# decode_issue

decode_issue/flops_by_reg.png
Scale: 4 px per um.
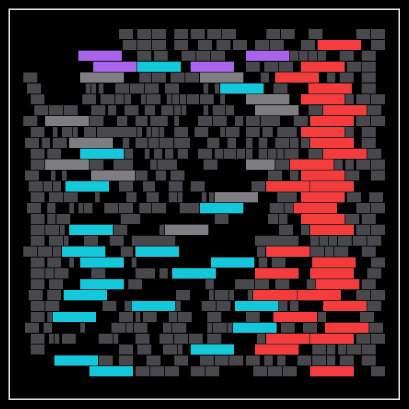

`src/rtl/inst_package.sv`:
```
// Instruction-set constants shared by the pipeline stages.
package inst_package;

  localparam logic [5:0] Nop  = 6'h00;
  localparam logic [5:0] Load = 6'h23;

endpackage

```
`src/rtl/decode_issue.sv`:
```
// Decode/issue stage: serialises a two-slot fetch bundle into one instruction
// per cycle, inserts load-use bubbles and back-pressures fetch via interlock.
module decode_issue
  import inst_package::*;
#(
  parameter int LOAD_USE_BUBBLES = 1
) (
  input  logic        clk,
  input  logic        rstn,
  input  logic [31:0] pc_in,
  input  logic [63:0] inst_in,
  input  logic        flush,
  input  logic        ex_stall,
  output logic        interlock,
  output logic [31:0] issue_inst,
  output logic [31:0] issue_pc,
  output logic        issue_slot,
  output logic [4:0]  issue_rd,
  output logic [4:0]  issue_rs1,
  output logic [4:0]  issue_rs2,
  output logic        issue_is_load
);

  localparam logic [31:0] NOP_WORD = {Nop, 26'd0};

  typedef enum logic {
    S0 = 1'b0,
    S1 = 1'b1
  } sel_t;

  typedef enum logic [2:0] {
    ACT_RESET  = 3'd0,
    ACT_FLUSH  = 3'd1,
    ACT_HOLD   = 3'd2,
    ACT_BUBBLE = 3'd3,
    ACT_ISSUE  = 3'd4
  } act_t;

  function automatic logic is_nop(input logic [31:0] w);
    return w == NOP_WORD;
  endfunction

  sel_t        sel_r;
  sel_t        sel_next_s;
  act_t        act_s;
  logic [31:0] slot0_s;
  logic [31:0] slot1_s;
  logic [31:0] cand_s;
  logic        slot0_nop_s;
  logic        slot1_nop_s;
  logic        cand_slot1_s;
  logic        hazard_s;

  // Candidate selection and load-use hazard detection.
  always_comb begin
    slot0_s      = inst_in[63:32];
    slot1_s      = inst_in[31:0];
    slot0_nop_s  = is_nop(slot0_s);
    slot1_nop_s  = is_nop(slot1_s);
    // A NOP in slot0 is skipped when slot1 carries real work.
    cand_slot1_s = (sel_r == S1) || (slot0_nop_s && !slot1_nop_s);
    if (cand_slot1_s) begin
      cand_s = slot1_s;
    end else begin
      cand_s = slot0_s;
    end
    // Both source fields are compared regardless of opcode (conservative).
    hazard_s = (LOAD_USE_BUBBLES > 0) && issue_is_load && (issue_rd != 5'd0) &&
               ((cand_s[20:16] == issue_rd) || (cand_s[15:11] == issue_rd));
  end

  // Per-cycle action priority, next slot pointer and fetch interlock.
  always_comb begin
    act_s      = ACT_ISSUE;
    sel_next_s = S0;
    interlock  = 1'b0;
    if (!rstn) begin
      act_s = ACT_RESET;
    end else if (flush) begin
      act_s = ACT_FLUSH;
    end else if (ex_stall) begin
      act_s      = ACT_HOLD;
      sel_next_s = sel_r;
      interlock  = 1'b1;
    end else if (hazard_s) begin
      act_s      = ACT_BUBBLE;
      sel_next_s = sel_r;
      interlock  = 1'b1;
    end else if (!cand_slot1_s && !slot1_nop_s) begin
      act_s      = ACT_ISSUE;
      sel_next_s = S1;
      interlock  = 1'b1;
    end else begin
      act_s      = ACT_ISSUE;
      sel_next_s = S0;
      interlock  = 1'b0;
    end
  end

  // Slot pointer and issue registers.
  always_ff @(posedge clk) begin
    sel_r <= sel_next_s;
    case (act_s)
      ACT_RESET, ACT_FLUSH, ACT_BUBBLE: begin
        issue_inst    <= NOP_WORD;
        issue_pc      <= 32'd0;
        issue_slot    <= 1'b0;
        issue_rd      <= 5'd0;
        issue_rs1     <= 5'd0;
        issue_rs2     <= 5'd0;
        issue_is_load <= 1'b0;
      end
      ACT_ISSUE: begin
        issue_inst    <= cand_s;
        issue_pc      <= pc_in;
        issue_slot    <= cand_slot1_s;
        issue_rd      <= cand_s[25:21];
        issue_rs1     <= cand_s[20:16];
        issue_rs2     <= cand_s[15:11];
        issue_is_load <= (cand_s[31:26] == Load);
      end
      default: begin
        issue_inst    <= issue_inst;
        issue_pc      <= issue_pc;
        issue_slot    <= issue_slot;
        issue_rd      <= issue_rd;
        issue_rs1     <= issue_rs1;
        issue_rs2     <= issue_rs2;
        issue_is_load <= issue_is_load;
      end
    endcase
  end

endmodule

```
`config.mk`:
```
export PLATFORM = sky130hd
export DESIGN_NAME = decode_issue
export DESIGN_NICKNAME = d
export VERILOG_FILES = /design/src/rtl/inst_package.sv /design/src/rtl/decode_issue.sv
export SDC_FILE = /design/constraint.sdc
export NUM_CORES = 1
export LEC_CHECK = 0
export ABC_AREA = 0
export CORE_MARGIN = 3
export CORE_UTILIZATION = 40
export DETAILED_ROUTE_END_ITERATION = 10
export MAX_ROUTING_LAYER = met4
export PLACE_DENSITY = 0.78
export SYNTH_ARGS = -nofsm -noshare
export SYNTH_HDL_FRONTEND = slang
export SYNTH_SLANG_ARGS = --single-unit
```
`constraint.sdc`:
```
create_clock -name clk -period 6.7 [get_ports clk]
set_input_delay 1.005 -clock clk [delete_from_list [all_inputs] [get_ports clk]]
set_output_delay 1.005 -clock clk [all_outputs]
set_load 0.05 [all_outputs]
```
# fp_mul_pipe

## config.mk

```make
export PLATFORM = sky130hd
export DESIGN_NAME = fp_mul_pipe
export DESIGN_NICKNAME = d
export VERILOG_FILES = /design/src/rtl/fp_mul_pkg.sv /design/src/rtl/fp_round_unit.sv /design/src/rtl/fp_mul_pipe.sv
export SDC_FILE = /design/constraint.sdc
export NUM_CORES = 2
export LEC_CHECK = 0
export CORE_AREA = 2 2 309 341
export DETAILED_ROUTE_END_ITERATION = 10
export DIE_AREA = 0 0 311 343
export SLEW_MARGIN = 15
export SYNTH_ARGS = -nofsm -noshare
export SYNTH_HDL_FRONTEND = slang
export SYNTH_HIERARCHICAL = 1
export SYNTH_SLANG_ARGS = --single-unit
```

## constraint.sdc

```tcl
create_clock -name clk -period 10.36 [get_ports clk]
set_clock_uncertainty 0.2 [all_clocks]
set_input_delay 1.554 -clock clk [delete_from_list [all_inputs] [get_ports clk]]
set_output_delay 1.554 -clock clk [all_outputs]
set_load 0.05 [all_outputs]
```

## src/rtl/fp_mul_pkg.sv

```systemverilog
// fp_mul_pkg: shared types and format helpers for the fp_mul_pipe multiplier.
package fp_mul_pkg;

    typedef enum logic [2:0] {
        RM_RNE = 3'b000,
        RM_RTZ = 3'b001,
        RM_RDN = 3'b010,
        RM_RUP = 3'b011,
        RM_RMM = 3'b100
    } r_mode_e;

    typedef enum logic [2:0] {
        CL_ZERO,
        CL_NORM,
        CL_INF,
        CL_QNAN,
        CL_SNAN
    } fp_class_e;

    typedef logic [127:0] fp_bits_t;

    function automatic int bias_f(input int ew);
        return (1 << (ew - 1)) - 1;
    endfunction

    function automatic int emax_f(input int ew);
        return (1 << ew) - 1;
    endfunction

    function automatic fp_bits_t qnan_f(input int ew, input int fw);
        fp_bits_t ones;
        ones = (fp_bits_t'(1) << ew) - fp_bits_t'(1);
        return (ones << fw) | (fp_bits_t'(1) << (fw - 1));
    endfunction

    function automatic fp_bits_t maxfin_f(input int ew, input int fw);
        fp_bits_t e_max;
        e_max = (fp_bits_t'(1) << ew) - fp_bits_t'(2);
        return (e_max << fw) | ((fp_bits_t'(1) << fw) - fp_bits_t'(1));
    endfunction

endpackage

```

## src/rtl/fp_round_unit.sv

```systemverilog
// fp_round_unit: applies the rounding mode, then saturates on overflow
// and flushes to zero on underflow.
module fp_round_unit
    import fp_mul_pkg::*;
#(
    parameter int EXP_W = 8,
    parameter int FRC_W = 23
) (
    input  logic                    sign_i,
    input  logic [FRC_W-1:0]        frac_i,
    input  logic                    g_i,
    input  logic                    r_i,
    input  logic                    s_i,
    input  logic signed [EXP_W+1:0] exp_i,
    input  r_mode_e                 rm_i,
    output logic [FRC_W-1:0]        frac_o,
    output logic [EXP_W-1:0]        exp_o,
    output logic                    ovrf_o,
    output logic                    udrf_o
);
    localparam int EW2 = EXP_W + 2;
    localparam int FW1 = FRC_W + 1;
    localparam int EF  = EXP_W + FRC_W;
    localparam logic signed [EW2-1:0] EMAX_S = EW2'(emax_f(EXP_W));
    localparam logic signed [EW2-1:0] ZERO_S = '0;
    localparam logic [EF-1:0] MAXF_P = EF'(maxfin_f(EXP_W, FRC_W));
    localparam logic [EF-1:0] INF_P  = {{EXP_W{1'b1}}, {FRC_W{1'b0}}};

    logic                  any;
    logic                  inc;
    logic                  to_inf;
    logic                  carry;
    logic [FRC_W-1:0]      frac_r;
    logic signed [EW2-1:0] exp_r;

    always_comb begin
        any    = g_i | r_i | s_i;
        inc    = g_i & (r_i | s_i | frac_i[0]);
        to_inf = 1'b1;
        unique case (rm_i)
            RM_RTZ: begin inc = 1'b0;           to_inf = 1'b0;    end
            RM_RDN: begin inc = sign_i & any;   to_inf = sign_i;  end
            RM_RUP: begin inc = !sign_i & any;  to_inf = !sign_i; end
            RM_RMM: inc = g_i;
            default: ;
        endcase
        // a carry out of the fraction leaves it at zero with exponent + 1
        {carry, frac_r} = {1'b0, frac_i} + FW1'(inc);
        exp_r  = exp_i + EW2'(carry);
        udrf_o = exp_i <= ZERO_S;
        ovrf_o = !udrf_o && (exp_r >= EMAX_S);
        {exp_o, frac_o} = {exp_r[EXP_W-1:0], frac_r};
        if (udrf_o) begin
            {exp_o, frac_o} = '0;
        end else if (ovrf_o) begin
            {exp_o, frac_o} = to_inf ? INF_P : MAXF_P;
        end
    end

endmodule

```

## src/rtl/fp_mul_pipe.sv

```systemverilog
// fp_mul_pipe: 3-stage pipelined floating-point multiplier, valid/ready both sides.
// Defining FP_MUL_INEXACT_EN adds the inexact output nx.
module fp_mul_pipe
    import fp_mul_pkg::*;
#(
    parameter int EXP_W = 8,
    parameter int FRC_W = 23
) (
    input  logic                 clk,
    input  logic                 rst_n,
    input  logic                 in_valid,
    output logic                 in_ready,
    input  logic [EXP_W+FRC_W:0] fp_X,
    input  logic [EXP_W+FRC_W:0] fp_Y,
    input  logic [2:0]           r_mode,
    output logic                 out_valid,
    input  logic                 out_ready,
    output logic [EXP_W+FRC_W:0] fp_Z,
    output logic                 ovrf,
    output logic                 udrf,
    output logic                 nv
`ifdef FP_MUL_INEXACT_EN
    ,
    output logic                 nx
`endif
);
    localparam int W   = 1 + EXP_W + FRC_W;
    localparam int MW  = FRC_W + 1;
    localparam int PW  = 2 * MW;
    localparam int EW2 = EXP_W + 2;
    localparam logic [W-1:0] QNAN_P = W'(qnan_f(EXP_W, FRC_W));
    localparam logic signed [EW2-1:0] BIAS_S = EW2'(bias_f(EXP_W));

    function automatic fp_class_e cls_f(
        input logic [EXP_W-1:0] e,
        input logic [FRC_W-1:0] f
    );
        fp_class_e c;
        unique case (1'b1)
            (e == '0):                       c = CL_ZERO;
            (&e && f == '0):                 c = CL_INF;
            (&e && f[FRC_W-1]):              c = CL_QNAN;
            (&e && f != '0 && !f[FRC_W-1]):  c = CL_SNAN;
            default:                         c = CL_NORM;
        endcase
        return c;
    endfunction

    logic en1, en2, en3;
    logic s1_v_q, s2_v_q, out_v_q;

    assign en3       = !out_v_q || out_ready;
    assign en2       = !s2_v_q || en3;
    assign en1       = !s1_v_q || en2;
    assign in_ready  = en1;
    assign out_valid = out_v_q;

    logic             sx, sy;
    logic [EXP_W-1:0] ex, ey;
    logic [FRC_W-1:0] fx, fy;
    fp_class_e        cx, cy;
    logic             nan_any, snan_any, inf_any, zero_any, inf_zero;
    logic             s1_spec_d, s1_nv_d;
    logic [W-1:0]     s1_spz_d;

    assign {sx, ex, fx} = fp_X;
    assign {sy, ey, fy} = fp_Y;
    assign cx = cls_f(ex, fx);
    assign cy = cls_f(ey, fy);

    always_comb begin
        snan_any = (cx == CL_SNAN) || (cy == CL_SNAN);
        nan_any  = snan_any || (cx == CL_QNAN) || (cy == CL_QNAN);
        inf_any  = (cx == CL_INF) || (cy == CL_INF);
        zero_any = (cx == CL_ZERO) || (cy == CL_ZERO);
        inf_zero = inf_any && zero_any;
        s1_spec_d = 1'b1;
        s1_nv_d   = 1'b0;
        s1_spz_d  = '0;
        if (nan_any || inf_zero) begin
            s1_spz_d = QNAN_P;
            s1_nv_d  = snan_any || inf_zero;
        end else if (inf_any) begin
            s1_spz_d = {sx ^ sy, {EXP_W{1'b1}}, {FRC_W{1'b0}}};
        end else if (zero_any) begin
            s1_spz_d = {sx ^ sy, {(W-1){1'b0}}};
        end else begin
            s1_spec_d = 1'b0;
        end
    end

    logic                  s1_sg_q, s1_spec_q, s1_nv_q;
    logic [W-1:0]          s1_spz_q;
    logic [PW-1:0]         s1_prod_q;
    logic signed [EW2-1:0] s1_e_q;
    r_mode_e               s1_rm_q;

    logic                  msb;
    logic [FRC_W-1:0]      s2_frc_d;
    logic                  s2_g_d, s2_r_d, s2_st_d;
    logic signed [EW2-1:0] s2_e_d;

    // product is in [1,4); a set MSB means one extra integer bit to drop
    always_comb begin
        msb = s1_prod_q[PW-1];
        if (msb) begin
            s2_frc_d = s1_prod_q[PW-2 -: FRC_W];
            s2_g_d   = s1_prod_q[MW-1];
            s2_r_d   = s1_prod_q[MW-2];
            s2_st_d  = |s1_prod_q[MW-3:0];
        end else begin
            s2_frc_d = s1_prod_q[PW-3 -: FRC_W];
            s2_g_d   = s1_prod_q[MW-2];
            s2_r_d   = s1_prod_q[MW-3];
            s2_st_d  = |s1_prod_q[MW-4:0];
        end
        s2_e_d = s1_e_q + EW2'(msb);
    end

    logic                  s2_sg_q, s2_spec_q, s2_nv_q;
    logic [W-1:0]          s2_spz_q;
    logic [FRC_W-1:0]      s2_frc_q;
    logic                  s2_g_q, s2_r_q, s2_st_q;
    logic signed [EW2-1:0] s2_e_q;
    r_mode_e               s2_rm_q;

    always_ff @(posedge clk) begin
        if (!rst_n) begin
            s1_v_q <= 1'b0;
            s2_v_q <= 1'b0;
        end else begin
            if (en1) s1_v_q <= in_valid;
            if (en2) s2_v_q <= s1_v_q;
        end
    end

    always_ff @(posedge clk) begin
        if (en1) begin
            s1_sg_q   <= sx ^ sy;
            s1_spec_q <= s1_spec_d;
            s1_nv_q   <= s1_nv_d;
            s1_spz_q  <= s1_spz_d;
            s1_prod_q <= PW'({1'b1, fx}) * PW'({1'b1, fy});
            s1_e_q    <= $signed({2'b00, ex}) + $signed({2'b00, ey}) - BIAS_S;
            s1_rm_q   <= r_mode_e'(r_mode);
        end
        if (en2) begin
            s2_sg_q   <= s1_sg_q;
            s2_spec_q <= s1_spec_q;
            s2_nv_q   <= s1_nv_q;
            s2_spz_q  <= s1_spz_q;
            s2_frc_q  <= s2_frc_d;
            s2_g_q    <= s2_g_d;
            s2_r_q    <= s2_r_d;
            s2_st_q   <= s2_st_d;
            s2_e_q    <= s2_e_d;
            s2_rm_q   <= s1_rm_q;
        end
    end

    logic [FRC_W-1:0] ru_frac;
    logic [EXP_W-1:0] ru_exp;
    logic             ru_ovf, ru_udf;
    logic             fin_v;

    fp_round_unit #(
        .EXP_W (EXP_W),
        .FRC_W (FRC_W)
    ) u_round (
        .sign_i (s2_sg_q),
        .frac_i (s2_frc_q),
        .g_i    (s2_g_q),
        .r_i    (s2_r_q),
        .s_i    (s2_st_q),
        .exp_i  (s2_e_q),
        .rm_i   (s2_rm_q),
        .frac_o (ru_frac),
        .exp_o  (ru_exp),
        .ovrf_o (ru_ovf),
        .udrf_o (ru_udf)
    );

    assign fin_v = s2_v_q && !s2_spec_q;

    logic [W-1:0] z_q;
    logic         ovf_q, udf_q, nv_q;

    always_ff @(posedge clk) begin
        if (!rst_n) begin
            out_v_q <= 1'b0;
            z_q     <= '0;
            ovf_q   <= 1'b0;
            udf_q   <= 1'b0;
            nv_q    <= 1'b0;
        end else if (en3) begin
            out_v_q <= s2_v_q;
            z_q     <= s2_spec_q ? s2_spz_q : {s2_sg_q, ru_exp, ru_frac};
            ovf_q   <= fin_v && ru_ovf;
            udf_q   <= fin_v && ru_udf;
            nv_q    <= s2_v_q && s2_spec_q && s2_nv_q;
        end
    end

    assign fp_Z = z_q;
    assign ovrf = ovf_q;
    assign udrf = udf_q;
    assign nv   = nv_q;

`ifdef FP_MUL_INEXACT_EN
    logic nx_q;

    always_ff @(posedge clk) begin
        if (!rst_n) begin
            nx_q <= 1'b0;
        end else if (en3) begin
            nx_q <= fin_v && (ru_ovf | ru_udf | s2_g_q | s2_r_q | s2_st_q);
        end
    end

    assign nx = nx_q;
`endif

endmodule

```

decode_issue/congestion.png
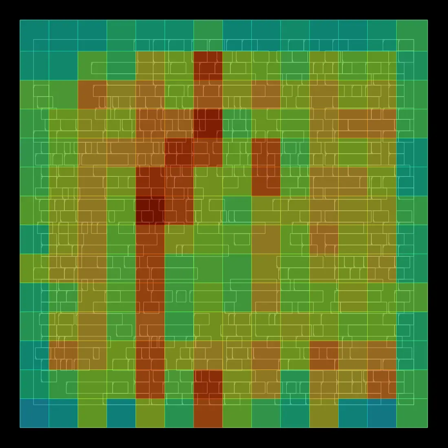
Tot GR Track Use: 20.5%
met2 usage: 34.3%
routing usage on met3: 4.67%
WL/cell: 17.8 um
grt met1 use: 25.1%

Notes on decode_issue/flops_by_reg.png above:
colour	signal	flops
red	`issue_pc`	32
cyan	`issue_inst`	20
purple	`issue_rs1`	4
not coloured	11
post-route core utilization: 67.5%

==> GITHUB_STEP_SUMMARY, decode_issue <==
## PnR job results

| Metric | Value |
|---|---|
| Status | completed |
| RePlAce Congestion | 0.782 |
| Post-CTS Resized | 0 |
| Largest class | flip-flops and latches |
| DP Area | 5100 um^2 |
| Syn avg cell area | roughly 13 um^2 |
| Largest regs | issue_pc: 32 flops, issue_inst: 20 flops |
| Antenna fix cells | 0 |
| Critical Path AT | between 5 and 6 ns |
| DRT antenna net count | 0 |
| RSZ-0062 raised after global routing | no |
| # fillers | roughly 600 |
| CP Capture Point | interlock |
| HP Start | sel_r |
| Number of enable flip-flop cells | 66 |
| Crit-path max cell delay | about 0.86 ns |
| Initial antenna violation count | 0 |
| Comb/total area | between 20% and 30% |
| Post-synth ARST share | 0% |
| Ranking of synthesized cells by area | edfxtp_1 (60%), mux2i_1 (9.9%), and2_1 (6.0%) |
| Syn_nets | 363 |
| Register-to-register setup slack | between 3 and 4 ns |
| Worst Setup Path Type | input pin to output pin |
| Basic Gates by Area | about 17% |
| Hold Vio Cnt, Final | 0 |
| Clock transition at path regs | 0.07 ns |
| DR vias | 2714 |
| Final min period | approximately 6 ns |
| Max_cap viols | 0 |
| Netlist Area Pre-Place | 3320 um^2 |
| Die Height | between 90 and 100 um |
fp_mul_pipe/flops_by_reg.png
Scale: 1.5 px per um.
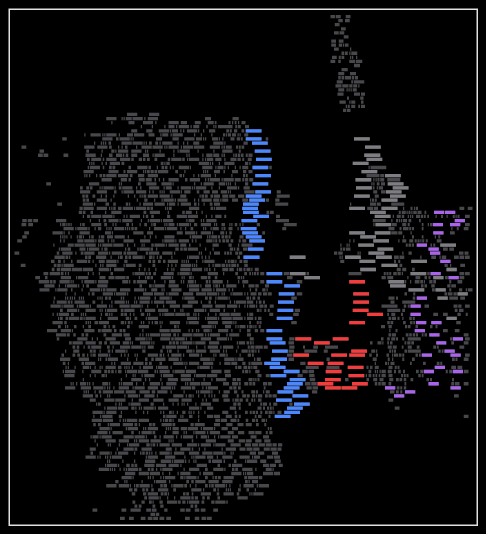
colour	signal	flops
blue	`s1_prod_q`	48
purple	`fp_Z`	32
red	`s2_frc_q`	23
not coloured	47
Sequential cell area: 4120 um^2

==> GITHUB_STEP_SUMMARY, fp_mul_pipe <==
## PnR job results

| Metric | Value |
|---|---|
| Status | completed |
| Yosys warnings | 6 |
| Post-route cell area | 29100 um^2 |
| WL met2 | roughly 33000 um |
| Number of flip-flops in the largest register | 48 |
| Fp_density | roughly a quarter |
| CTS Buf Count | 17 |
| CP Launch Point | fp_Y[5] |
| Hold Vio Cnt, Final | 0 |
| Post-route setup slack | 1.26 ns |
| Most frequent cells in the layout | inv_1 (603), fa_1 (483), nand2_1 (304), and2_1 (250), ha_1 (194) |
| Met3 wire len | between 4000 and 5000 um |
| First-pass GRT wire length | 113000 um |
| Grt met1 use | 17.7% |
| Most frequent cell after synthesis | inv_1 |
| FMAX | 110 MHz |
| Register-to-register setup slack | about 5.2 ns |
| Seq_cells | approximately 150 |
| Post-synth cell types | a little over 70 |
| TNS Setup | 0 ns |
| Comb area | roughly 19000 um^2 |
| Reg with most FFs | s1_prod_q |
| Root Driver | clkbuf_16 |

# mem_stage

<file path="src/rtl/mem_stage.sv">
// mem_stage -- MEM pipeline stage with a req/gnt/rvalid data-memory port.
//
// Purpose:
//   Takes the EX/MEM slot, issues loads and stores to a data memory with a
//   request/grant handshake plus a separate read-valid return, formats store
//   byte enables/data and load extension, and registers the MEM/WB slot.
//   Upstream stages are frozen through 'stall' while an access is pending.
//
// Ports:
//   clk, rst                 clock, asynchronous active-high reset
//   valid_in                 EX/MEM slot holds a valid instruction
//   cw_mem[4:0]              bit0 mem_rd, bit1 mem_wr, bits[4:2] funct3
//   cw_wb_in[2:0]            WB control word, passed through
//   ALUres_in, store_data,   address/result, store data, next PC
//   NPCin
//   regDest_in[4:0]          destination register
//   dmem_req/we/addr/wdata/be  request side of the data-memory port
//   dmem_gnt, dmem_rvalid,   grant, read-valid and read data from memory
//   dmem_rdata
//   cw_wb, ALUres, MEMread,  MEM/WB register outputs
//   NPCout, regDest
//   stall                    freezes upstream while an access is pending
//   misalign                 registered misaligned-access trap flag
//
// Configuration:
//   MEM_MISALIGN_CHECK_EN    when defined, misaligned halfword/word accesses
//                            are trapped (no request, misalign = 1, bubble).
//                            When undefined, misalign is 0 and the offending
//                            low address bits are ignored for lane selection.
//
// N is expected to be a multiple of 16 (32 in practice).

module mem_stage #(
    parameter int N = 32
) (
    input  logic         clk,
    input  logic         rst,
    input  logic         valid_in,
    input  logic [4:0]   cw_mem,
    input  logic [2:0]   cw_wb_in,
    input  logic [N-1:0] ALUres_in,
    input  logic [N-1:0] store_data,
    input  logic [N-1:0] NPCin,
    input  logic [4:0]   regDest_in,
    output logic         dmem_req,
    output logic         dmem_we,
    output logic [N-1:0] dmem_addr,
    output logic [N-1:0] dmem_wdata,
    output logic [3:0]   dmem_be,
    input  logic         dmem_gnt,
    input  logic         dmem_rvalid,
    input  logic [N-1:0] dmem_rdata,
    output logic [2:0]   cw_wb,
    output logic [N-1:0] ALUres,
    output logic [N-1:0] MEMread,
    output logic [N-1:0] NPCout,
    output logic [4:0]   regDest,
    output logic         stall,
    output logic         misalign
);

    typedef enum logic [1:0] {
        IDLE,
        WAIT_GNT,
        WAIT_RVALID
    } state_t;

    state_t state_reg;

    // Request fields captured at issue so they stay stable while waiting.
    logic [N-1:0] addr_reg;
    logic [N-1:0] wdata_reg;
    logic [3:0]   be_reg;
    logic         we_reg;
    logic [1:0]   off_reg;
    logic [2:0]   f3_reg;

    // MEM/WB register
    logic [2:0]   cw_wb_reg;
    logic [N-1:0] alures_reg;
    logic [N-1:0] memread_reg;
    logic [N-1:0] npc_reg;
    logic [4:0]   regdest_reg;

    // Instruction decode
    logic       mem_rd;
    logic       mem_wr;
    logic [2:0] funct3;
    logic [1:0] size;       // 00 byte, 01 half, 1x word
    logic [1:0] raw_off;
    logic [1:0] eff_off;    // lane offset with meaningless low bits dropped
    logic       is_mem;
    logic       misalign_detect;

    assign mem_rd  = cw_mem[0];
    assign mem_wr  = cw_mem[1];
    assign funct3  = cw_mem[4:2];
    assign size    = funct3[1:0];
    assign raw_off = ALUres_in[1:0];
    assign is_mem  = valid_in & (mem_rd | mem_wr);

`ifdef MEM_MISALIGN_CHECK_EN
    assign misalign_detect = is_mem &
                             (((size == 2'b01) & raw_off[0]) |
                              (size[1] & (raw_off != 2'b00)));
`else
    assign misalign_detect = 1'b0;
`endif

    always_comb begin
        eff_off = 2'b00;
        case (size)
            2'b00:   eff_off = raw_off;
            2'b01:   eff_off = {raw_off[1], 1'b0};
            default: eff_off = 2'b00;
        endcase
    end

    // Store data lane replication
    logic [N-1:0] byte_rep;
    logic [N-1:0] half_rep;

    genvar gi;
    generate
        for (gi = 0; gi < N / 8; gi++) begin : g_byte_rep
            assign byte_rep[8*gi +: 8] = store_data[7:0];
        end
        for (gi = 0; gi < N / 16; gi++) begin : g_half_rep
            assign half_rep[16*gi +: 16] = store_data[15:0];
        end
    endgenerate

    logic [3:0]   new_be;
    logic [N-1:0] new_wdata;

    always_comb begin
        new_be    = 4'b1111;
        new_wdata = store_data;
        case (size)
            2'b00: begin
                new_be    = 4'b0001 << eff_off;
                new_wdata = byte_rep;
            end
            2'b01: begin
                new_be    = 4'b0011 << eff_off;
                new_wdata = half_rep;
            end
            default: begin
                new_be    = 4'b1111;
                new_wdata = store_data;
            end
        endcase
    end

    // Handshake bookkeeping
    logic issue;
    logic store_done;
    logic load_done;
    logic pending;
    logic stall_int;
    logic load_wb;

    assign issue      = (state_reg == IDLE) & is_mem & ~misalign_detect;
    assign store_done = dmem_gnt &
                        ((issue & mem_wr) | ((state_reg == WAIT_GNT) & we_reg));
    // rvalid is only honoured in WAIT_RVALID, so a beat coinciding with the
    // grant (or arriving after a reset abandoned the access) is dropped.
    assign load_done  = (state_reg == WAIT_RVALID) & dmem_rvalid;
    assign pending    = issue | (state_reg != IDLE);
    assign stall_int  = pending & ~(store_done | load_done);
    assign load_wb    = ((state_reg == IDLE) & valid_in & ~is_mem) |
                        store_done | load_done;

    assign stall = stall_int & ~rst;

    // Request port: live decode in IDLE, captured fields while waiting.
    always_comb begin
        dmem_req   = 1'b0;
        dmem_we    = we_reg;
        dmem_addr  = addr_reg;
        dmem_be    = be_reg;
        dmem_wdata = wdata_reg;
        case (state_reg)
            IDLE: begin
                dmem_req   = issue;
                dmem_we    = mem_wr;
                dmem_addr  = {ALUres_in[N-1:2], 2'b00};
                dmem_be    = new_be;
                dmem_wdata = new_wdata;
            end
            WAIT_GNT: dmem_req = 1'b1;
            default:  dmem_req = 1'b0;
        endcase
        if (rst) begin
            dmem_req = 1'b0;
        end
    end

    // Load lane extraction and extension, using the captured offset/funct3
    logic [7:0]   byte_lane;
    logic [15:0]  half_lane;
    logic [N-1:0] load_ext;

    assign byte_lane = dmem_rdata[{off_reg, 3'b000} +: 8];
    assign half_lane = dmem_rdata[{off_reg[1], 4'b0000} +: 16];

    always_comb begin
        load_ext = dmem_rdata;
        case (f3_reg)
            3'b000:  load_ext = {{(N-8){byte_lane[7]}}, byte_lane};
            3'b100:  load_ext = {{(N-8){1'b0}}, byte_lane};
            3'b001:  load_ext = {{(N-16){half_lane[15]}}, half_lane};
            3'b101:  load_ext = {{(N-16){1'b0}}, half_lane};
            default: load_ext = dmem_rdata;
        endcase
    end

    always_ff @(posedge clk or posedge rst) begin
        if (rst) begin
            state_reg   <= IDLE;
            addr_reg    <= '0;
            wdata_reg   <= '0;
            be_reg      <= '0;
            we_reg      <= 1'b0;
            off_reg     <= '0;
            f3_reg      <= '0;
            cw_wb_reg   <= '0;
            alures_reg  <= '0;
            memread_reg <= '0;
            npc_reg     <= '0;
            regdest_reg <= '0;
        end else begin
            case (state_reg)
                IDLE: begin
                    if (issue) begin
                        addr_reg  <= {ALUres_in[N-1:2], 2'b00};
                        wdata_reg <= new_wdata;
                        be_reg    <= new_be;
                        we_reg    <= mem_wr;
                        off_reg   <= eff_off;
                        f3_reg    <= funct3;
                        if (!dmem_gnt) begin
                            state_reg <= WAIT_GNT;
                        end else if (!mem_wr) begin
                            state_reg <= WAIT_RVALID;
                        end
                    end
                end
                WAIT_GNT: begin
                    if (dmem_gnt) begin
                        state_reg <= we_reg ? IDLE : WAIT_RVALID;
                    end
                end
                WAIT_RVALID: begin
                    if (dmem_rvalid) begin
                        state_reg <= IDLE;
                    end
                end
                default: state_reg <= IDLE;
            endcase

            // Completion loads the slot; anything else (stall, bubble,
            // trapped access) only kills the WB control word.
            if (load_wb) begin
                cw_wb_reg   <= cw_wb_in;
                alures_reg  <= ALUres_in;
                memread_reg <= load_done ? load_ext : '0;
                npc_reg     <= NPCin;
                regdest_reg <= regDest_in;
            end else begin
                cw_wb_reg   <= '0;
            end
        end
    end

`ifdef MEM_MISALIGN_CHECK_EN
    logic misalign_reg;

    always_ff @(posedge clk or posedge rst) begin
        if (rst) begin
            misalign_reg <= 1'b0;
        end else begin
            misalign_reg <= (state_reg == IDLE) & misalign_detect;
        end
    end

    assign misalign = misalign_reg;
`else
    assign misalign = 1'b0;
`endif

    assign cw_wb   = cw_wb_reg;
    assign ALUres  = alures_reg;
    assign MEMread = memread_reg;
    assign NPCout  = npc_reg;
    assign regDest = regdest_reg;

endmodule

</file>
<file path="config.mk">
export PLATFORM = sky130hd
export DESIGN_NAME = mem_stage
export DESIGN_NICKNAME = d
export VERILOG_FILES = /design/src/rtl/mem_stage.sv
export SDC_FILE = /design/constraint.sdc
export NUM_CORES = 1
export LEC_CHECK = 0
export CAP_MARGIN = 20
export CORE_MARGIN = 2
export CORE_UTILIZATION = 48
export DETAILED_ROUTE_END_ITERATION = 8
export PLACE_DENSITY = 0.86
export SKIP_LAST_GASP = 1
export SLEW_MARGIN = 30
export SYNTH_ARGS = -nofsm -noshare
export SYNTH_HDL_FRONTEND = slang
export SYNTH_SLANG_ARGS = --single-unit
export TNS_END_PERCENT = 50
</file>
<file path="constraint.sdc">
create_clock -name clk -period 9.2 [get_ports clk]
set_input_delay 1.84 -clock clk [delete_from_list [all_inputs] [get_ports clk]]
set_output_delay 1.84 -clock clk [all_outputs]
set_load 0.005 [all_outputs]
</file>
# muldiv_unit

### src/rtl/muldiv_pkg.sv
// Shared op codes, FSM state type and sizing helper for the HI/LO multiply/divide unit.
package muldiv_pkg;

  // ALU control codes, identical to the decoder encoding
  localparam logic [4:0] OP_MULTU = 5'b00111;
  localparam logic [4:0] OP_MULT  = 5'b01000;
  localparam logic [4:0] OP_DIV   = 5'b01111;
  localparam logic [4:0] OP_DIVU  = 5'b10000;
  localparam logic [4:0] OP_MTHI  = 5'b10001;
  localparam logic [4:0] OP_MTLO  = 5'b10010;

  typedef enum logic [1:0] {
    IDLE = 2'd0,
    RUN  = 2'd1,
    FIX  = 2'd2
  } state_t;

  // Iteration counter must hold the value WIDTH itself
  function automatic int unsigned cnt_width(input int unsigned w);
    return $clog2(w + 1);
  endfunction

endpackage

### src/rtl/muldiv_step.sv
// One radix-2 iteration: shift-add for multiply, restoring subtract for divide.
// Multiply: acc_hi holds the running upper product (bit WIDTH is the carry-free
// headroom), acc_lo holds the low product bits with the multiplier shifting out.
// Divide: acc_hi is the partial remainder, acc_lo the dividend shifting out while
// quotient bits shift in (qbit is merged into bit 0 by the caller).
module muldiv_step
  import muldiv_pkg::*;
#(
  parameter int unsigned WIDTH = 32
) (
  input  logic             is_div,
  input  logic [WIDTH:0]   acc_hi,
  input  logic [WIDTH-1:0] acc_lo,
  input  logic [WIDTH-1:0] opnd,
  output logic [WIDTH:0]   nxt_hi,
  output logic [WIDTH-1:0] nxt_lo,
  output logic             qbit
);

  logic [WIDTH:0]   sum;
  logic [WIDTH+1:0] shifted;
  logic [WIDTH+1:0] divisor;
  logic [WIDTH+1:0] diff;

  // Both candidate results are formed, mode selects which one is returned
  always_comb begin
    sum     = acc_hi + {1'b0, (acc_lo[0] ? opnd : '0)};
    shifted = {acc_hi, acc_lo[WIDTH-1]};
    divisor = (WIDTH+2)'(opnd);
    diff    = shifted - divisor;
    nxt_hi  = '0;
    nxt_lo  = '0;
    qbit    = 1'b0;
    if (is_div) begin
      nxt_lo = {acc_lo[WIDTH-2:0], 1'b0};
      if (shifted >= divisor) begin
        qbit   = 1'b1;
        nxt_hi = (WIDTH+1)'(diff);
      end else begin
        nxt_hi = (WIDTH+1)'(shifted);
      end
    end else begin
      nxt_hi = {1'b0, sum[WIDTH:1]};
      nxt_lo = {sum[0], acc_lo[WIDTH-1:1]};
    end
  end

endmodule

### src/rtl/muldiv_unit.sv
// Iterative multiply/divide unit owning the architectural HI/LO pair.
// Operands are reduced to magnitudes at accept time; signs are re-applied in FIX.
// A zero divisor keeps the raw dividend and no sign flags, so the restoring loop
// naturally yields HI = a and LO = all ones.
module muldiv_unit
  import muldiv_pkg::*;
#(
  parameter int unsigned WIDTH = 32
) (
  input  logic             clk,
  input  logic             reset,
  input  logic             start,
  input  logic [4:0]       op,
  input  logic [WIDTH-1:0] a,
  input  logic [WIDTH-1:0] b,
  output logic             busy,
  output logic             done,
  output logic             div_zero,
  output logic [WIDTH-1:0] hi,
  output logic [WIDTH-1:0] lo
);

  localparam int unsigned CW = cnt_width(WIDTH);

  state_t           state, state_nxt;
  logic [CW-1:0]    cnt, cnt_nxt;
  logic [WIDTH:0]   acc_hi, acc_hi_nxt;
  logic [WIDTH-1:0] acc_lo, acc_lo_nxt;
  logic [WIDTH-1:0] opnd, opnd_nxt;
  logic             is_div, is_div_nxt;
  logic             neg_q, neg_q_nxt;
  logic             neg_r, neg_r_nxt;
  logic             dz, dz_nxt;
  logic [WIDTH-1:0] hi_nxt, lo_nxt;
  logic             busy_nxt, done_nxt, div_zero_nxt;

  logic [WIDTH:0]   step_hi;
  logic [WIDTH-1:0] step_lo;
  logic             step_qbit;

  logic             op_div, op_signed, op_md, b_zero, a_neg, b_neg;
  logic [WIDTH-1:0] a_mag, b_mag;
  logic [2*WIDTH-1:0] prod, prod_fix;
  logic [WIDTH-1:0] quo_fix, rem_fix;

  muldiv_step #(.WIDTH(WIDTH)) u_step (
    .is_div (is_div),
    .acc_hi (acc_hi),
    .acc_lo (acc_lo),
    .opnd   (opnd),
    .nxt_hi (step_hi),
    .nxt_lo (step_lo),
    .qbit   (step_qbit)
  );

  // Command decode and operand magnitude extraction
  assign op_div    = (op == OP_DIV) || (op == OP_DIVU);
  assign op_signed = (op == OP_DIV) || (op == OP_MULT);
  assign op_md     = op_div || (op == OP_MULT) || (op == OP_MULTU);
  assign b_zero    = op_div && (b == '0);
  assign a_neg     = op_signed && a[WIDTH-1] && !b_zero;
  assign b_neg     = op_signed && b[WIDTH-1] && !b_zero;
  assign a_mag     = a_neg ? -a : a;
  assign b_mag     = b_neg ? -b : b;

  // Sign correction applied while in FIX
  assign prod     = {acc_hi[WIDTH-1:0], acc_lo};
  assign prod_fix = neg_q ? -prod : prod;
  assign quo_fix  = neg_q ? -acc_lo : acc_lo;
  assign rem_fix  = neg_r ? -acc_hi[WIDTH-1:0] : acc_hi[WIDTH-1:0];

  // Next-state and registered-output logic
  always_comb begin
    state_nxt    = state;
    cnt_nxt      = cnt;
    acc_hi_nxt   = acc_hi;
    acc_lo_nxt   = acc_lo;
    opnd_nxt     = opnd;
    is_div_nxt   = is_div;
    neg_q_nxt    = neg_q;
    neg_r_nxt    = neg_r;
    dz_nxt       = dz;
    hi_nxt       = hi;
    lo_nxt       = lo;
    busy_nxt     = busy;
    done_nxt     = 1'b0;
    div_zero_nxt = div_zero;
    case (state)
      IDLE: begin
        if (start) begin
          if (op == OP_MTHI) begin
            hi_nxt = a;
          end else if (op == OP_MTLO) begin
            lo_nxt = a;
          end else if (op_md) begin
            acc_hi_nxt   = '0;
            acc_lo_nxt   = a_mag;
            opnd_nxt     = b_mag;
            is_div_nxt   = op_div;
            neg_q_nxt    = a_neg ^ b_neg;
            neg_r_nxt    = a_neg;
            dz_nxt       = b_zero;
            div_zero_nxt = 1'b0;
            cnt_nxt      = CW'(WIDTH);
            busy_nxt     = 1'b1;
            state_nxt    = RUN;
          end
        end
      end
      RUN: begin
        acc_hi_nxt = step_hi;
        acc_lo_nxt = step_lo | WIDTH'(step_qbit);
        cnt_nxt    = cnt - CW'(1);
        if (cnt == CW'(1)) begin
          state_nxt = FIX;
        end
      end
      FIX: begin
        if (is_div) begin
          hi_nxt       = rem_fix;
          lo_nxt       = quo_fix;
          div_zero_nxt = dz;
        end else begin
          hi_nxt = prod_fix[2*WIDTH-1:WIDTH];
          lo_nxt = prod_fix[WIDTH-1:0];
        end
        busy_nxt  = 1'b0;
        done_nxt  = 1'b1;
        state_nxt = IDLE;
      end
      default: begin
        state_nxt = IDLE;
        busy_nxt  = 1'b0;
      end
    endcase
  end

  // State and output registers with synchronous reset
  always_ff @(posedge clk) begin
    if (reset) begin
      state    <= IDLE;
      cnt      <= '0;
      acc_hi   <= '0;
      acc_lo   <= '0;
      opnd     <= '0;
      is_div   <= 1'b0;
      neg_q    <= 1'b0;
      neg_r    <= 1'b0;
      dz       <= 1'b0;
      hi       <= '0;
      lo       <= '0;
      busy     <= 1'b0;
      done     <= 1'b0;
      div_zero <= 1'b0;
    end else begin
      state    <= state_nxt;
      cnt      <= cnt_nxt;
      acc_hi   <= acc_hi_nxt;
      acc_lo   <= acc_lo_nxt;
      opnd     <= opnd_nxt;
      is_div   <= is_div_nxt;
      neg_q    <= neg_q_nxt;
      neg_r    <= neg_r_nxt;
      dz       <= dz_nxt;
      hi       <= hi_nxt;
      lo       <= lo_nxt;
      busy     <= busy_nxt;
      done     <= done_nxt;
      div_zero <= div_zero_nxt;
    end
  end

endmodule

### config.mk
export PLATFORM = sky130hd
export DESIGN_NAME = muldiv_unit
export DESIGN_NICKNAME = d
export VERILOG_FILES = /design/src/rtl/muldiv_pkg.sv /design/src/rtl/muldiv_step.sv /design/src/rtl/muldiv_unit.sv
export SDC_FILE = /design/constraint.sdc
export NUM_CORES = 1
export LEC_CHECK = 0
export CELL_PAD_IN_SITES_DETAIL_PLACEMENT = 1
export CELL_PAD_IN_SITES_GLOBAL_PLACEMENT = 1
export CORE_ASPECT_RATIO = 1.4
export CORE_MARGIN = 1
export CORE_UTILIZATION = 39
export DETAILED_ROUTE_END_ITERATION = 10
export GPL_TIMING_DRIVEN = 0
export PLACE_DENSITY = 0.82
export SLEW_MARGIN = 20
export SYNTH_ARGS = -nofsm -noshare
export SYNTH_HDL_FRONTEND = slang
export SYNTH_SLANG_ARGS = --single-unit
### constraint.sdc
create_clock -name clk -period 3.35 [get_ports clk]
set_clock_uncertainty 0.15 [all_clocks]
set_input_delay 0.67 -clock clk [delete_from_list [all_inputs] [get_ports clk]]
set_output_delay 0.67 -clock clk [all_outputs]
set_load 0.03 [all_outputs]
mem_stage/layer_met1.png
Scale: 4 px per um. Supply wires on this layer in grey.
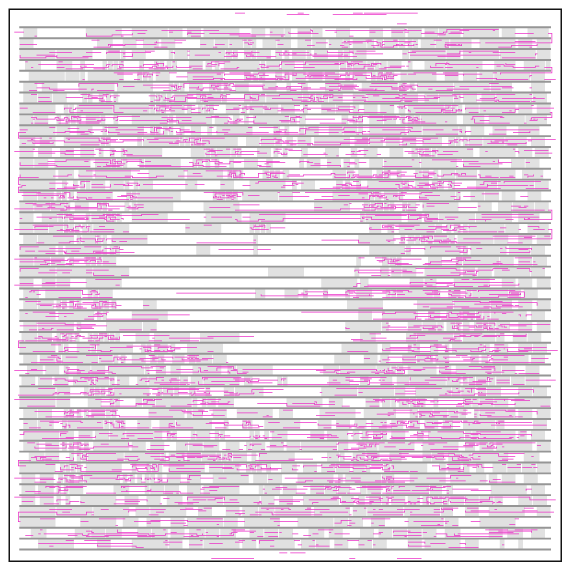
nets with wire on the layer	1098
longest straight run	42.3 um
main direction	horizontal
grt met1 use: 32.9%
Routed WL: 24900 um
DR vias: 7456

==> GITHUB_STEP_SUMMARY, mem_stage <==
## PnR job results

| Metric | Value |
|---|---|
| Post-route cell area | approximately 12000 um^2 |
| Most frequent cells in the layout | clkdlybuf4s50_1 (318), nand2_1 (298), dfrtp_1 (178), o21ai_0 (68), mux2_2 (48) |
| Cells after Synth | between 800 and 900 |
| Clock group | between 0.7 and 0.8 mW |
| CP top delay family | buffers and inverters |
| Fraction of area in registers | a little over a third |
| Clk tree area frac | under 10% |
| Post-synth cell types | between 40 and 50 |
| Tap Count | ~230 |
| Status | completed |
| Largest net degree at the start of global routing | approximately 110 |
| Hold Crit Class | flop to flop |
| M1 WL | 9920 um |
| Cell chain of the critical path | clkdlybuf4s50_1 -> nor2_2 -> mux2i_1 -> o21ai_0 -> clkdlybuf4s50_1 |
| Switching share of power | approximately 30% |
| DRT antenna net count | 0 |
| I/O pin cnt | approximately 320 |
| Area leader, netlist | dfrtp_1 |
| Crit. path cell count | 5 |
| Chip area | around 19000 um^2 |
| Fp_density | approximately 49% |
muldiv_unit/congestion.png
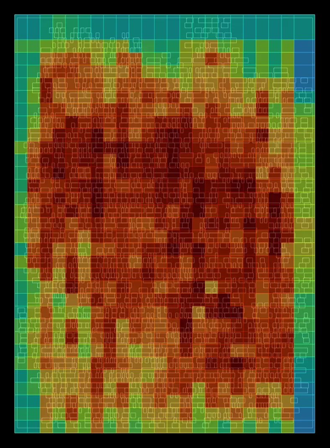
routing usage on met3: 5.30%
grt met1 use: 38.4%
gr busiest metal: met2

muldiv_unit/flops_by_reg.png
Scale: 2 px per um.
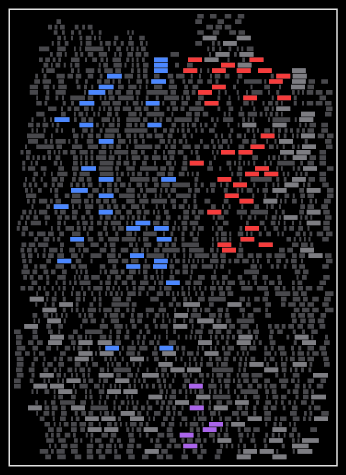
colour	signal	flops
blue	`acc_hi`	33
red	`hi`	32
purple	`cnt`	6
not coloured	105
Seq power: 2.23 mW
post-route core utilization: 50.1%

==> GITHUB_STEP_SUMMARY, muldiv_unit <==
## PnR job results

| Metric | Value |
|---|---|
| CP Launch Point | opnd[5] |
| Mux area share | between 3 and 4% |
| Final net count | roughly 2300 |
| Largest class | multi-input combinational cells |
| Syn_nets | between 2000 and 2500 |
| Worst-margin pin slew | approximately 0.92 ns |
| Post-route setup slack | -0.0760 ns |
| Post-DP HPWL | 53100 um |
| Tap Count | 462 |
| Pwr top | sequential cells |
| Post-synth ARST share | 0% |
| Root Driver | clkbuf_16 |
| H-tree levels | 4 |
| Post-Layout Cell Count | around 2600 |
| Max Fanout on Critical Path | 7 |
| Slew HR | between 30 and 40% |
| # fillers | roughly 4400 |
| Logic power comb | between 2 and 2.5 mW |
| Buf+Inv Stages, Crit Path | 2 |
| Failing checks | negative setup slack |
| Most frequent logic cell in the layout | nor2_1 |
| Core area | roughly 36000 um^2 |
| Final setup viols | 13 |
| Post-route cell area | about 18000 um^2 |
| Fraction of area in registers | about a fifth |
| Most frequent cells in the layout | nor2_1 (228), a21oi_1 (212), nand2_1 (171), dfxtp_1 (151), clkdlybuf4s50_1 (117) |
| Status | finished, violations left |
| CP Capture Point | acc_hi[6] |
| Uppermost layer routed | met4 |
| Die Span X | approximately 160 um |
| Setup WS pre-CTS | -1.41 ns |
| Grt total ovfl | 0 |
| Reg2reg start | opnd[5] |
| Int Pwr | approximately 4.3 mW |

# seg7_scan_capture

seg7_scan_capture/flops_by_reg.png
Scale: 3 px per um.
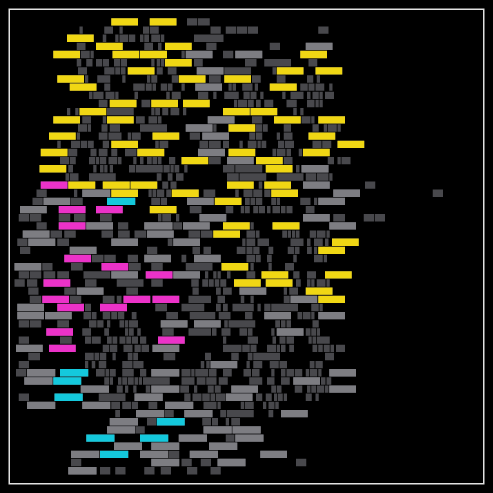

File: src/rtl/seg7_scan_capture.sv
// rtl/seg7_scan_capture.sv - listener for a multiplexed 7-segment AN/SEG bus, publishes decoded 4-digit frames
//
// Follows the anode scan on the bus. Each digit's segment pattern must settle before it is
// decoded to hex. A coherent 4-digit frame is published once every digit has been captured.
//
// Parameters:
//   STABLE_CYC   cycles {an,seg} must stay unchanged inside one anode window before capture (1..255)
//   TIMEOUT_CYC  cycles without a capture of a digit before its dig_valid bit drops (>= STABLE_CYC)
//
// Ports:
//   clk        system clock
//   rst        asynchronous, active-high reset
//   an[3:0]    anode selects, active-low, an[i]=0 selects digit i (digit 3 leftmost)
//   seg[7:0]   segments, active-low, seg[0..6]=a..g, seg[7]=dp
//   digits     decoded hex frame, digits[4i+3:4i] = digit i
//   dp         decimal point per digit (1 = lit)
//   blank      1 = digit captured with all of a..g off
//   dig_valid  1 = digit captured within the last TIMEOUT_CYC cycles
//   frame_stb  one-cycle pulse when digits/dp/blank are updated
//   err        one-cycle pulse on an illegal a..g pattern or on entry into a multi-anode condition
//   err_cnt    saturating error-pulse counter, present only when SEG7_CAPTURE_ERRCNT_EN is defined
//
// Optional feature macro: SEG7_CAPTURE_ERRCNT_EN

module seg7_scan_capture #(
  parameter int unsigned STABLE_CYC  = 4,
  parameter int unsigned TIMEOUT_CYC = 65535
) (
  input  logic        clk,
  input  logic        rst,
  input  logic [3:0]  an,
  input  logic [7:0]  seg,
  output logic [15:0] digits,
  output logic [3:0]  dp,
  output logic [3:0]  blank,
  output logic [3:0]  dig_valid,
  output logic        frame_stb,
  output logic        err
`ifdef SEG7_CAPTURE_ERRCNT_EN
  ,
  output logic [7:0]  err_cnt
`endif
);

  localparam int unsigned TW = (TIMEOUT_CYC < 2) ? 1 : $clog2(TIMEOUT_CYC + 1);
  localparam logic [TW-1:0] TMAX = TW'(TIMEOUT_CYC);
  localparam logic [7:0]    SMAX = 8'(STABLE_CYC);

  typedef enum logic [1:0] {
    S_IDLE,
    S_SETTLE,
    S_HOLD
  } state_e;

  // Synchroniser plus one extra stage holding last cycle's synchronised value.
  // The anode stages come out of reset as "no anode active" so that the
  // reset value itself never looks like a multi-anode condition.
  logic [3:0] an_s1_q, an_s2_q, an_p_q;
  logic [7:0] seg_s1_q, seg_s2_q, seg_p_q;

  always_ff @(posedge clk or posedge rst) begin
    if (rst) begin
      an_s1_q  <= 4'hF;
      an_s2_q  <= 4'hF;
      an_p_q   <= 4'hF;
      seg_s1_q <= 8'hFF;
      seg_s2_q <= 8'hFF;
      seg_p_q  <= 8'hFF;
    end else begin
      an_s1_q  <= an;
      an_s2_q  <= an_s1_q;
      an_p_q   <= an_s2_q;
      seg_s1_q <= seg;
      seg_s2_q <= seg_s1_q;
      seg_p_q  <= seg_s2_q;
    end
  end

  // Anode classification on the synchronised bus
  logic [2:0] n_act;
  logic [1:0] idx;
  logic       win;
  logic       multi;
  logic       changed;

  always_comb begin
    n_act = 3'd0;
    idx   = 2'd0;
    for (int k = 0; k < 4; k++) begin
      if (!an_s2_q[k]) begin
        n_act = n_act + 3'd1;
        idx   = 2'(k);
      end
    end
  end

  assign win     = (n_act == 3'd1);
  assign multi   = (n_act >= 3'd2);
  assign changed = ({an_s2_q, seg_s2_q} != {an_p_q, seg_p_q});

  // Segment decode, a..g made active-high with g as MSB
  logic [6:0] pat;
  logic       pat_ok;
  logic       pat_blank;
  logic [3:0] pat_nib;

  assign pat = ~seg_s2_q[6:0];

  always_comb begin
    pat_ok    = 1'b1;
    pat_blank = 1'b0;
    pat_nib   = 4'h0;
    case (pat)
      7'h3F: pat_nib = 4'h0;
      7'h06: pat_nib = 4'h1;
      7'h5B: pat_nib = 4'h2;
      7'h4F: pat_nib = 4'h3;
      7'h66: pat_nib = 4'h4;
      7'h6D: pat_nib = 4'h5;
      7'h7D: pat_nib = 4'h6;
      7'h07: pat_nib = 4'h7;
      7'h7F: pat_nib = 4'h8;
      7'h6F: pat_nib = 4'h9;
      7'h77: pat_nib = 4'hA;
      7'h7C: pat_nib = 4'hB;
      7'h39: pat_nib = 4'hC;
      7'h5E: pat_nib = 4'hD;
      7'h79: pat_nib = 4'hE;
      7'h71: pat_nib = 4'hF;
      7'h00: pat_blank = 1'b1;
      default: pat_ok = 1'b0;
    endcase
  end

  // Capture FSM next state. The stable counter counts cycles the current
  // {an,seg} has been seen, starting at 1 on the first cycle of a window.
  state_e     state_q, state_d;
  logic [7:0] cnt_q, cnt_d;
  logic       attempt;

  always_comb begin
    state_d = state_q;
    cnt_d   = cnt_q;
    attempt = 1'b0;
    case (state_q)
      S_IDLE: begin
        if (win) begin
          state_d = S_SETTLE;
          cnt_d   = 8'd1;
        end
      end
      S_SETTLE: begin
        if (!changed) begin
          cnt_d = cnt_q + 8'd1;
        end else if (win) begin
          cnt_d = 8'd1;
        end else begin
          state_d = S_IDLE;
        end
      end
      S_HOLD: begin
        if (changed) begin
          if (win) begin
            state_d = S_SETTLE;
            cnt_d   = 8'd1;
          end else begin
            state_d = S_IDLE;
          end
        end
      end
      default: state_d = S_IDLE;
    endcase
    // One capture attempt per window; HOLD then waits for the bus to move on
    if (state_d == S_SETTLE && cnt_d == SMAX) begin
      attempt = 1'b1;
      state_d = S_HOLD;
    end
  end

  // Staging, commit and timeout next state
  logic [15:0]   stage_dig_q, stage_dig_d;
  logic [3:0]    stage_dp_q, stage_dp_d;
  logic [3:0]    stage_blank_q, stage_blank_d;
  logic [3:0]    seen_q, seen_d;
  logic [3:0]    cap_vec;
  logic [3:0]    seen_all;
  logic          cap_ok;
  logic          cap_bad;
  logic          commit_now;
  logic          commit_pend_q;
  logic          multi_q;
  logic          err_d;
  logic [TW-1:0] tcnt_q [4];
  logic [TW-1:0] tcnt_d [4];
  logic [3:0]    dig_valid_q, dig_valid_d;
  logic [15:0]   digits_q;
  logic [3:0]    dp_q;
  logic [3:0]    blank_q;
  logic          frame_stb_q;
  logic          err_q;

  assign cap_ok     = attempt & pat_ok;
  assign cap_bad    = attempt & ~pat_ok;
  assign cap_vec    = cap_ok ? (4'b0001 << idx) : 4'b0000;
  assign seen_all   = seen_q | cap_vec;
  assign commit_now = cap_ok && (seen_all == 4'hF);
  assign seen_d     = commit_now ? 4'h0 : seen_all;
  assign err_d      = (multi & ~multi_q) | cap_bad;

  always_comb begin
    stage_dig_d   = stage_dig_q;
    stage_dp_d    = stage_dp_q;
    stage_blank_d = stage_blank_q;
    if (cap_ok) begin
      stage_dig_d[{idx, 2'b00} +: 4] = pat_nib;
      stage_dp_d[idx]                = ~seg_s2_q[7];
      stage_blank_d[idx]             = pat_blank;
    end
  end

  // Per-digit age counters; a capture on the same cycle as expiry keeps the digit valid
  always_comb begin
    dig_valid_d = dig_valid_q;
    for (int k = 0; k < 4; k++) begin
      tcnt_d[k] = tcnt_q[k];
      if (cap_vec[k]) begin
        tcnt_d[k] = '0;
      end else if (tcnt_q[k] != TMAX) begin
        tcnt_d[k] = tcnt_q[k] + TW'(1);
      end
      if (commit_pend_q) begin
        dig_valid_d[k] = 1'b1;
      end else if (tcnt_q[k] == TMAX && !cap_vec[k]) begin
        dig_valid_d[k] = 1'b0;
      end
    end
  end

  always_ff @(posedge clk or posedge rst) begin
    if (rst) begin
      state_q       <= S_IDLE;
      cnt_q         <= 8'd0;
      stage_dig_q   <= 16'h0;
      stage_dp_q    <= 4'h0;
      stage_blank_q <= 4'h0;
      seen_q        <= 4'h0;
      commit_pend_q <= 1'b0;
      multi_q       <= 1'b0;
      dig_valid_q   <= 4'h0;
      digits_q      <= 16'h0;
      dp_q          <= 4'h0;
      blank_q       <= 4'h0;
      frame_stb_q   <= 1'b0;
      err_q         <= 1'b0;
      for (int k = 0; k < 4; k++) begin
        tcnt_q[k] <= '0;
      end
    end else begin
      state_q       <= state_d;
      cnt_q         <= cnt_d;
      stage_dig_q   <= stage_dig_d;
      stage_dp_q    <= stage_dp_d;
      stage_blank_q <= stage_blank_d;
      seen_q        <= seen_d;
      commit_pend_q <= commit_now;
      multi_q       <= multi;
      dig_valid_q   <= dig_valid_d;
      frame_stb_q   <= commit_pend_q;
      err_q         <= err_d;
      // The frame is copied one cycle after the 4th capture lands in staging,
      // so every output field changes together on the frame_stb cycle.
      if (commit_pend_q) begin
        digits_q <= stage_dig_q;
        dp_q     <= stage_dp_q;
        blank_q  <= stage_blank_q;
      end
      for (int k = 0; k < 4; k++) begin
        tcnt_q[k] <= tcnt_d[k];
      end
    end
  end

  assign digits    = digits_q;
  assign dp        = dp_q;
  assign blank     = blank_q;
  assign dig_valid = dig_valid_q;
  assign frame_stb = frame_stb_q;
  assign err       = err_q;

`ifdef SEG7_CAPTURE_ERRCNT_EN
  logic [7:0] err_cnt_q;

  always_ff @(posedge clk or posedge rst) begin
    if (rst) begin
      err_cnt_q <= 8'h00;
    end else if (err_d && err_cnt_q != 8'hFF) begin
      err_cnt_q <= err_cnt_q + 8'd1;
    end
  end

  assign err_cnt = err_cnt_q;
`else
  // Error counter not built; err pulses are the only error indication.
`endif

endmodule

File: config.mk
export PLATFORM = sky130hd
export DESIGN_NAME = seg7_scan_capture
export DESIGN_NICKNAME = d
export VERILOG_FILES = /design/src/rtl/seg7_scan_capture.sv
export SDC_FILE = /design/constraint.sdc
export NUM_CORES = 1
export LEC_CHECK = 0
export CORE_UTILIZATION = 32
export DETAILED_ROUTE_END_ITERATION = 10
export GPL_TIMING_DRIVEN = 0
export SYNTH_ARGS = -nofsm -noshare
export SYNTH_HDL_FRONTEND = slang
export SYNTH_SLANG_ARGS = --single-unit
File: constraint.sdc
create_clock -name clk -period 7 [get_ports clk]
set_clock_uncertainty 0.2 [all_clocks]
set_input_delay 1.4 -clock clk [delete_from_list [all_inputs] [get_ports clk]]
set_output_delay 1.4 -clock clk [all_outputs]
set_load 0.01 [all_outputs]
# uart_rx_frame_check

`config.mk`:
```
export PLATFORM = sky130hd
export DESIGN_NAME = uart_rx_frame_check
export DESIGN_NICKNAME = d
export VERILOG_FILES = /design/src/rtl/uart_rx_pkg.sv /design/src/rtl/uart_sat_cnt.sv /design/src/rtl/uart_rx_frame_check.sv
export SDC_FILE = /design/constraint.sdc
export NUM_CORES = 1
export LEC_CHECK = 0
export CAP_MARGIN = 20
export CORE_ASPECT_RATIO = 1.25
export CORE_UTILIZATION = 48
export DETAILED_ROUTE_END_ITERATION = 12
export GPL_TIMING_DRIVEN = 0
export HOLD_SLACK_MARGIN = 0.05
export PLACE_DENSITY = 0.75
export SLEW_MARGIN = 20
export SYNTH_ARGS = -nofsm -noshare
export SYNTH_HDL_FRONTEND = slang
export SYNTH_SLANG_ARGS = --single-unit
```
`constraint.sdc`:
```
create_clock -name clk -period 2.1 [get_ports clk]
set_clock_uncertainty 0.15 [all_clocks]
set_input_delay 0.42 -clock clk [delete_from_list [all_inputs] [get_ports clk]]
set_output_delay 0.42 -clock clk [all_outputs]
set_load 0.02 [all_outputs]
```
`src/rtl/uart_rx_pkg.sv`:
```
// ---------------------------------------------------------------------------
// uart_rx_pkg
// Shared definitions for the UART receive frame checker:
//   - par_typ_e  : encoding of the par_typ configuration input
//   - rx_state_e : encoding of the frame FSM states
//   - exp_parity : expected parity bit from the running XOR accumulator
// ---------------------------------------------------------------------------
package uart_rx_pkg;

  typedef enum logic [1:0] {
    PAR_EVEN  = 2'b00,
    PAR_ODD   = 2'b01,
    PAR_MARK  = 2'b10,
    PAR_SPACE = 2'b11
  } par_typ_e;

  typedef enum logic [2:0] {
    ST_IDLE   = 3'd0,
    ST_DATA   = 3'd1,
    ST_PARITY = 3'd2,
    ST_STOP1  = 3'd3,
    ST_STOP2  = 3'd4
  } rx_state_e;

  // Expected parity bit on the line given the XOR of all data bits.
  function automatic logic exp_parity(input logic acc, input logic [1:0] typ);
    logic p;
    p = 1'b0;
    case (par_typ_e'(typ))
      PAR_EVEN:  p = acc;
      PAR_ODD:   p = ~acc;
      PAR_MARK:  p = 1'b1;
      PAR_SPACE: p = 1'b0;
      default:   p = 1'b0;
    endcase
    return p;
  endfunction

endpackage

```
`src/rtl/uart_sat_cnt.sv`:
```
// ---------------------------------------------------------------------------
// uart_sat_cnt
// Saturating up-counter with synchronous clear.
// Ports:
//   clk  : rising-edge clock
//   rst  : asynchronous active-high reset (count -> 0)
//   inc  : increment by one unless already at all-ones
//   clr  : synchronous clear, wins over a coincident inc
//   cnt  : current count
// ---------------------------------------------------------------------------
module uart_sat_cnt #(
  parameter int unsigned W = 8
) (
  input  logic         clk,
  input  logic         rst,
  input  logic         inc,
  input  logic         clr,
  output logic [W-1:0] cnt
);

  logic [W-1:0] cnt_q;
  logic [W-1:0] cnt_d;

  // Next count: clear first, then saturating increment.
  always_comb begin
    cnt_d = cnt_q;
    if (clr) begin
      cnt_d = '0;
    end else if (inc && (cnt_q != {W{1'b1}})) begin
      cnt_d = cnt_q + W'(1);
    end else begin
      cnt_d = cnt_q;
    end
  end

  // Count register.
  always_ff @(posedge clk or posedge rst) begin
    if (rst) begin
      cnt_q <= '0;
    end else begin
      cnt_q <= cnt_d;
    end
  end

  assign cnt = cnt_q;

endmodule

```
`src/rtl/uart_rx_frame_check.sv`:
```
// ---------------------------------------------------------------------------
// uart_rx_frame_check
// Assembles a UART frame from mid-bit samples delivered by an upstream
// oversampler, checks parity and stop bits, and keeps saturating totals of
// parity and stop errors.
// Ports:
//   clk, rst       : clock, asynchronous active-high reset
//   frame_start    : one-cycle pulse, start bit validated (aborts a frame in
//                    progress and starts a fresh one)
//   bit_valid      : one-cycle strobe, sampled_bit is a mid-bit sample
//   sampled_bit    : sampled line value
//   par_en         : parity bit present (latched at frame_start)
//   par_typ        : 00 even, 01 odd, 10 mark, 11 space (latched)
//   two_stop       : two stop bits (latched)
//   cnt_clr        : synchronous clear of both error counters
//   p_data         : received data word, LSB first on the line
//   frame_valid    : one-cycle pulse after the last stop-bit sample
//   par_err        : parity error of the last completed frame
//   stp_err        : stop-bit error of the last completed frame
//   busy           : receiver is not idle
//   par_err_cnt    : saturating count of parity errors
//   stp_err_cnt    : saturating count of stop errors
// ---------------------------------------------------------------------------
module uart_rx_frame_check
  import uart_rx_pkg::*;
#(
  parameter int unsigned DATA_W    = 8,
  parameter int unsigned ERR_CNT_W = 8
) (
  input  logic                 clk,
  input  logic                 rst,
  input  logic                 frame_start,
  input  logic                 bit_valid,
  input  logic                 sampled_bit,
  input  logic                 par_en,
  input  logic [1:0]           par_typ,
  input  logic                 two_stop,
  input  logic                 cnt_clr,
  output logic [DATA_W-1:0]    p_data,
  output logic                 frame_valid,
  output logic                 par_err,
  output logic                 stp_err,
  output logic                 busy,
  output logic [ERR_CNT_W-1:0] par_err_cnt,
  output logic [ERR_CNT_W-1:0] stp_err_cnt
);

  localparam int unsigned CNT_W = $clog2(DATA_W + 1);

  rx_state_e          state_q, state_d;

  // Frame working registers
  logic [CNT_W-1:0]   bit_cnt_q, bit_cnt_d;
  logic [DATA_W-1:0]  shift_q, shift_d;
  logic               acc_q, acc_d;
  logic               par_flag_q, par_flag_d;
  logic               stp_flag_q, stp_flag_d;

  // Configuration latched at frame_start
  logic               cfg_par_en_q, cfg_par_en_d;
  logic [1:0]         cfg_par_typ_q, cfg_par_typ_d;
  logic               cfg_two_stop_q, cfg_two_stop_d;

  // Output registers
  logic [DATA_W-1:0]  p_data_q, p_data_d;
  logic               frame_valid_q, frame_valid_d;
  logic               par_err_q, par_err_d;
  logic               stp_err_q, stp_err_d;
  logic               busy_q, busy_d;

  // A strobe coincident with frame_start belongs to the start bit, not the frame.
  logic bit_s;
  logic last_data_s;
  logic final_stop_s;
  logic frame_stp_s;
  logic par_inc_s;
  logic stp_inc_s;

  assign bit_s        = bit_valid & ~frame_start;
  assign last_data_s  = (bit_cnt_q == CNT_W'(DATA_W - 1));
  assign final_stop_s = bit_s & (((state_q == ST_STOP1) & ~cfg_two_stop_q) |
                                 (state_q == ST_STOP2));
  // Stop flag including the sample being consumed on the final stop bit.
  assign frame_stp_s  = stp_flag_q | ~sampled_bit;
  assign par_inc_s    = final_stop_s & par_flag_q;
  assign stp_inc_s    = final_stop_s & frame_stp_s;

  // FSM state register.
  always_ff @(posedge clk or posedge rst) begin
    if (rst) begin
      state_q <= ST_IDLE;
    end else begin
      state_q <= state_d;
    end
  end

  // FSM next-state logic; frame_start always (re)enters DATA.
  always_comb begin
    state_d = state_q;
    if (frame_start) begin
      state_d = ST_DATA;
    end else if (bit_s) begin
      case (state_q)
        ST_IDLE:   state_d = ST_IDLE;
        ST_DATA: begin
          if (last_data_s) begin
            state_d = cfg_par_en_q ? ST_PARITY : ST_STOP1;
          end else begin
            state_d = ST_DATA;
          end
        end
        ST_PARITY: state_d = ST_STOP1;
        ST_STOP1:  state_d = cfg_two_stop_q ? ST_STOP2 : ST_IDLE;
        ST_STOP2:  state_d = ST_IDLE;
        default:   state_d = ST_IDLE;
      endcase
    end else begin
      state_d = state_q;
    end
  end

  // Frame datapath: shift register, parity accumulator, bit count, flags, config.
  always_comb begin
    bit_cnt_d      = bit_cnt_q;
    shift_d        = shift_q;
    acc_d          = acc_q;
    par_flag_d     = par_flag_q;
    stp_flag_d     = stp_flag_q;
    cfg_par_en_d   = cfg_par_en_q;
    cfg_par_typ_d  = cfg_par_typ_q;
    cfg_two_stop_d = cfg_two_stop_q;
    if (frame_start) begin
      bit_cnt_d      = '0;
      shift_d        = '0;
      acc_d          = 1'b0;
      par_flag_d     = 1'b0;
      stp_flag_d     = 1'b0;
      cfg_par_en_d   = par_en;
      cfg_par_typ_d  = par_typ;
      cfg_two_stop_d = two_stop;
    end else if (bit_s) begin
      case (state_q)
        ST_DATA: begin
          // Per-bit compare keeps the select index width-matched for any DATA_W.
          for (int i = 0; i < DATA_W; i++) begin
            shift_d[i] = (bit_cnt_q == CNT_W'(i)) ? sampled_bit : shift_q[i];
          end
          acc_d     = acc_q ^ sampled_bit;
          bit_cnt_d = bit_cnt_q + CNT_W'(1);
        end
        ST_PARITY: begin
          if (sampled_bit != exp_parity(acc_q, cfg_par_typ_q)) begin
            par_flag_d = 1'b1;
          end else begin
            par_flag_d = par_flag_q;
          end
        end
        ST_STOP1, ST_STOP2: begin
          if (!sampled_bit) begin
            stp_flag_d = 1'b1;
          end else begin
            stp_flag_d = stp_flag_q;
          end
        end
        default: begin
          bit_cnt_d = bit_cnt_q;
        end
      endcase
    end else begin
      bit_cnt_d = bit_cnt_q;
    end
  end

  // FSM output logic: next values of the registered outputs.
  always_comb begin
    p_data_d      = p_data_q;
    par_err_d     = par_err_q;
    stp_err_d     = stp_err_q;
    frame_valid_d = final_stop_s;
    busy_d        = (state_d != ST_IDLE);
    if (final_stop_s) begin
      p_data_d  = shift_q;
      par_err_d = par_flag_q;
      stp_err_d = frame_stp_s;
    end else begin
      p_data_d  = p_data_q;
    end
  end

  // Datapath, configuration and output registers.
  always_ff @(posedge clk or posedge rst) begin
    if (rst) begin
      bit_cnt_q      <= '0;
      shift_q        <= '0;
      acc_q          <= 1'b0;
      par_flag_q     <= 1'b0;
      stp_flag_q     <= 1'b0;
      cfg_par_en_q   <= 1'b0;
      cfg_par_typ_q  <= 2'b00;
      cfg_two_stop_q <= 1'b0;
      p_data_q       <= '0;
      frame_valid_q  <= 1'b0;
      par_err_q      <= 1'b0;
      stp_err_q      <= 1'b0;
      busy_q         <= 1'b0;
    end else begin
      bit_cnt_q      <= bit_cnt_d;
      shift_q        <= shift_d;
      acc_q          <= acc_d;
      par_flag_q     <= par_flag_d;
      stp_flag_q     <= stp_flag_d;
      cfg_par_en_q   <= cfg_par_en_d;
      cfg_par_typ_q  <= cfg_par_typ_d;
      cfg_two_stop_q <= cfg_two_stop_d;
      p_data_q       <= p_data_d;
      frame_valid_q  <= frame_valid_d;
      par_err_q      <= par_err_d;
      stp_err_q      <= stp_err_d;
      busy_q         <= busy_d;
    end
  end

  // Counters update on the same edge that raises frame_valid.
  uart_sat_cnt #(.W(ERR_CNT_W)) u_par_cnt (
    .clk (clk),
    .rst (rst),
    .inc (par_inc_s),
    .clr (cnt_clr),
    .cnt (par_err_cnt)
  );

  uart_sat_cnt #(.W(ERR_CNT_W)) u_stp_cnt (
    .clk (clk),
    .rst (rst),
    .inc (stp_inc_s),
    .clr (cnt_clr),
    .cnt (stp_err_cnt)
  );

  assign p_data      = p_data_q;
  assign frame_valid = frame_valid_q;
  assign par_err     = par_err_q;
  assign stp_err     = stp_err_q;
  assign busy        = busy_q;

endmodule

```
# pll_dco_1x

===== src/rtl/pll_dco_pkg.sv =====
// Shared types, defaults and code decoding for the 1x PLL digitally controlled oscillator.
package pll_dco_pkg;

    localparam int DCO_AW         = 16;
    localparam int DCO_FW         = 12;
    localparam int DCO_F_INIT     = 'h100;
    localparam int DCO_F_MIN      = 'h020;
    localparam int DCO_F_MAX      = 'h7FF;
    localparam int DCO_STEP_FAST  = 16;
    localparam int DCO_STEP_FINE  = 1;
    localparam int DCO_LOCK_CNT   = 8;
    localparam int DCO_UNLOCK_CNT = 4;

    typedef enum logic [1:0] {
        ACQUIRE = 2'd0,
        TRACK   = 2'd1,
        LOCKED  = 2'd2
    } dco_state_e;

    localparam logic [1:0] ADJ_UP   = 2'b11;
    localparam logic [1:0] ADJ_DN   = 2'b00;
    localparam logic [1:0] ADJ_HOLD = 2'b01;
    localparam logic [1:0] ADJ_ILL  = 2'b10;

    typedef struct packed {
        logic up;
        logic dn;
        logic hold;
        logic ill;
    } adj_dec_t;

    function automatic adj_dec_t adj_decode(input logic [1:0] code);
        adj_dec_t d;
        d = '0;
        unique case (code)
            ADJ_UP:   d.up   = 1'b1;
            ADJ_DN:   d.dn   = 1'b1;
            ADJ_HOLD: d.hold = 1'b1;
            default:  d.ill  = 1'b1;
        endcase
        return d;
    endfunction

endpackage


===== src/rtl/pll_dco_ctrl.sv =====
// Update-strobe control: frequency word stepping with saturation, lock FSM and its counters.
module pll_dco_ctrl
    import pll_dco_pkg::*;
#(
    parameter int            FW         = DCO_FW,
    parameter logic [FW-1:0] F_INIT     = FW'(DCO_F_INIT),
    parameter logic [FW-1:0] F_MIN      = FW'(DCO_F_MIN),
    parameter logic [FW-1:0] F_MAX      = FW'(DCO_F_MAX),
    parameter int            STEP_FAST  = DCO_STEP_FAST,
    parameter int            STEP_FINE  = DCO_STEP_FINE,
    parameter int            LOCK_CNT   = DCO_LOCK_CNT,
    parameter int            UNLOCK_CNT = DCO_UNLOCK_CNT
) (
    input  logic          clk,
    input  logic          rst_n,
    input  logic          update,
    input  logic [1:0]    code,
    output logic [FW-1:0] freq_word,
    output logic          locked,
    output dco_state_e    state,
    output logic          clamp_hit,
    output logic          illegal_code
);

    localparam int HW = $clog2(LOCK_CNT + 1);
    localparam int UW = $clog2(UNLOCK_CNT + 1);

    localparam logic [HW-1:0] LOCK_N   = HW'(LOCK_CNT);
    localparam logic [UW-1:0] UNLOCK_N = UW'(UNLOCK_CNT);
    localparam logic [FW:0]   STEP_F   = (FW+1)'(STEP_FAST);
    localparam logic [FW:0]   STEP_S   = (FW+1)'(STEP_FINE);

    dco_state_e    state_q, state_d;
    logic [FW-1:0] fw_q, fw_d;
    logic [HW-1:0] hold_q, hold_d;
    logic [UW-1:0] same_q, same_d;
    logic          dir_q, dir_d;
    logic          has_dir_q, has_dir_d;
    logic          locked_q, locked_d;
    logic          clamp_q, clamp_d;
    logic          ill_q, ill_d;

    adj_dec_t      dec;
    logic          move;
    logic          reversal;
    logic [FW:0]   step;
    logic [FW:0]   fw_ext;
    logic [FW:0]   sum;
    logic [HW-1:0] hold_inc;
    logic [UW-1:0] same_inc;

    always_comb begin
        dec      = adj_decode(code);
        move     = dec.up | dec.dn;
        step     = (state_q == ACQUIRE) ? STEP_F : STEP_S;
        fw_ext   = {1'b0, fw_q};
        sum      = dec.up ? (fw_ext + step) : (fw_ext - step);
        reversal = has_dir_q && ((dec.up && !dir_q) || (dec.dn && dir_q));
        hold_inc = (hold_q == LOCK_N) ? hold_q : hold_q + 1'b1;
        same_inc = (same_q == UNLOCK_N) ? same_q : same_q + 1'b1;
    end

    always_comb begin
        state_d   = state_q;
        fw_d      = fw_q;
        hold_d    = hold_q;
        same_d    = same_q;
        dir_d     = dir_q;
        has_dir_d = has_dir_q;
        clamp_d   = 1'b0;
        ill_d     = 1'b0;

        if (update) begin
            if (move) begin
                dir_d     = dec.up;
                has_dir_d = 1'b1;
                hold_d    = '0;
                // Down-step underflow shows up as the extra carry bit.
                if (dec.dn && (sum[FW] || sum < {1'b0, F_MIN})) begin
                    fw_d    = F_MIN;
                    clamp_d = 1'b1;
                end else if (dec.up && sum > {1'b0, F_MAX}) begin
                    fw_d    = F_MAX;
                    clamp_d = 1'b1;
                end else begin
                    fw_d = sum[FW-1:0];
                end
            end

            if (dec.hold) begin
                hold_d = hold_inc;
                same_d = '0;
            end

            ill_d = dec.ill;

            unique case (state_q)
                ACQUIRE: begin
                    if (reversal) begin
                        state_d = TRACK;
                    end else if (dec.hold && hold_inc == LOCK_N) begin
                        state_d = LOCKED;
                    end
                end
                TRACK: begin
                    if (dec.hold && hold_inc == LOCK_N) begin
                        state_d = LOCKED;
                    end
                end
                LOCKED: begin
                    if (move) begin
                        if (same_q != '0 && reversal) begin
                            state_d = TRACK;
                        end else if (same_inc == UNLOCK_N) begin
                            state_d = ACQUIRE;
                        end else begin
                            same_d = same_inc;
                        end
                    end
                end
                default: state_d = ACQUIRE;
            endcase

            // Every state entry starts with fresh run counters.
            if (state_d != state_q) begin
                hold_d = '0;
                same_d = '0;
            end
        end

        locked_d = (state_d == LOCKED);
    end

    always_ff @(posedge clk or negedge rst_n) begin
        if (!rst_n) begin
            state_q   <= ACQUIRE;
            fw_q      <= F_INIT;
            hold_q    <= '0;
            same_q    <= '0;
            dir_q     <= 1'b0;
            has_dir_q <= 1'b0;
            locked_q  <= 1'b0;
            clamp_q   <= 1'b0;
            ill_q     <= 1'b0;
        end else begin
            state_q   <= state_d;
            fw_q      <= fw_d;
            hold_q    <= hold_d;
            same_q    <= same_d;
            dir_q     <= dir_d;
            has_dir_q <= has_dir_d;
            locked_q  <= locked_d;
            clamp_q   <= clamp_d;
            ill_q     <= ill_d;
        end
    end

    assign freq_word    = fw_q;
    assign locked       = locked_q;
    assign state        = state_q;
    assign clamp_hit    = clamp_q;
    assign illegal_code = ill_q;

endmodule


===== src/rtl/pll_dco_1x.sv =====
// 1x PLL DCO: code synchronizer, phase-accumulator NCO and update strobe around pll_dco_ctrl.
module pll_dco_1x
    import pll_dco_pkg::*;
#(
    parameter int            AW         = DCO_AW,
    parameter int            FW         = DCO_FW,
    parameter logic [FW-1:0] F_INIT     = FW'(DCO_F_INIT),
    parameter logic [FW-1:0] F_MIN      = FW'(DCO_F_MIN),
    parameter logic [FW-1:0] F_MAX      = FW'(DCO_F_MAX),
    parameter int            STEP_FAST  = DCO_STEP_FAST,
    parameter int            STEP_FINE  = DCO_STEP_FINE,
    parameter int            LOCK_CNT   = DCO_LOCK_CNT,
    parameter int            UNLOCK_CNT = DCO_UNLOCK_CNT
) (
    input  logic          ClockIn,
    input  logic          ResetN,
    input  logic [1:0]    AdjustFreq,
    output logic          PLLClock,
    output logic [FW-1:0] FreqWord,
    output logic          Locked,
    output logic [1:0]    DcoState,
    output logic          ClampHit,
    output logic          IllegalCode
);

    logic [1:0]    sync1_q, sync1_d;
    logic [1:0]    sync2_q, sync2_d;
    logic [AW-1:0] acc_q, acc_d;
    logic          pll_q, pll_d;
    logic          pll_prev_q, pll_prev_d;
    logic          update;
    dco_state_e    state;

    always_comb begin
        sync1_d    = AdjustFreq;
        sync2_d    = sync1_q;
        acc_d      = acc_q + {{(AW-FW){1'b0}}, FreqWord};
        pll_d      = acc_q[AW-1];
        pll_prev_d = pll_q;
    end

    // Sync flops rest on the hold code so reset never looks like a step.
    always_ff @(posedge ClockIn or negedge ResetN) begin
        if (!ResetN) begin
            sync1_q    <= ADJ_HOLD;
            sync2_q    <= ADJ_HOLD;
            acc_q      <= '0;
            pll_q      <= 1'b0;
            pll_prev_q <= 1'b0;
        end else begin
            sync1_q    <= sync1_d;
            sync2_q    <= sync2_d;
            acc_q      <= acc_d;
            pll_q      <= pll_d;
            pll_prev_q <= pll_prev_d;
        end
    end

    assign update = pll_q & ~pll_prev_q;

    pll_dco_ctrl #(
        .FW         (FW),
        .F_INIT     (F_INIT),
        .F_MIN      (F_MIN),
        .F_MAX      (F_MAX),
        .STEP_FAST  (STEP_FAST),
        .STEP_FINE  (STEP_FINE),
        .LOCK_CNT   (LOCK_CNT),
        .UNLOCK_CNT (UNLOCK_CNT)
    ) u_ctrl (
        .clk          (ClockIn),
        .rst_n        (ResetN),
        .update       (update),
        .code         (sync2_q),
        .freq_word    (FreqWord),
        .locked       (Locked),
        .state        (state),
        .clamp_hit    (ClampHit),
        .illegal_code (IllegalCode)
    );

    assign PLLClock = pll_q;
    assign DcoState = state;

endmodule


===== config.mk =====
export PLATFORM = sky130hd
export DESIGN_NAME = pll_dco_1x
export DESIGN_NICKNAME = d
export VERILOG_FILES = /design/src/rtl/pll_dco_pkg.sv /design/src/rtl/pll_dco_ctrl.sv /design/src/rtl/pll_dco_1x.sv
export SDC_FILE = /design/constraint.sdc
export NUM_CORES = 1
export LEC_CHECK = 0
export CAP_MARGIN = 20
export CORE_MARGIN = 5
export CORE_UTILIZATION = 60
export CTS_BUF_LIST = sky130_fd_sc_hd__clkbuf_4 sky130_fd_sc_hd__clkbuf_8
export DETAILED_ROUTE_END_ITERATION = 12
export PLACE_DENSITY = 0.84
export SLEW_MARGIN = 20
export SYNTH_ARGS = -nofsm -noshare
export SYNTH_HDL_FRONTEND = slang
export SYNTH_SLANG_ARGS = --single-unit
export TNS_END_PERCENT = 30

===== constraint.sdc =====
create_clock -name ClockIn -period 6.16 [get_ports ClockIn]
set_clock_uncertainty 0.1 [all_clocks]
set_input_delay 1.232 -clock ClockIn [delete_from_list [all_inputs] [get_ports ClockIn]]
set_output_delay 1.232 -clock ClockIn [all_outputs]
set_load 0.005 [all_outputs]

pll_dco_1x/congestion.png
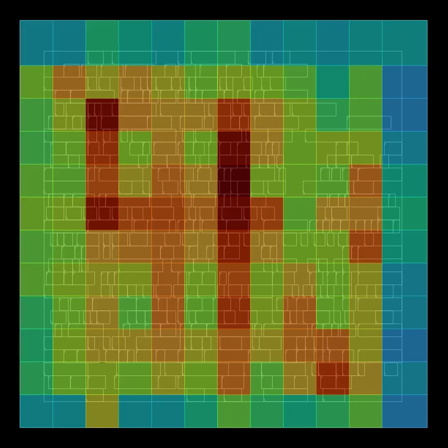
routing usage on met3: 3.59%
Tot GR Track Use: 21.7%
grt met1 use: 28.4%
post-route core utilization: 68.0%

==> GITHUB_STEP_SUMMARY, pll_dco_1x <==
## PnR job results

| Metric | Value |
|---|---|
| Status | completed |
| DRC | 0 |
| RePlAce Congestion | about 0.89 |
| Largest net degree at the start of global routing | 49 |
| Int Pwr | 0.420 mW |
| Post-synth seq share | 35.4% |
| DR vias/cell | 6.07 |
| Adder-cell share of the synthesized area | 11.6% |
| Nature of the critical path startpoint | flop |
| Root Driver | clkbuf_8 |
| WL/cell | ~16 um |
| DR vias | 2803 |
| Dpl cells | ~450 |
| Uppermost layer routed | met4 |
| First-pass GRT wire length | approximately 13000 um |
| Peak supply drop | between 0.0001 and 0.00015 V |
| Initial drt markers | ~210 |
| Cells after Synth | 372 |
uart_rx_frame_check/wires.png
Scale: 6 px per um. Only two layers are drawn.
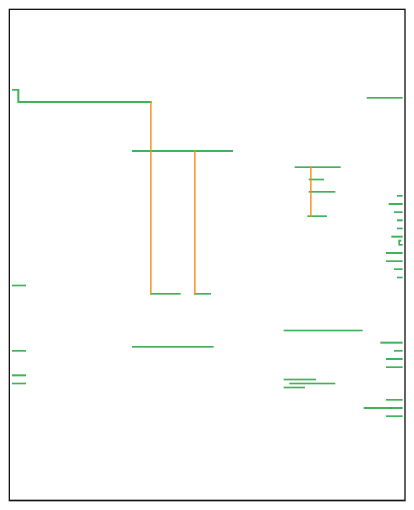
colour	layer	wire length
green	metal 3	157 um
orange	metal 4	63.9 um
WL/cell: 14.0 um
DR vias: 1959

==> GITHUB_STEP_SUMMARY, uart_rx_frame_check <==
## PnR job results

| Metric | Value |
|---|---|
| Status | completed |
| TritonCTS Sinks | ~50 |
| Final setup viols | 0 |
| DR vias/cell | ~5.5 |
| Initial drt markers | ~130 |
| Routing usage on met3 | approximately 4.2% |
| Signal buf overhead | 15.1% |
| Met2 usage | ~37% |
| Most frequent logic cell in the layout | dfrtp_1 |
| Worst-margin pin slew | around 0.48 ns |
| H-tree levels | 2 |
| WL met2 | 2580 um |
| Worst Setup Path Type | flop to flop |
| Largest net degree at the start of global routing | 36 |
| Critical Path End Type | flop |
| Cell row count | 28 |
| Reg2reg end | u_par_cnt.cnt[2] |
| Most frequent cells in the layout | dfrtp_1 (49), nand2_1 (37), clkdlybuf4s50_1 (36), nor2_1 (28), nand3_1 (14) |
| Seq power | 0.992 mW |
| YS chip area | about 2400 um^2 |
| TNS Setup | 0 ns |
| Clock share of power | between 30% and 40% |
| Gate power share | under 10% |
| CP Capture Point | u_par_cnt.cnt[2] |
| RSZ-0062 raised after global routing | yes |
| Met3 wire len | 157 um |
| Vias in the first global route | slightly below 2000 |
| Dpl cells | 345 |
| Initial antenna violation count | 0 |
| Core area | 4800 um^2 |
| Uppermost layer routed | met4 |
| Clock group | approximately 0.53 mW |
| Register-to-register setup slack | about 0.0098 ns |
| CTS Buf Count | 5 |
| Sequential cell area | between 1000 and 1500 um^2 |
| Final net count | between 300 and 400 |
| Post-route setup slack | about 0.0098 ns |
| # fillers | ~390 |
| I/O pin cnt | 38 |
| Yosys Instances | 247 |
| Post-cts hold-fix buffer tally | 0 |
| Commonest cells in the netlist | dfrtp_1 (50), nand2_1 (37), nor2_1 (28), nand3_1 (14), a21oi_1 (11) |
| Most frequent cell after synthesis | dfrtp_1 |
| Tap Count | 60 |
seg7_scan_capture/layer_met4.png
Scale: 3 px per um. Supply wires on this layer in grey.
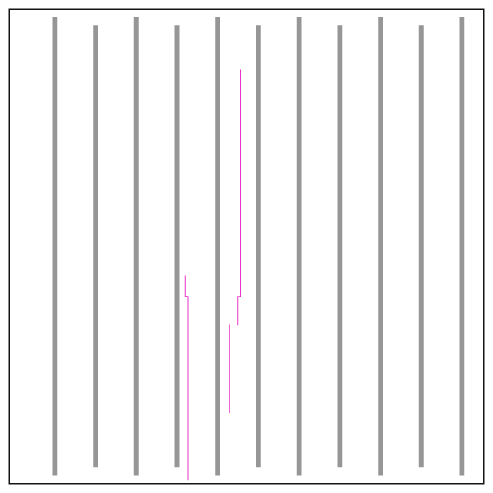
longest straight run	75.6 um
share of all routed wire	1.3%
wire length on this layer	184 um
nets with wire on the layer	2
DR vias: 5068
Routed WL: 14700 um

About seg7_scan_capture/flops_by_reg.png:
colour	signal	flops
yellow	`tcnt_q`	64
magenta	`stage_dig_q`	16
cyan	`seg_s2_q`	8
not coloured	82
Sequential cell area: 4300 um^2
Seq power: 1.01 mW
post-route core utilization: 38.8%
fraction of area in registers: 46.9%

==> GITHUB_STEP_SUMMARY, seg7_scan_capture <==
## PnR job results

| Metric | Value |
|---|---|
| Cell row count | 56 |
| Reg with most FFs | tcnt_q |
| Critical Path AT | 4.59 ns |
| DRC | 0 |
| M1 WL | 7430 um |
| CP Capture Point | stage_blank_q[1] |
| CP top delay family | AND-OR/OR-AND gates |
| Die Height | between 150 and 200 um |
| Status | completed |
| FMAX | 223 MHz |
| Pwr top | sequential cells |
| CP Launch Point | an_s2_q[2] |
| Most frequent cells in the layout | dfrtp_1 (134), nor2_1 (74), xor2_1 (53), clkdlybuf4s50_1 (43) |
| Post-Synth AOI/OAI Area | 6.29% |
| Most frequent cell after synthesis | dfrtp_1 |
| Comb/total area | 35.2% |

==> gallery <==
Signal wires on met1.
image #1
Scale: 6 px per um. Supply wires on this layer in grey.
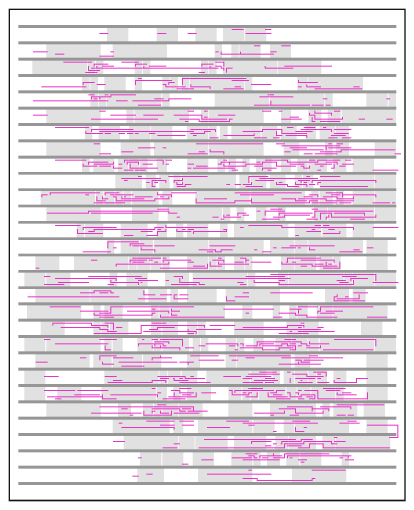
image #2
Scale: 6 px per um. Supply wires on this layer in grey.
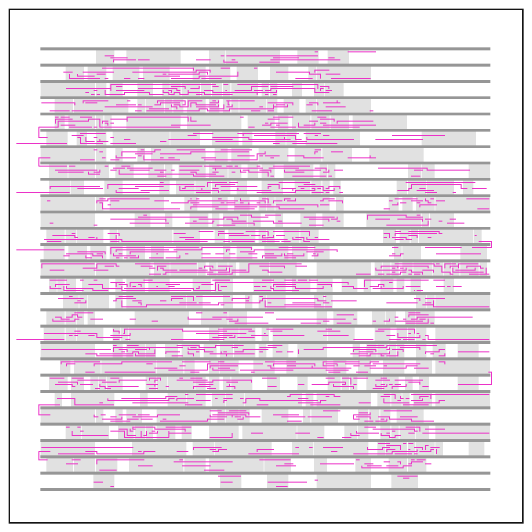
image #3
Scale: 4 px per um. Supply wires on this layer in grey.
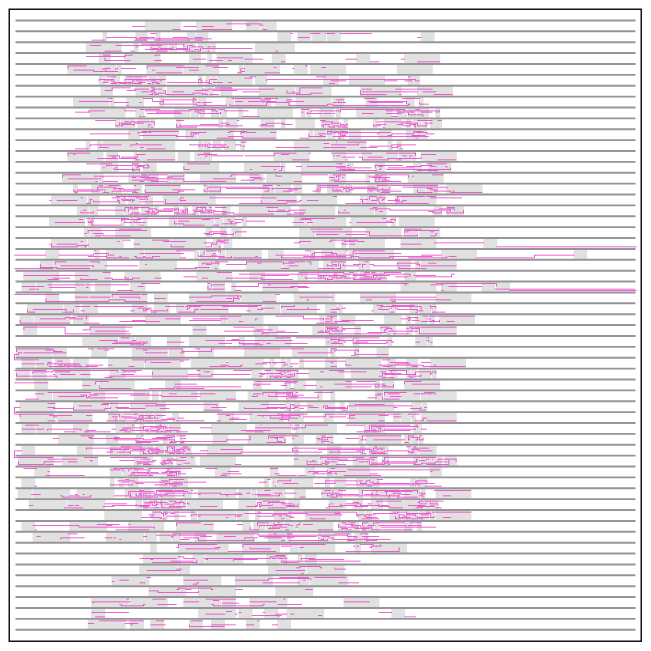
| picture | from |
|---|---|
| image #1 | uart_rx_frame_check |
| image #3 | seg7_scan_capture |
| image #2 | pll_dco_1x |
Of these, smallest die: image #1



==> layout pictures side by side <==
Metal 4.
picture 1
Scale: 6 px per um. Supply wires on this layer in grey.
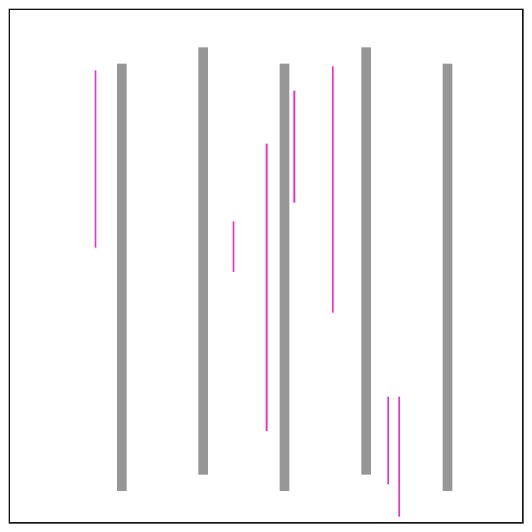
picture 2
Scale: 1.5 px per um. Supply wires on this layer in grey.
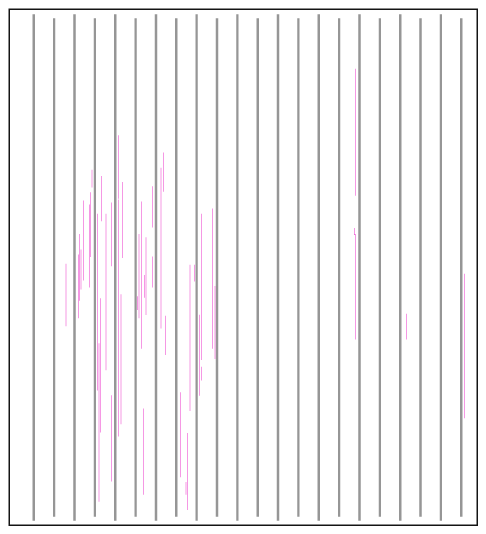
picture 3
Scale: 2 px per um. Supply wires on this layer in grey.
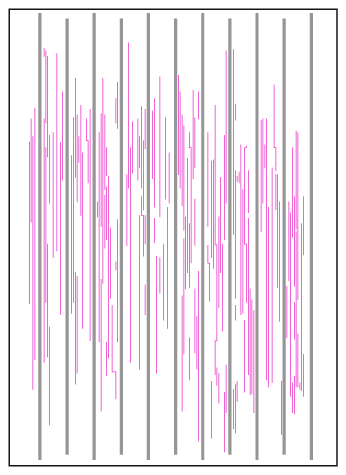
picture 4
Scale: 3 px per um. Supply wires on this layer in grey.
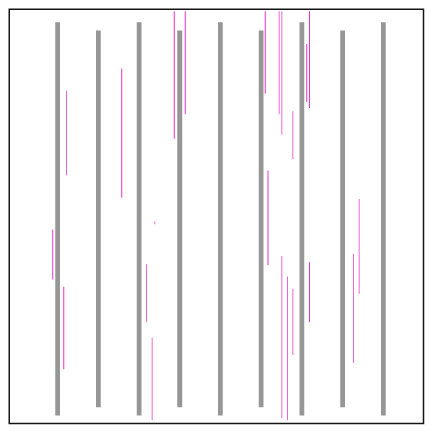
Of these, smallest die: picture 1
For muldiv_unit, see picture 3.
For mem_stage, see picture 4.
For pll_dco_1x, see picture 1.
For fp_mul_pipe, see picture 2.


==> screenshots <==
Signal wires on met1.
panel A
Scale: 1.5 px per um. Supply wires on this layer in grey.
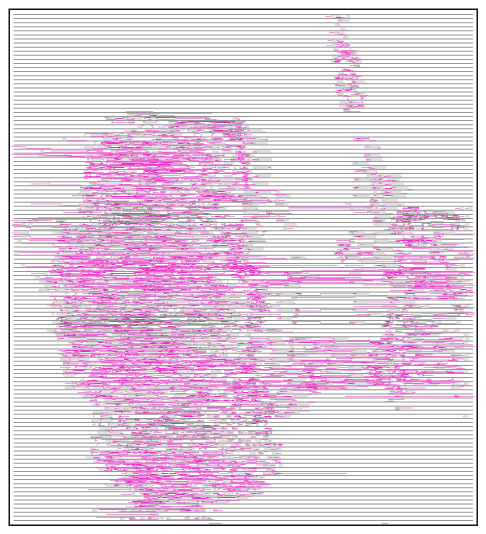
panel B
Scale: 6 px per um. Supply wires on this layer in grey.
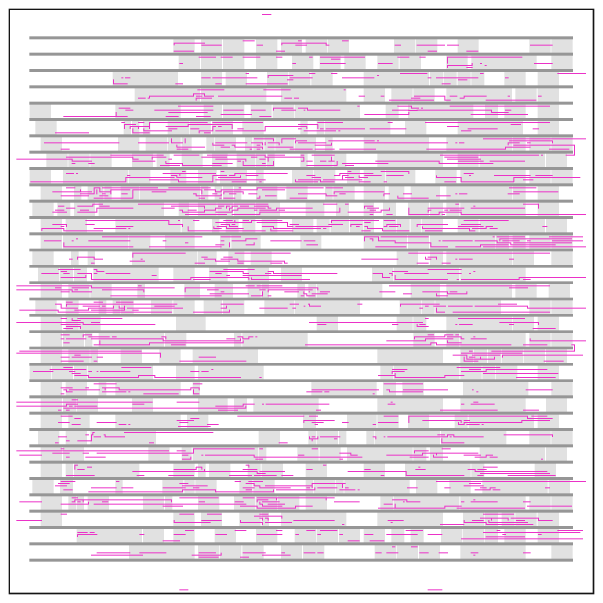
panel C
Scale: 2 px per um. Supply wires on this layer in grey.
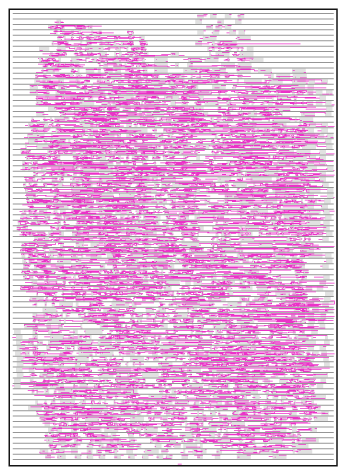
decode_issue is panel B.
muldiv_unit is panel C.
fp_mul_pipe is panel A.

Power and IR drop assume default switching activity.
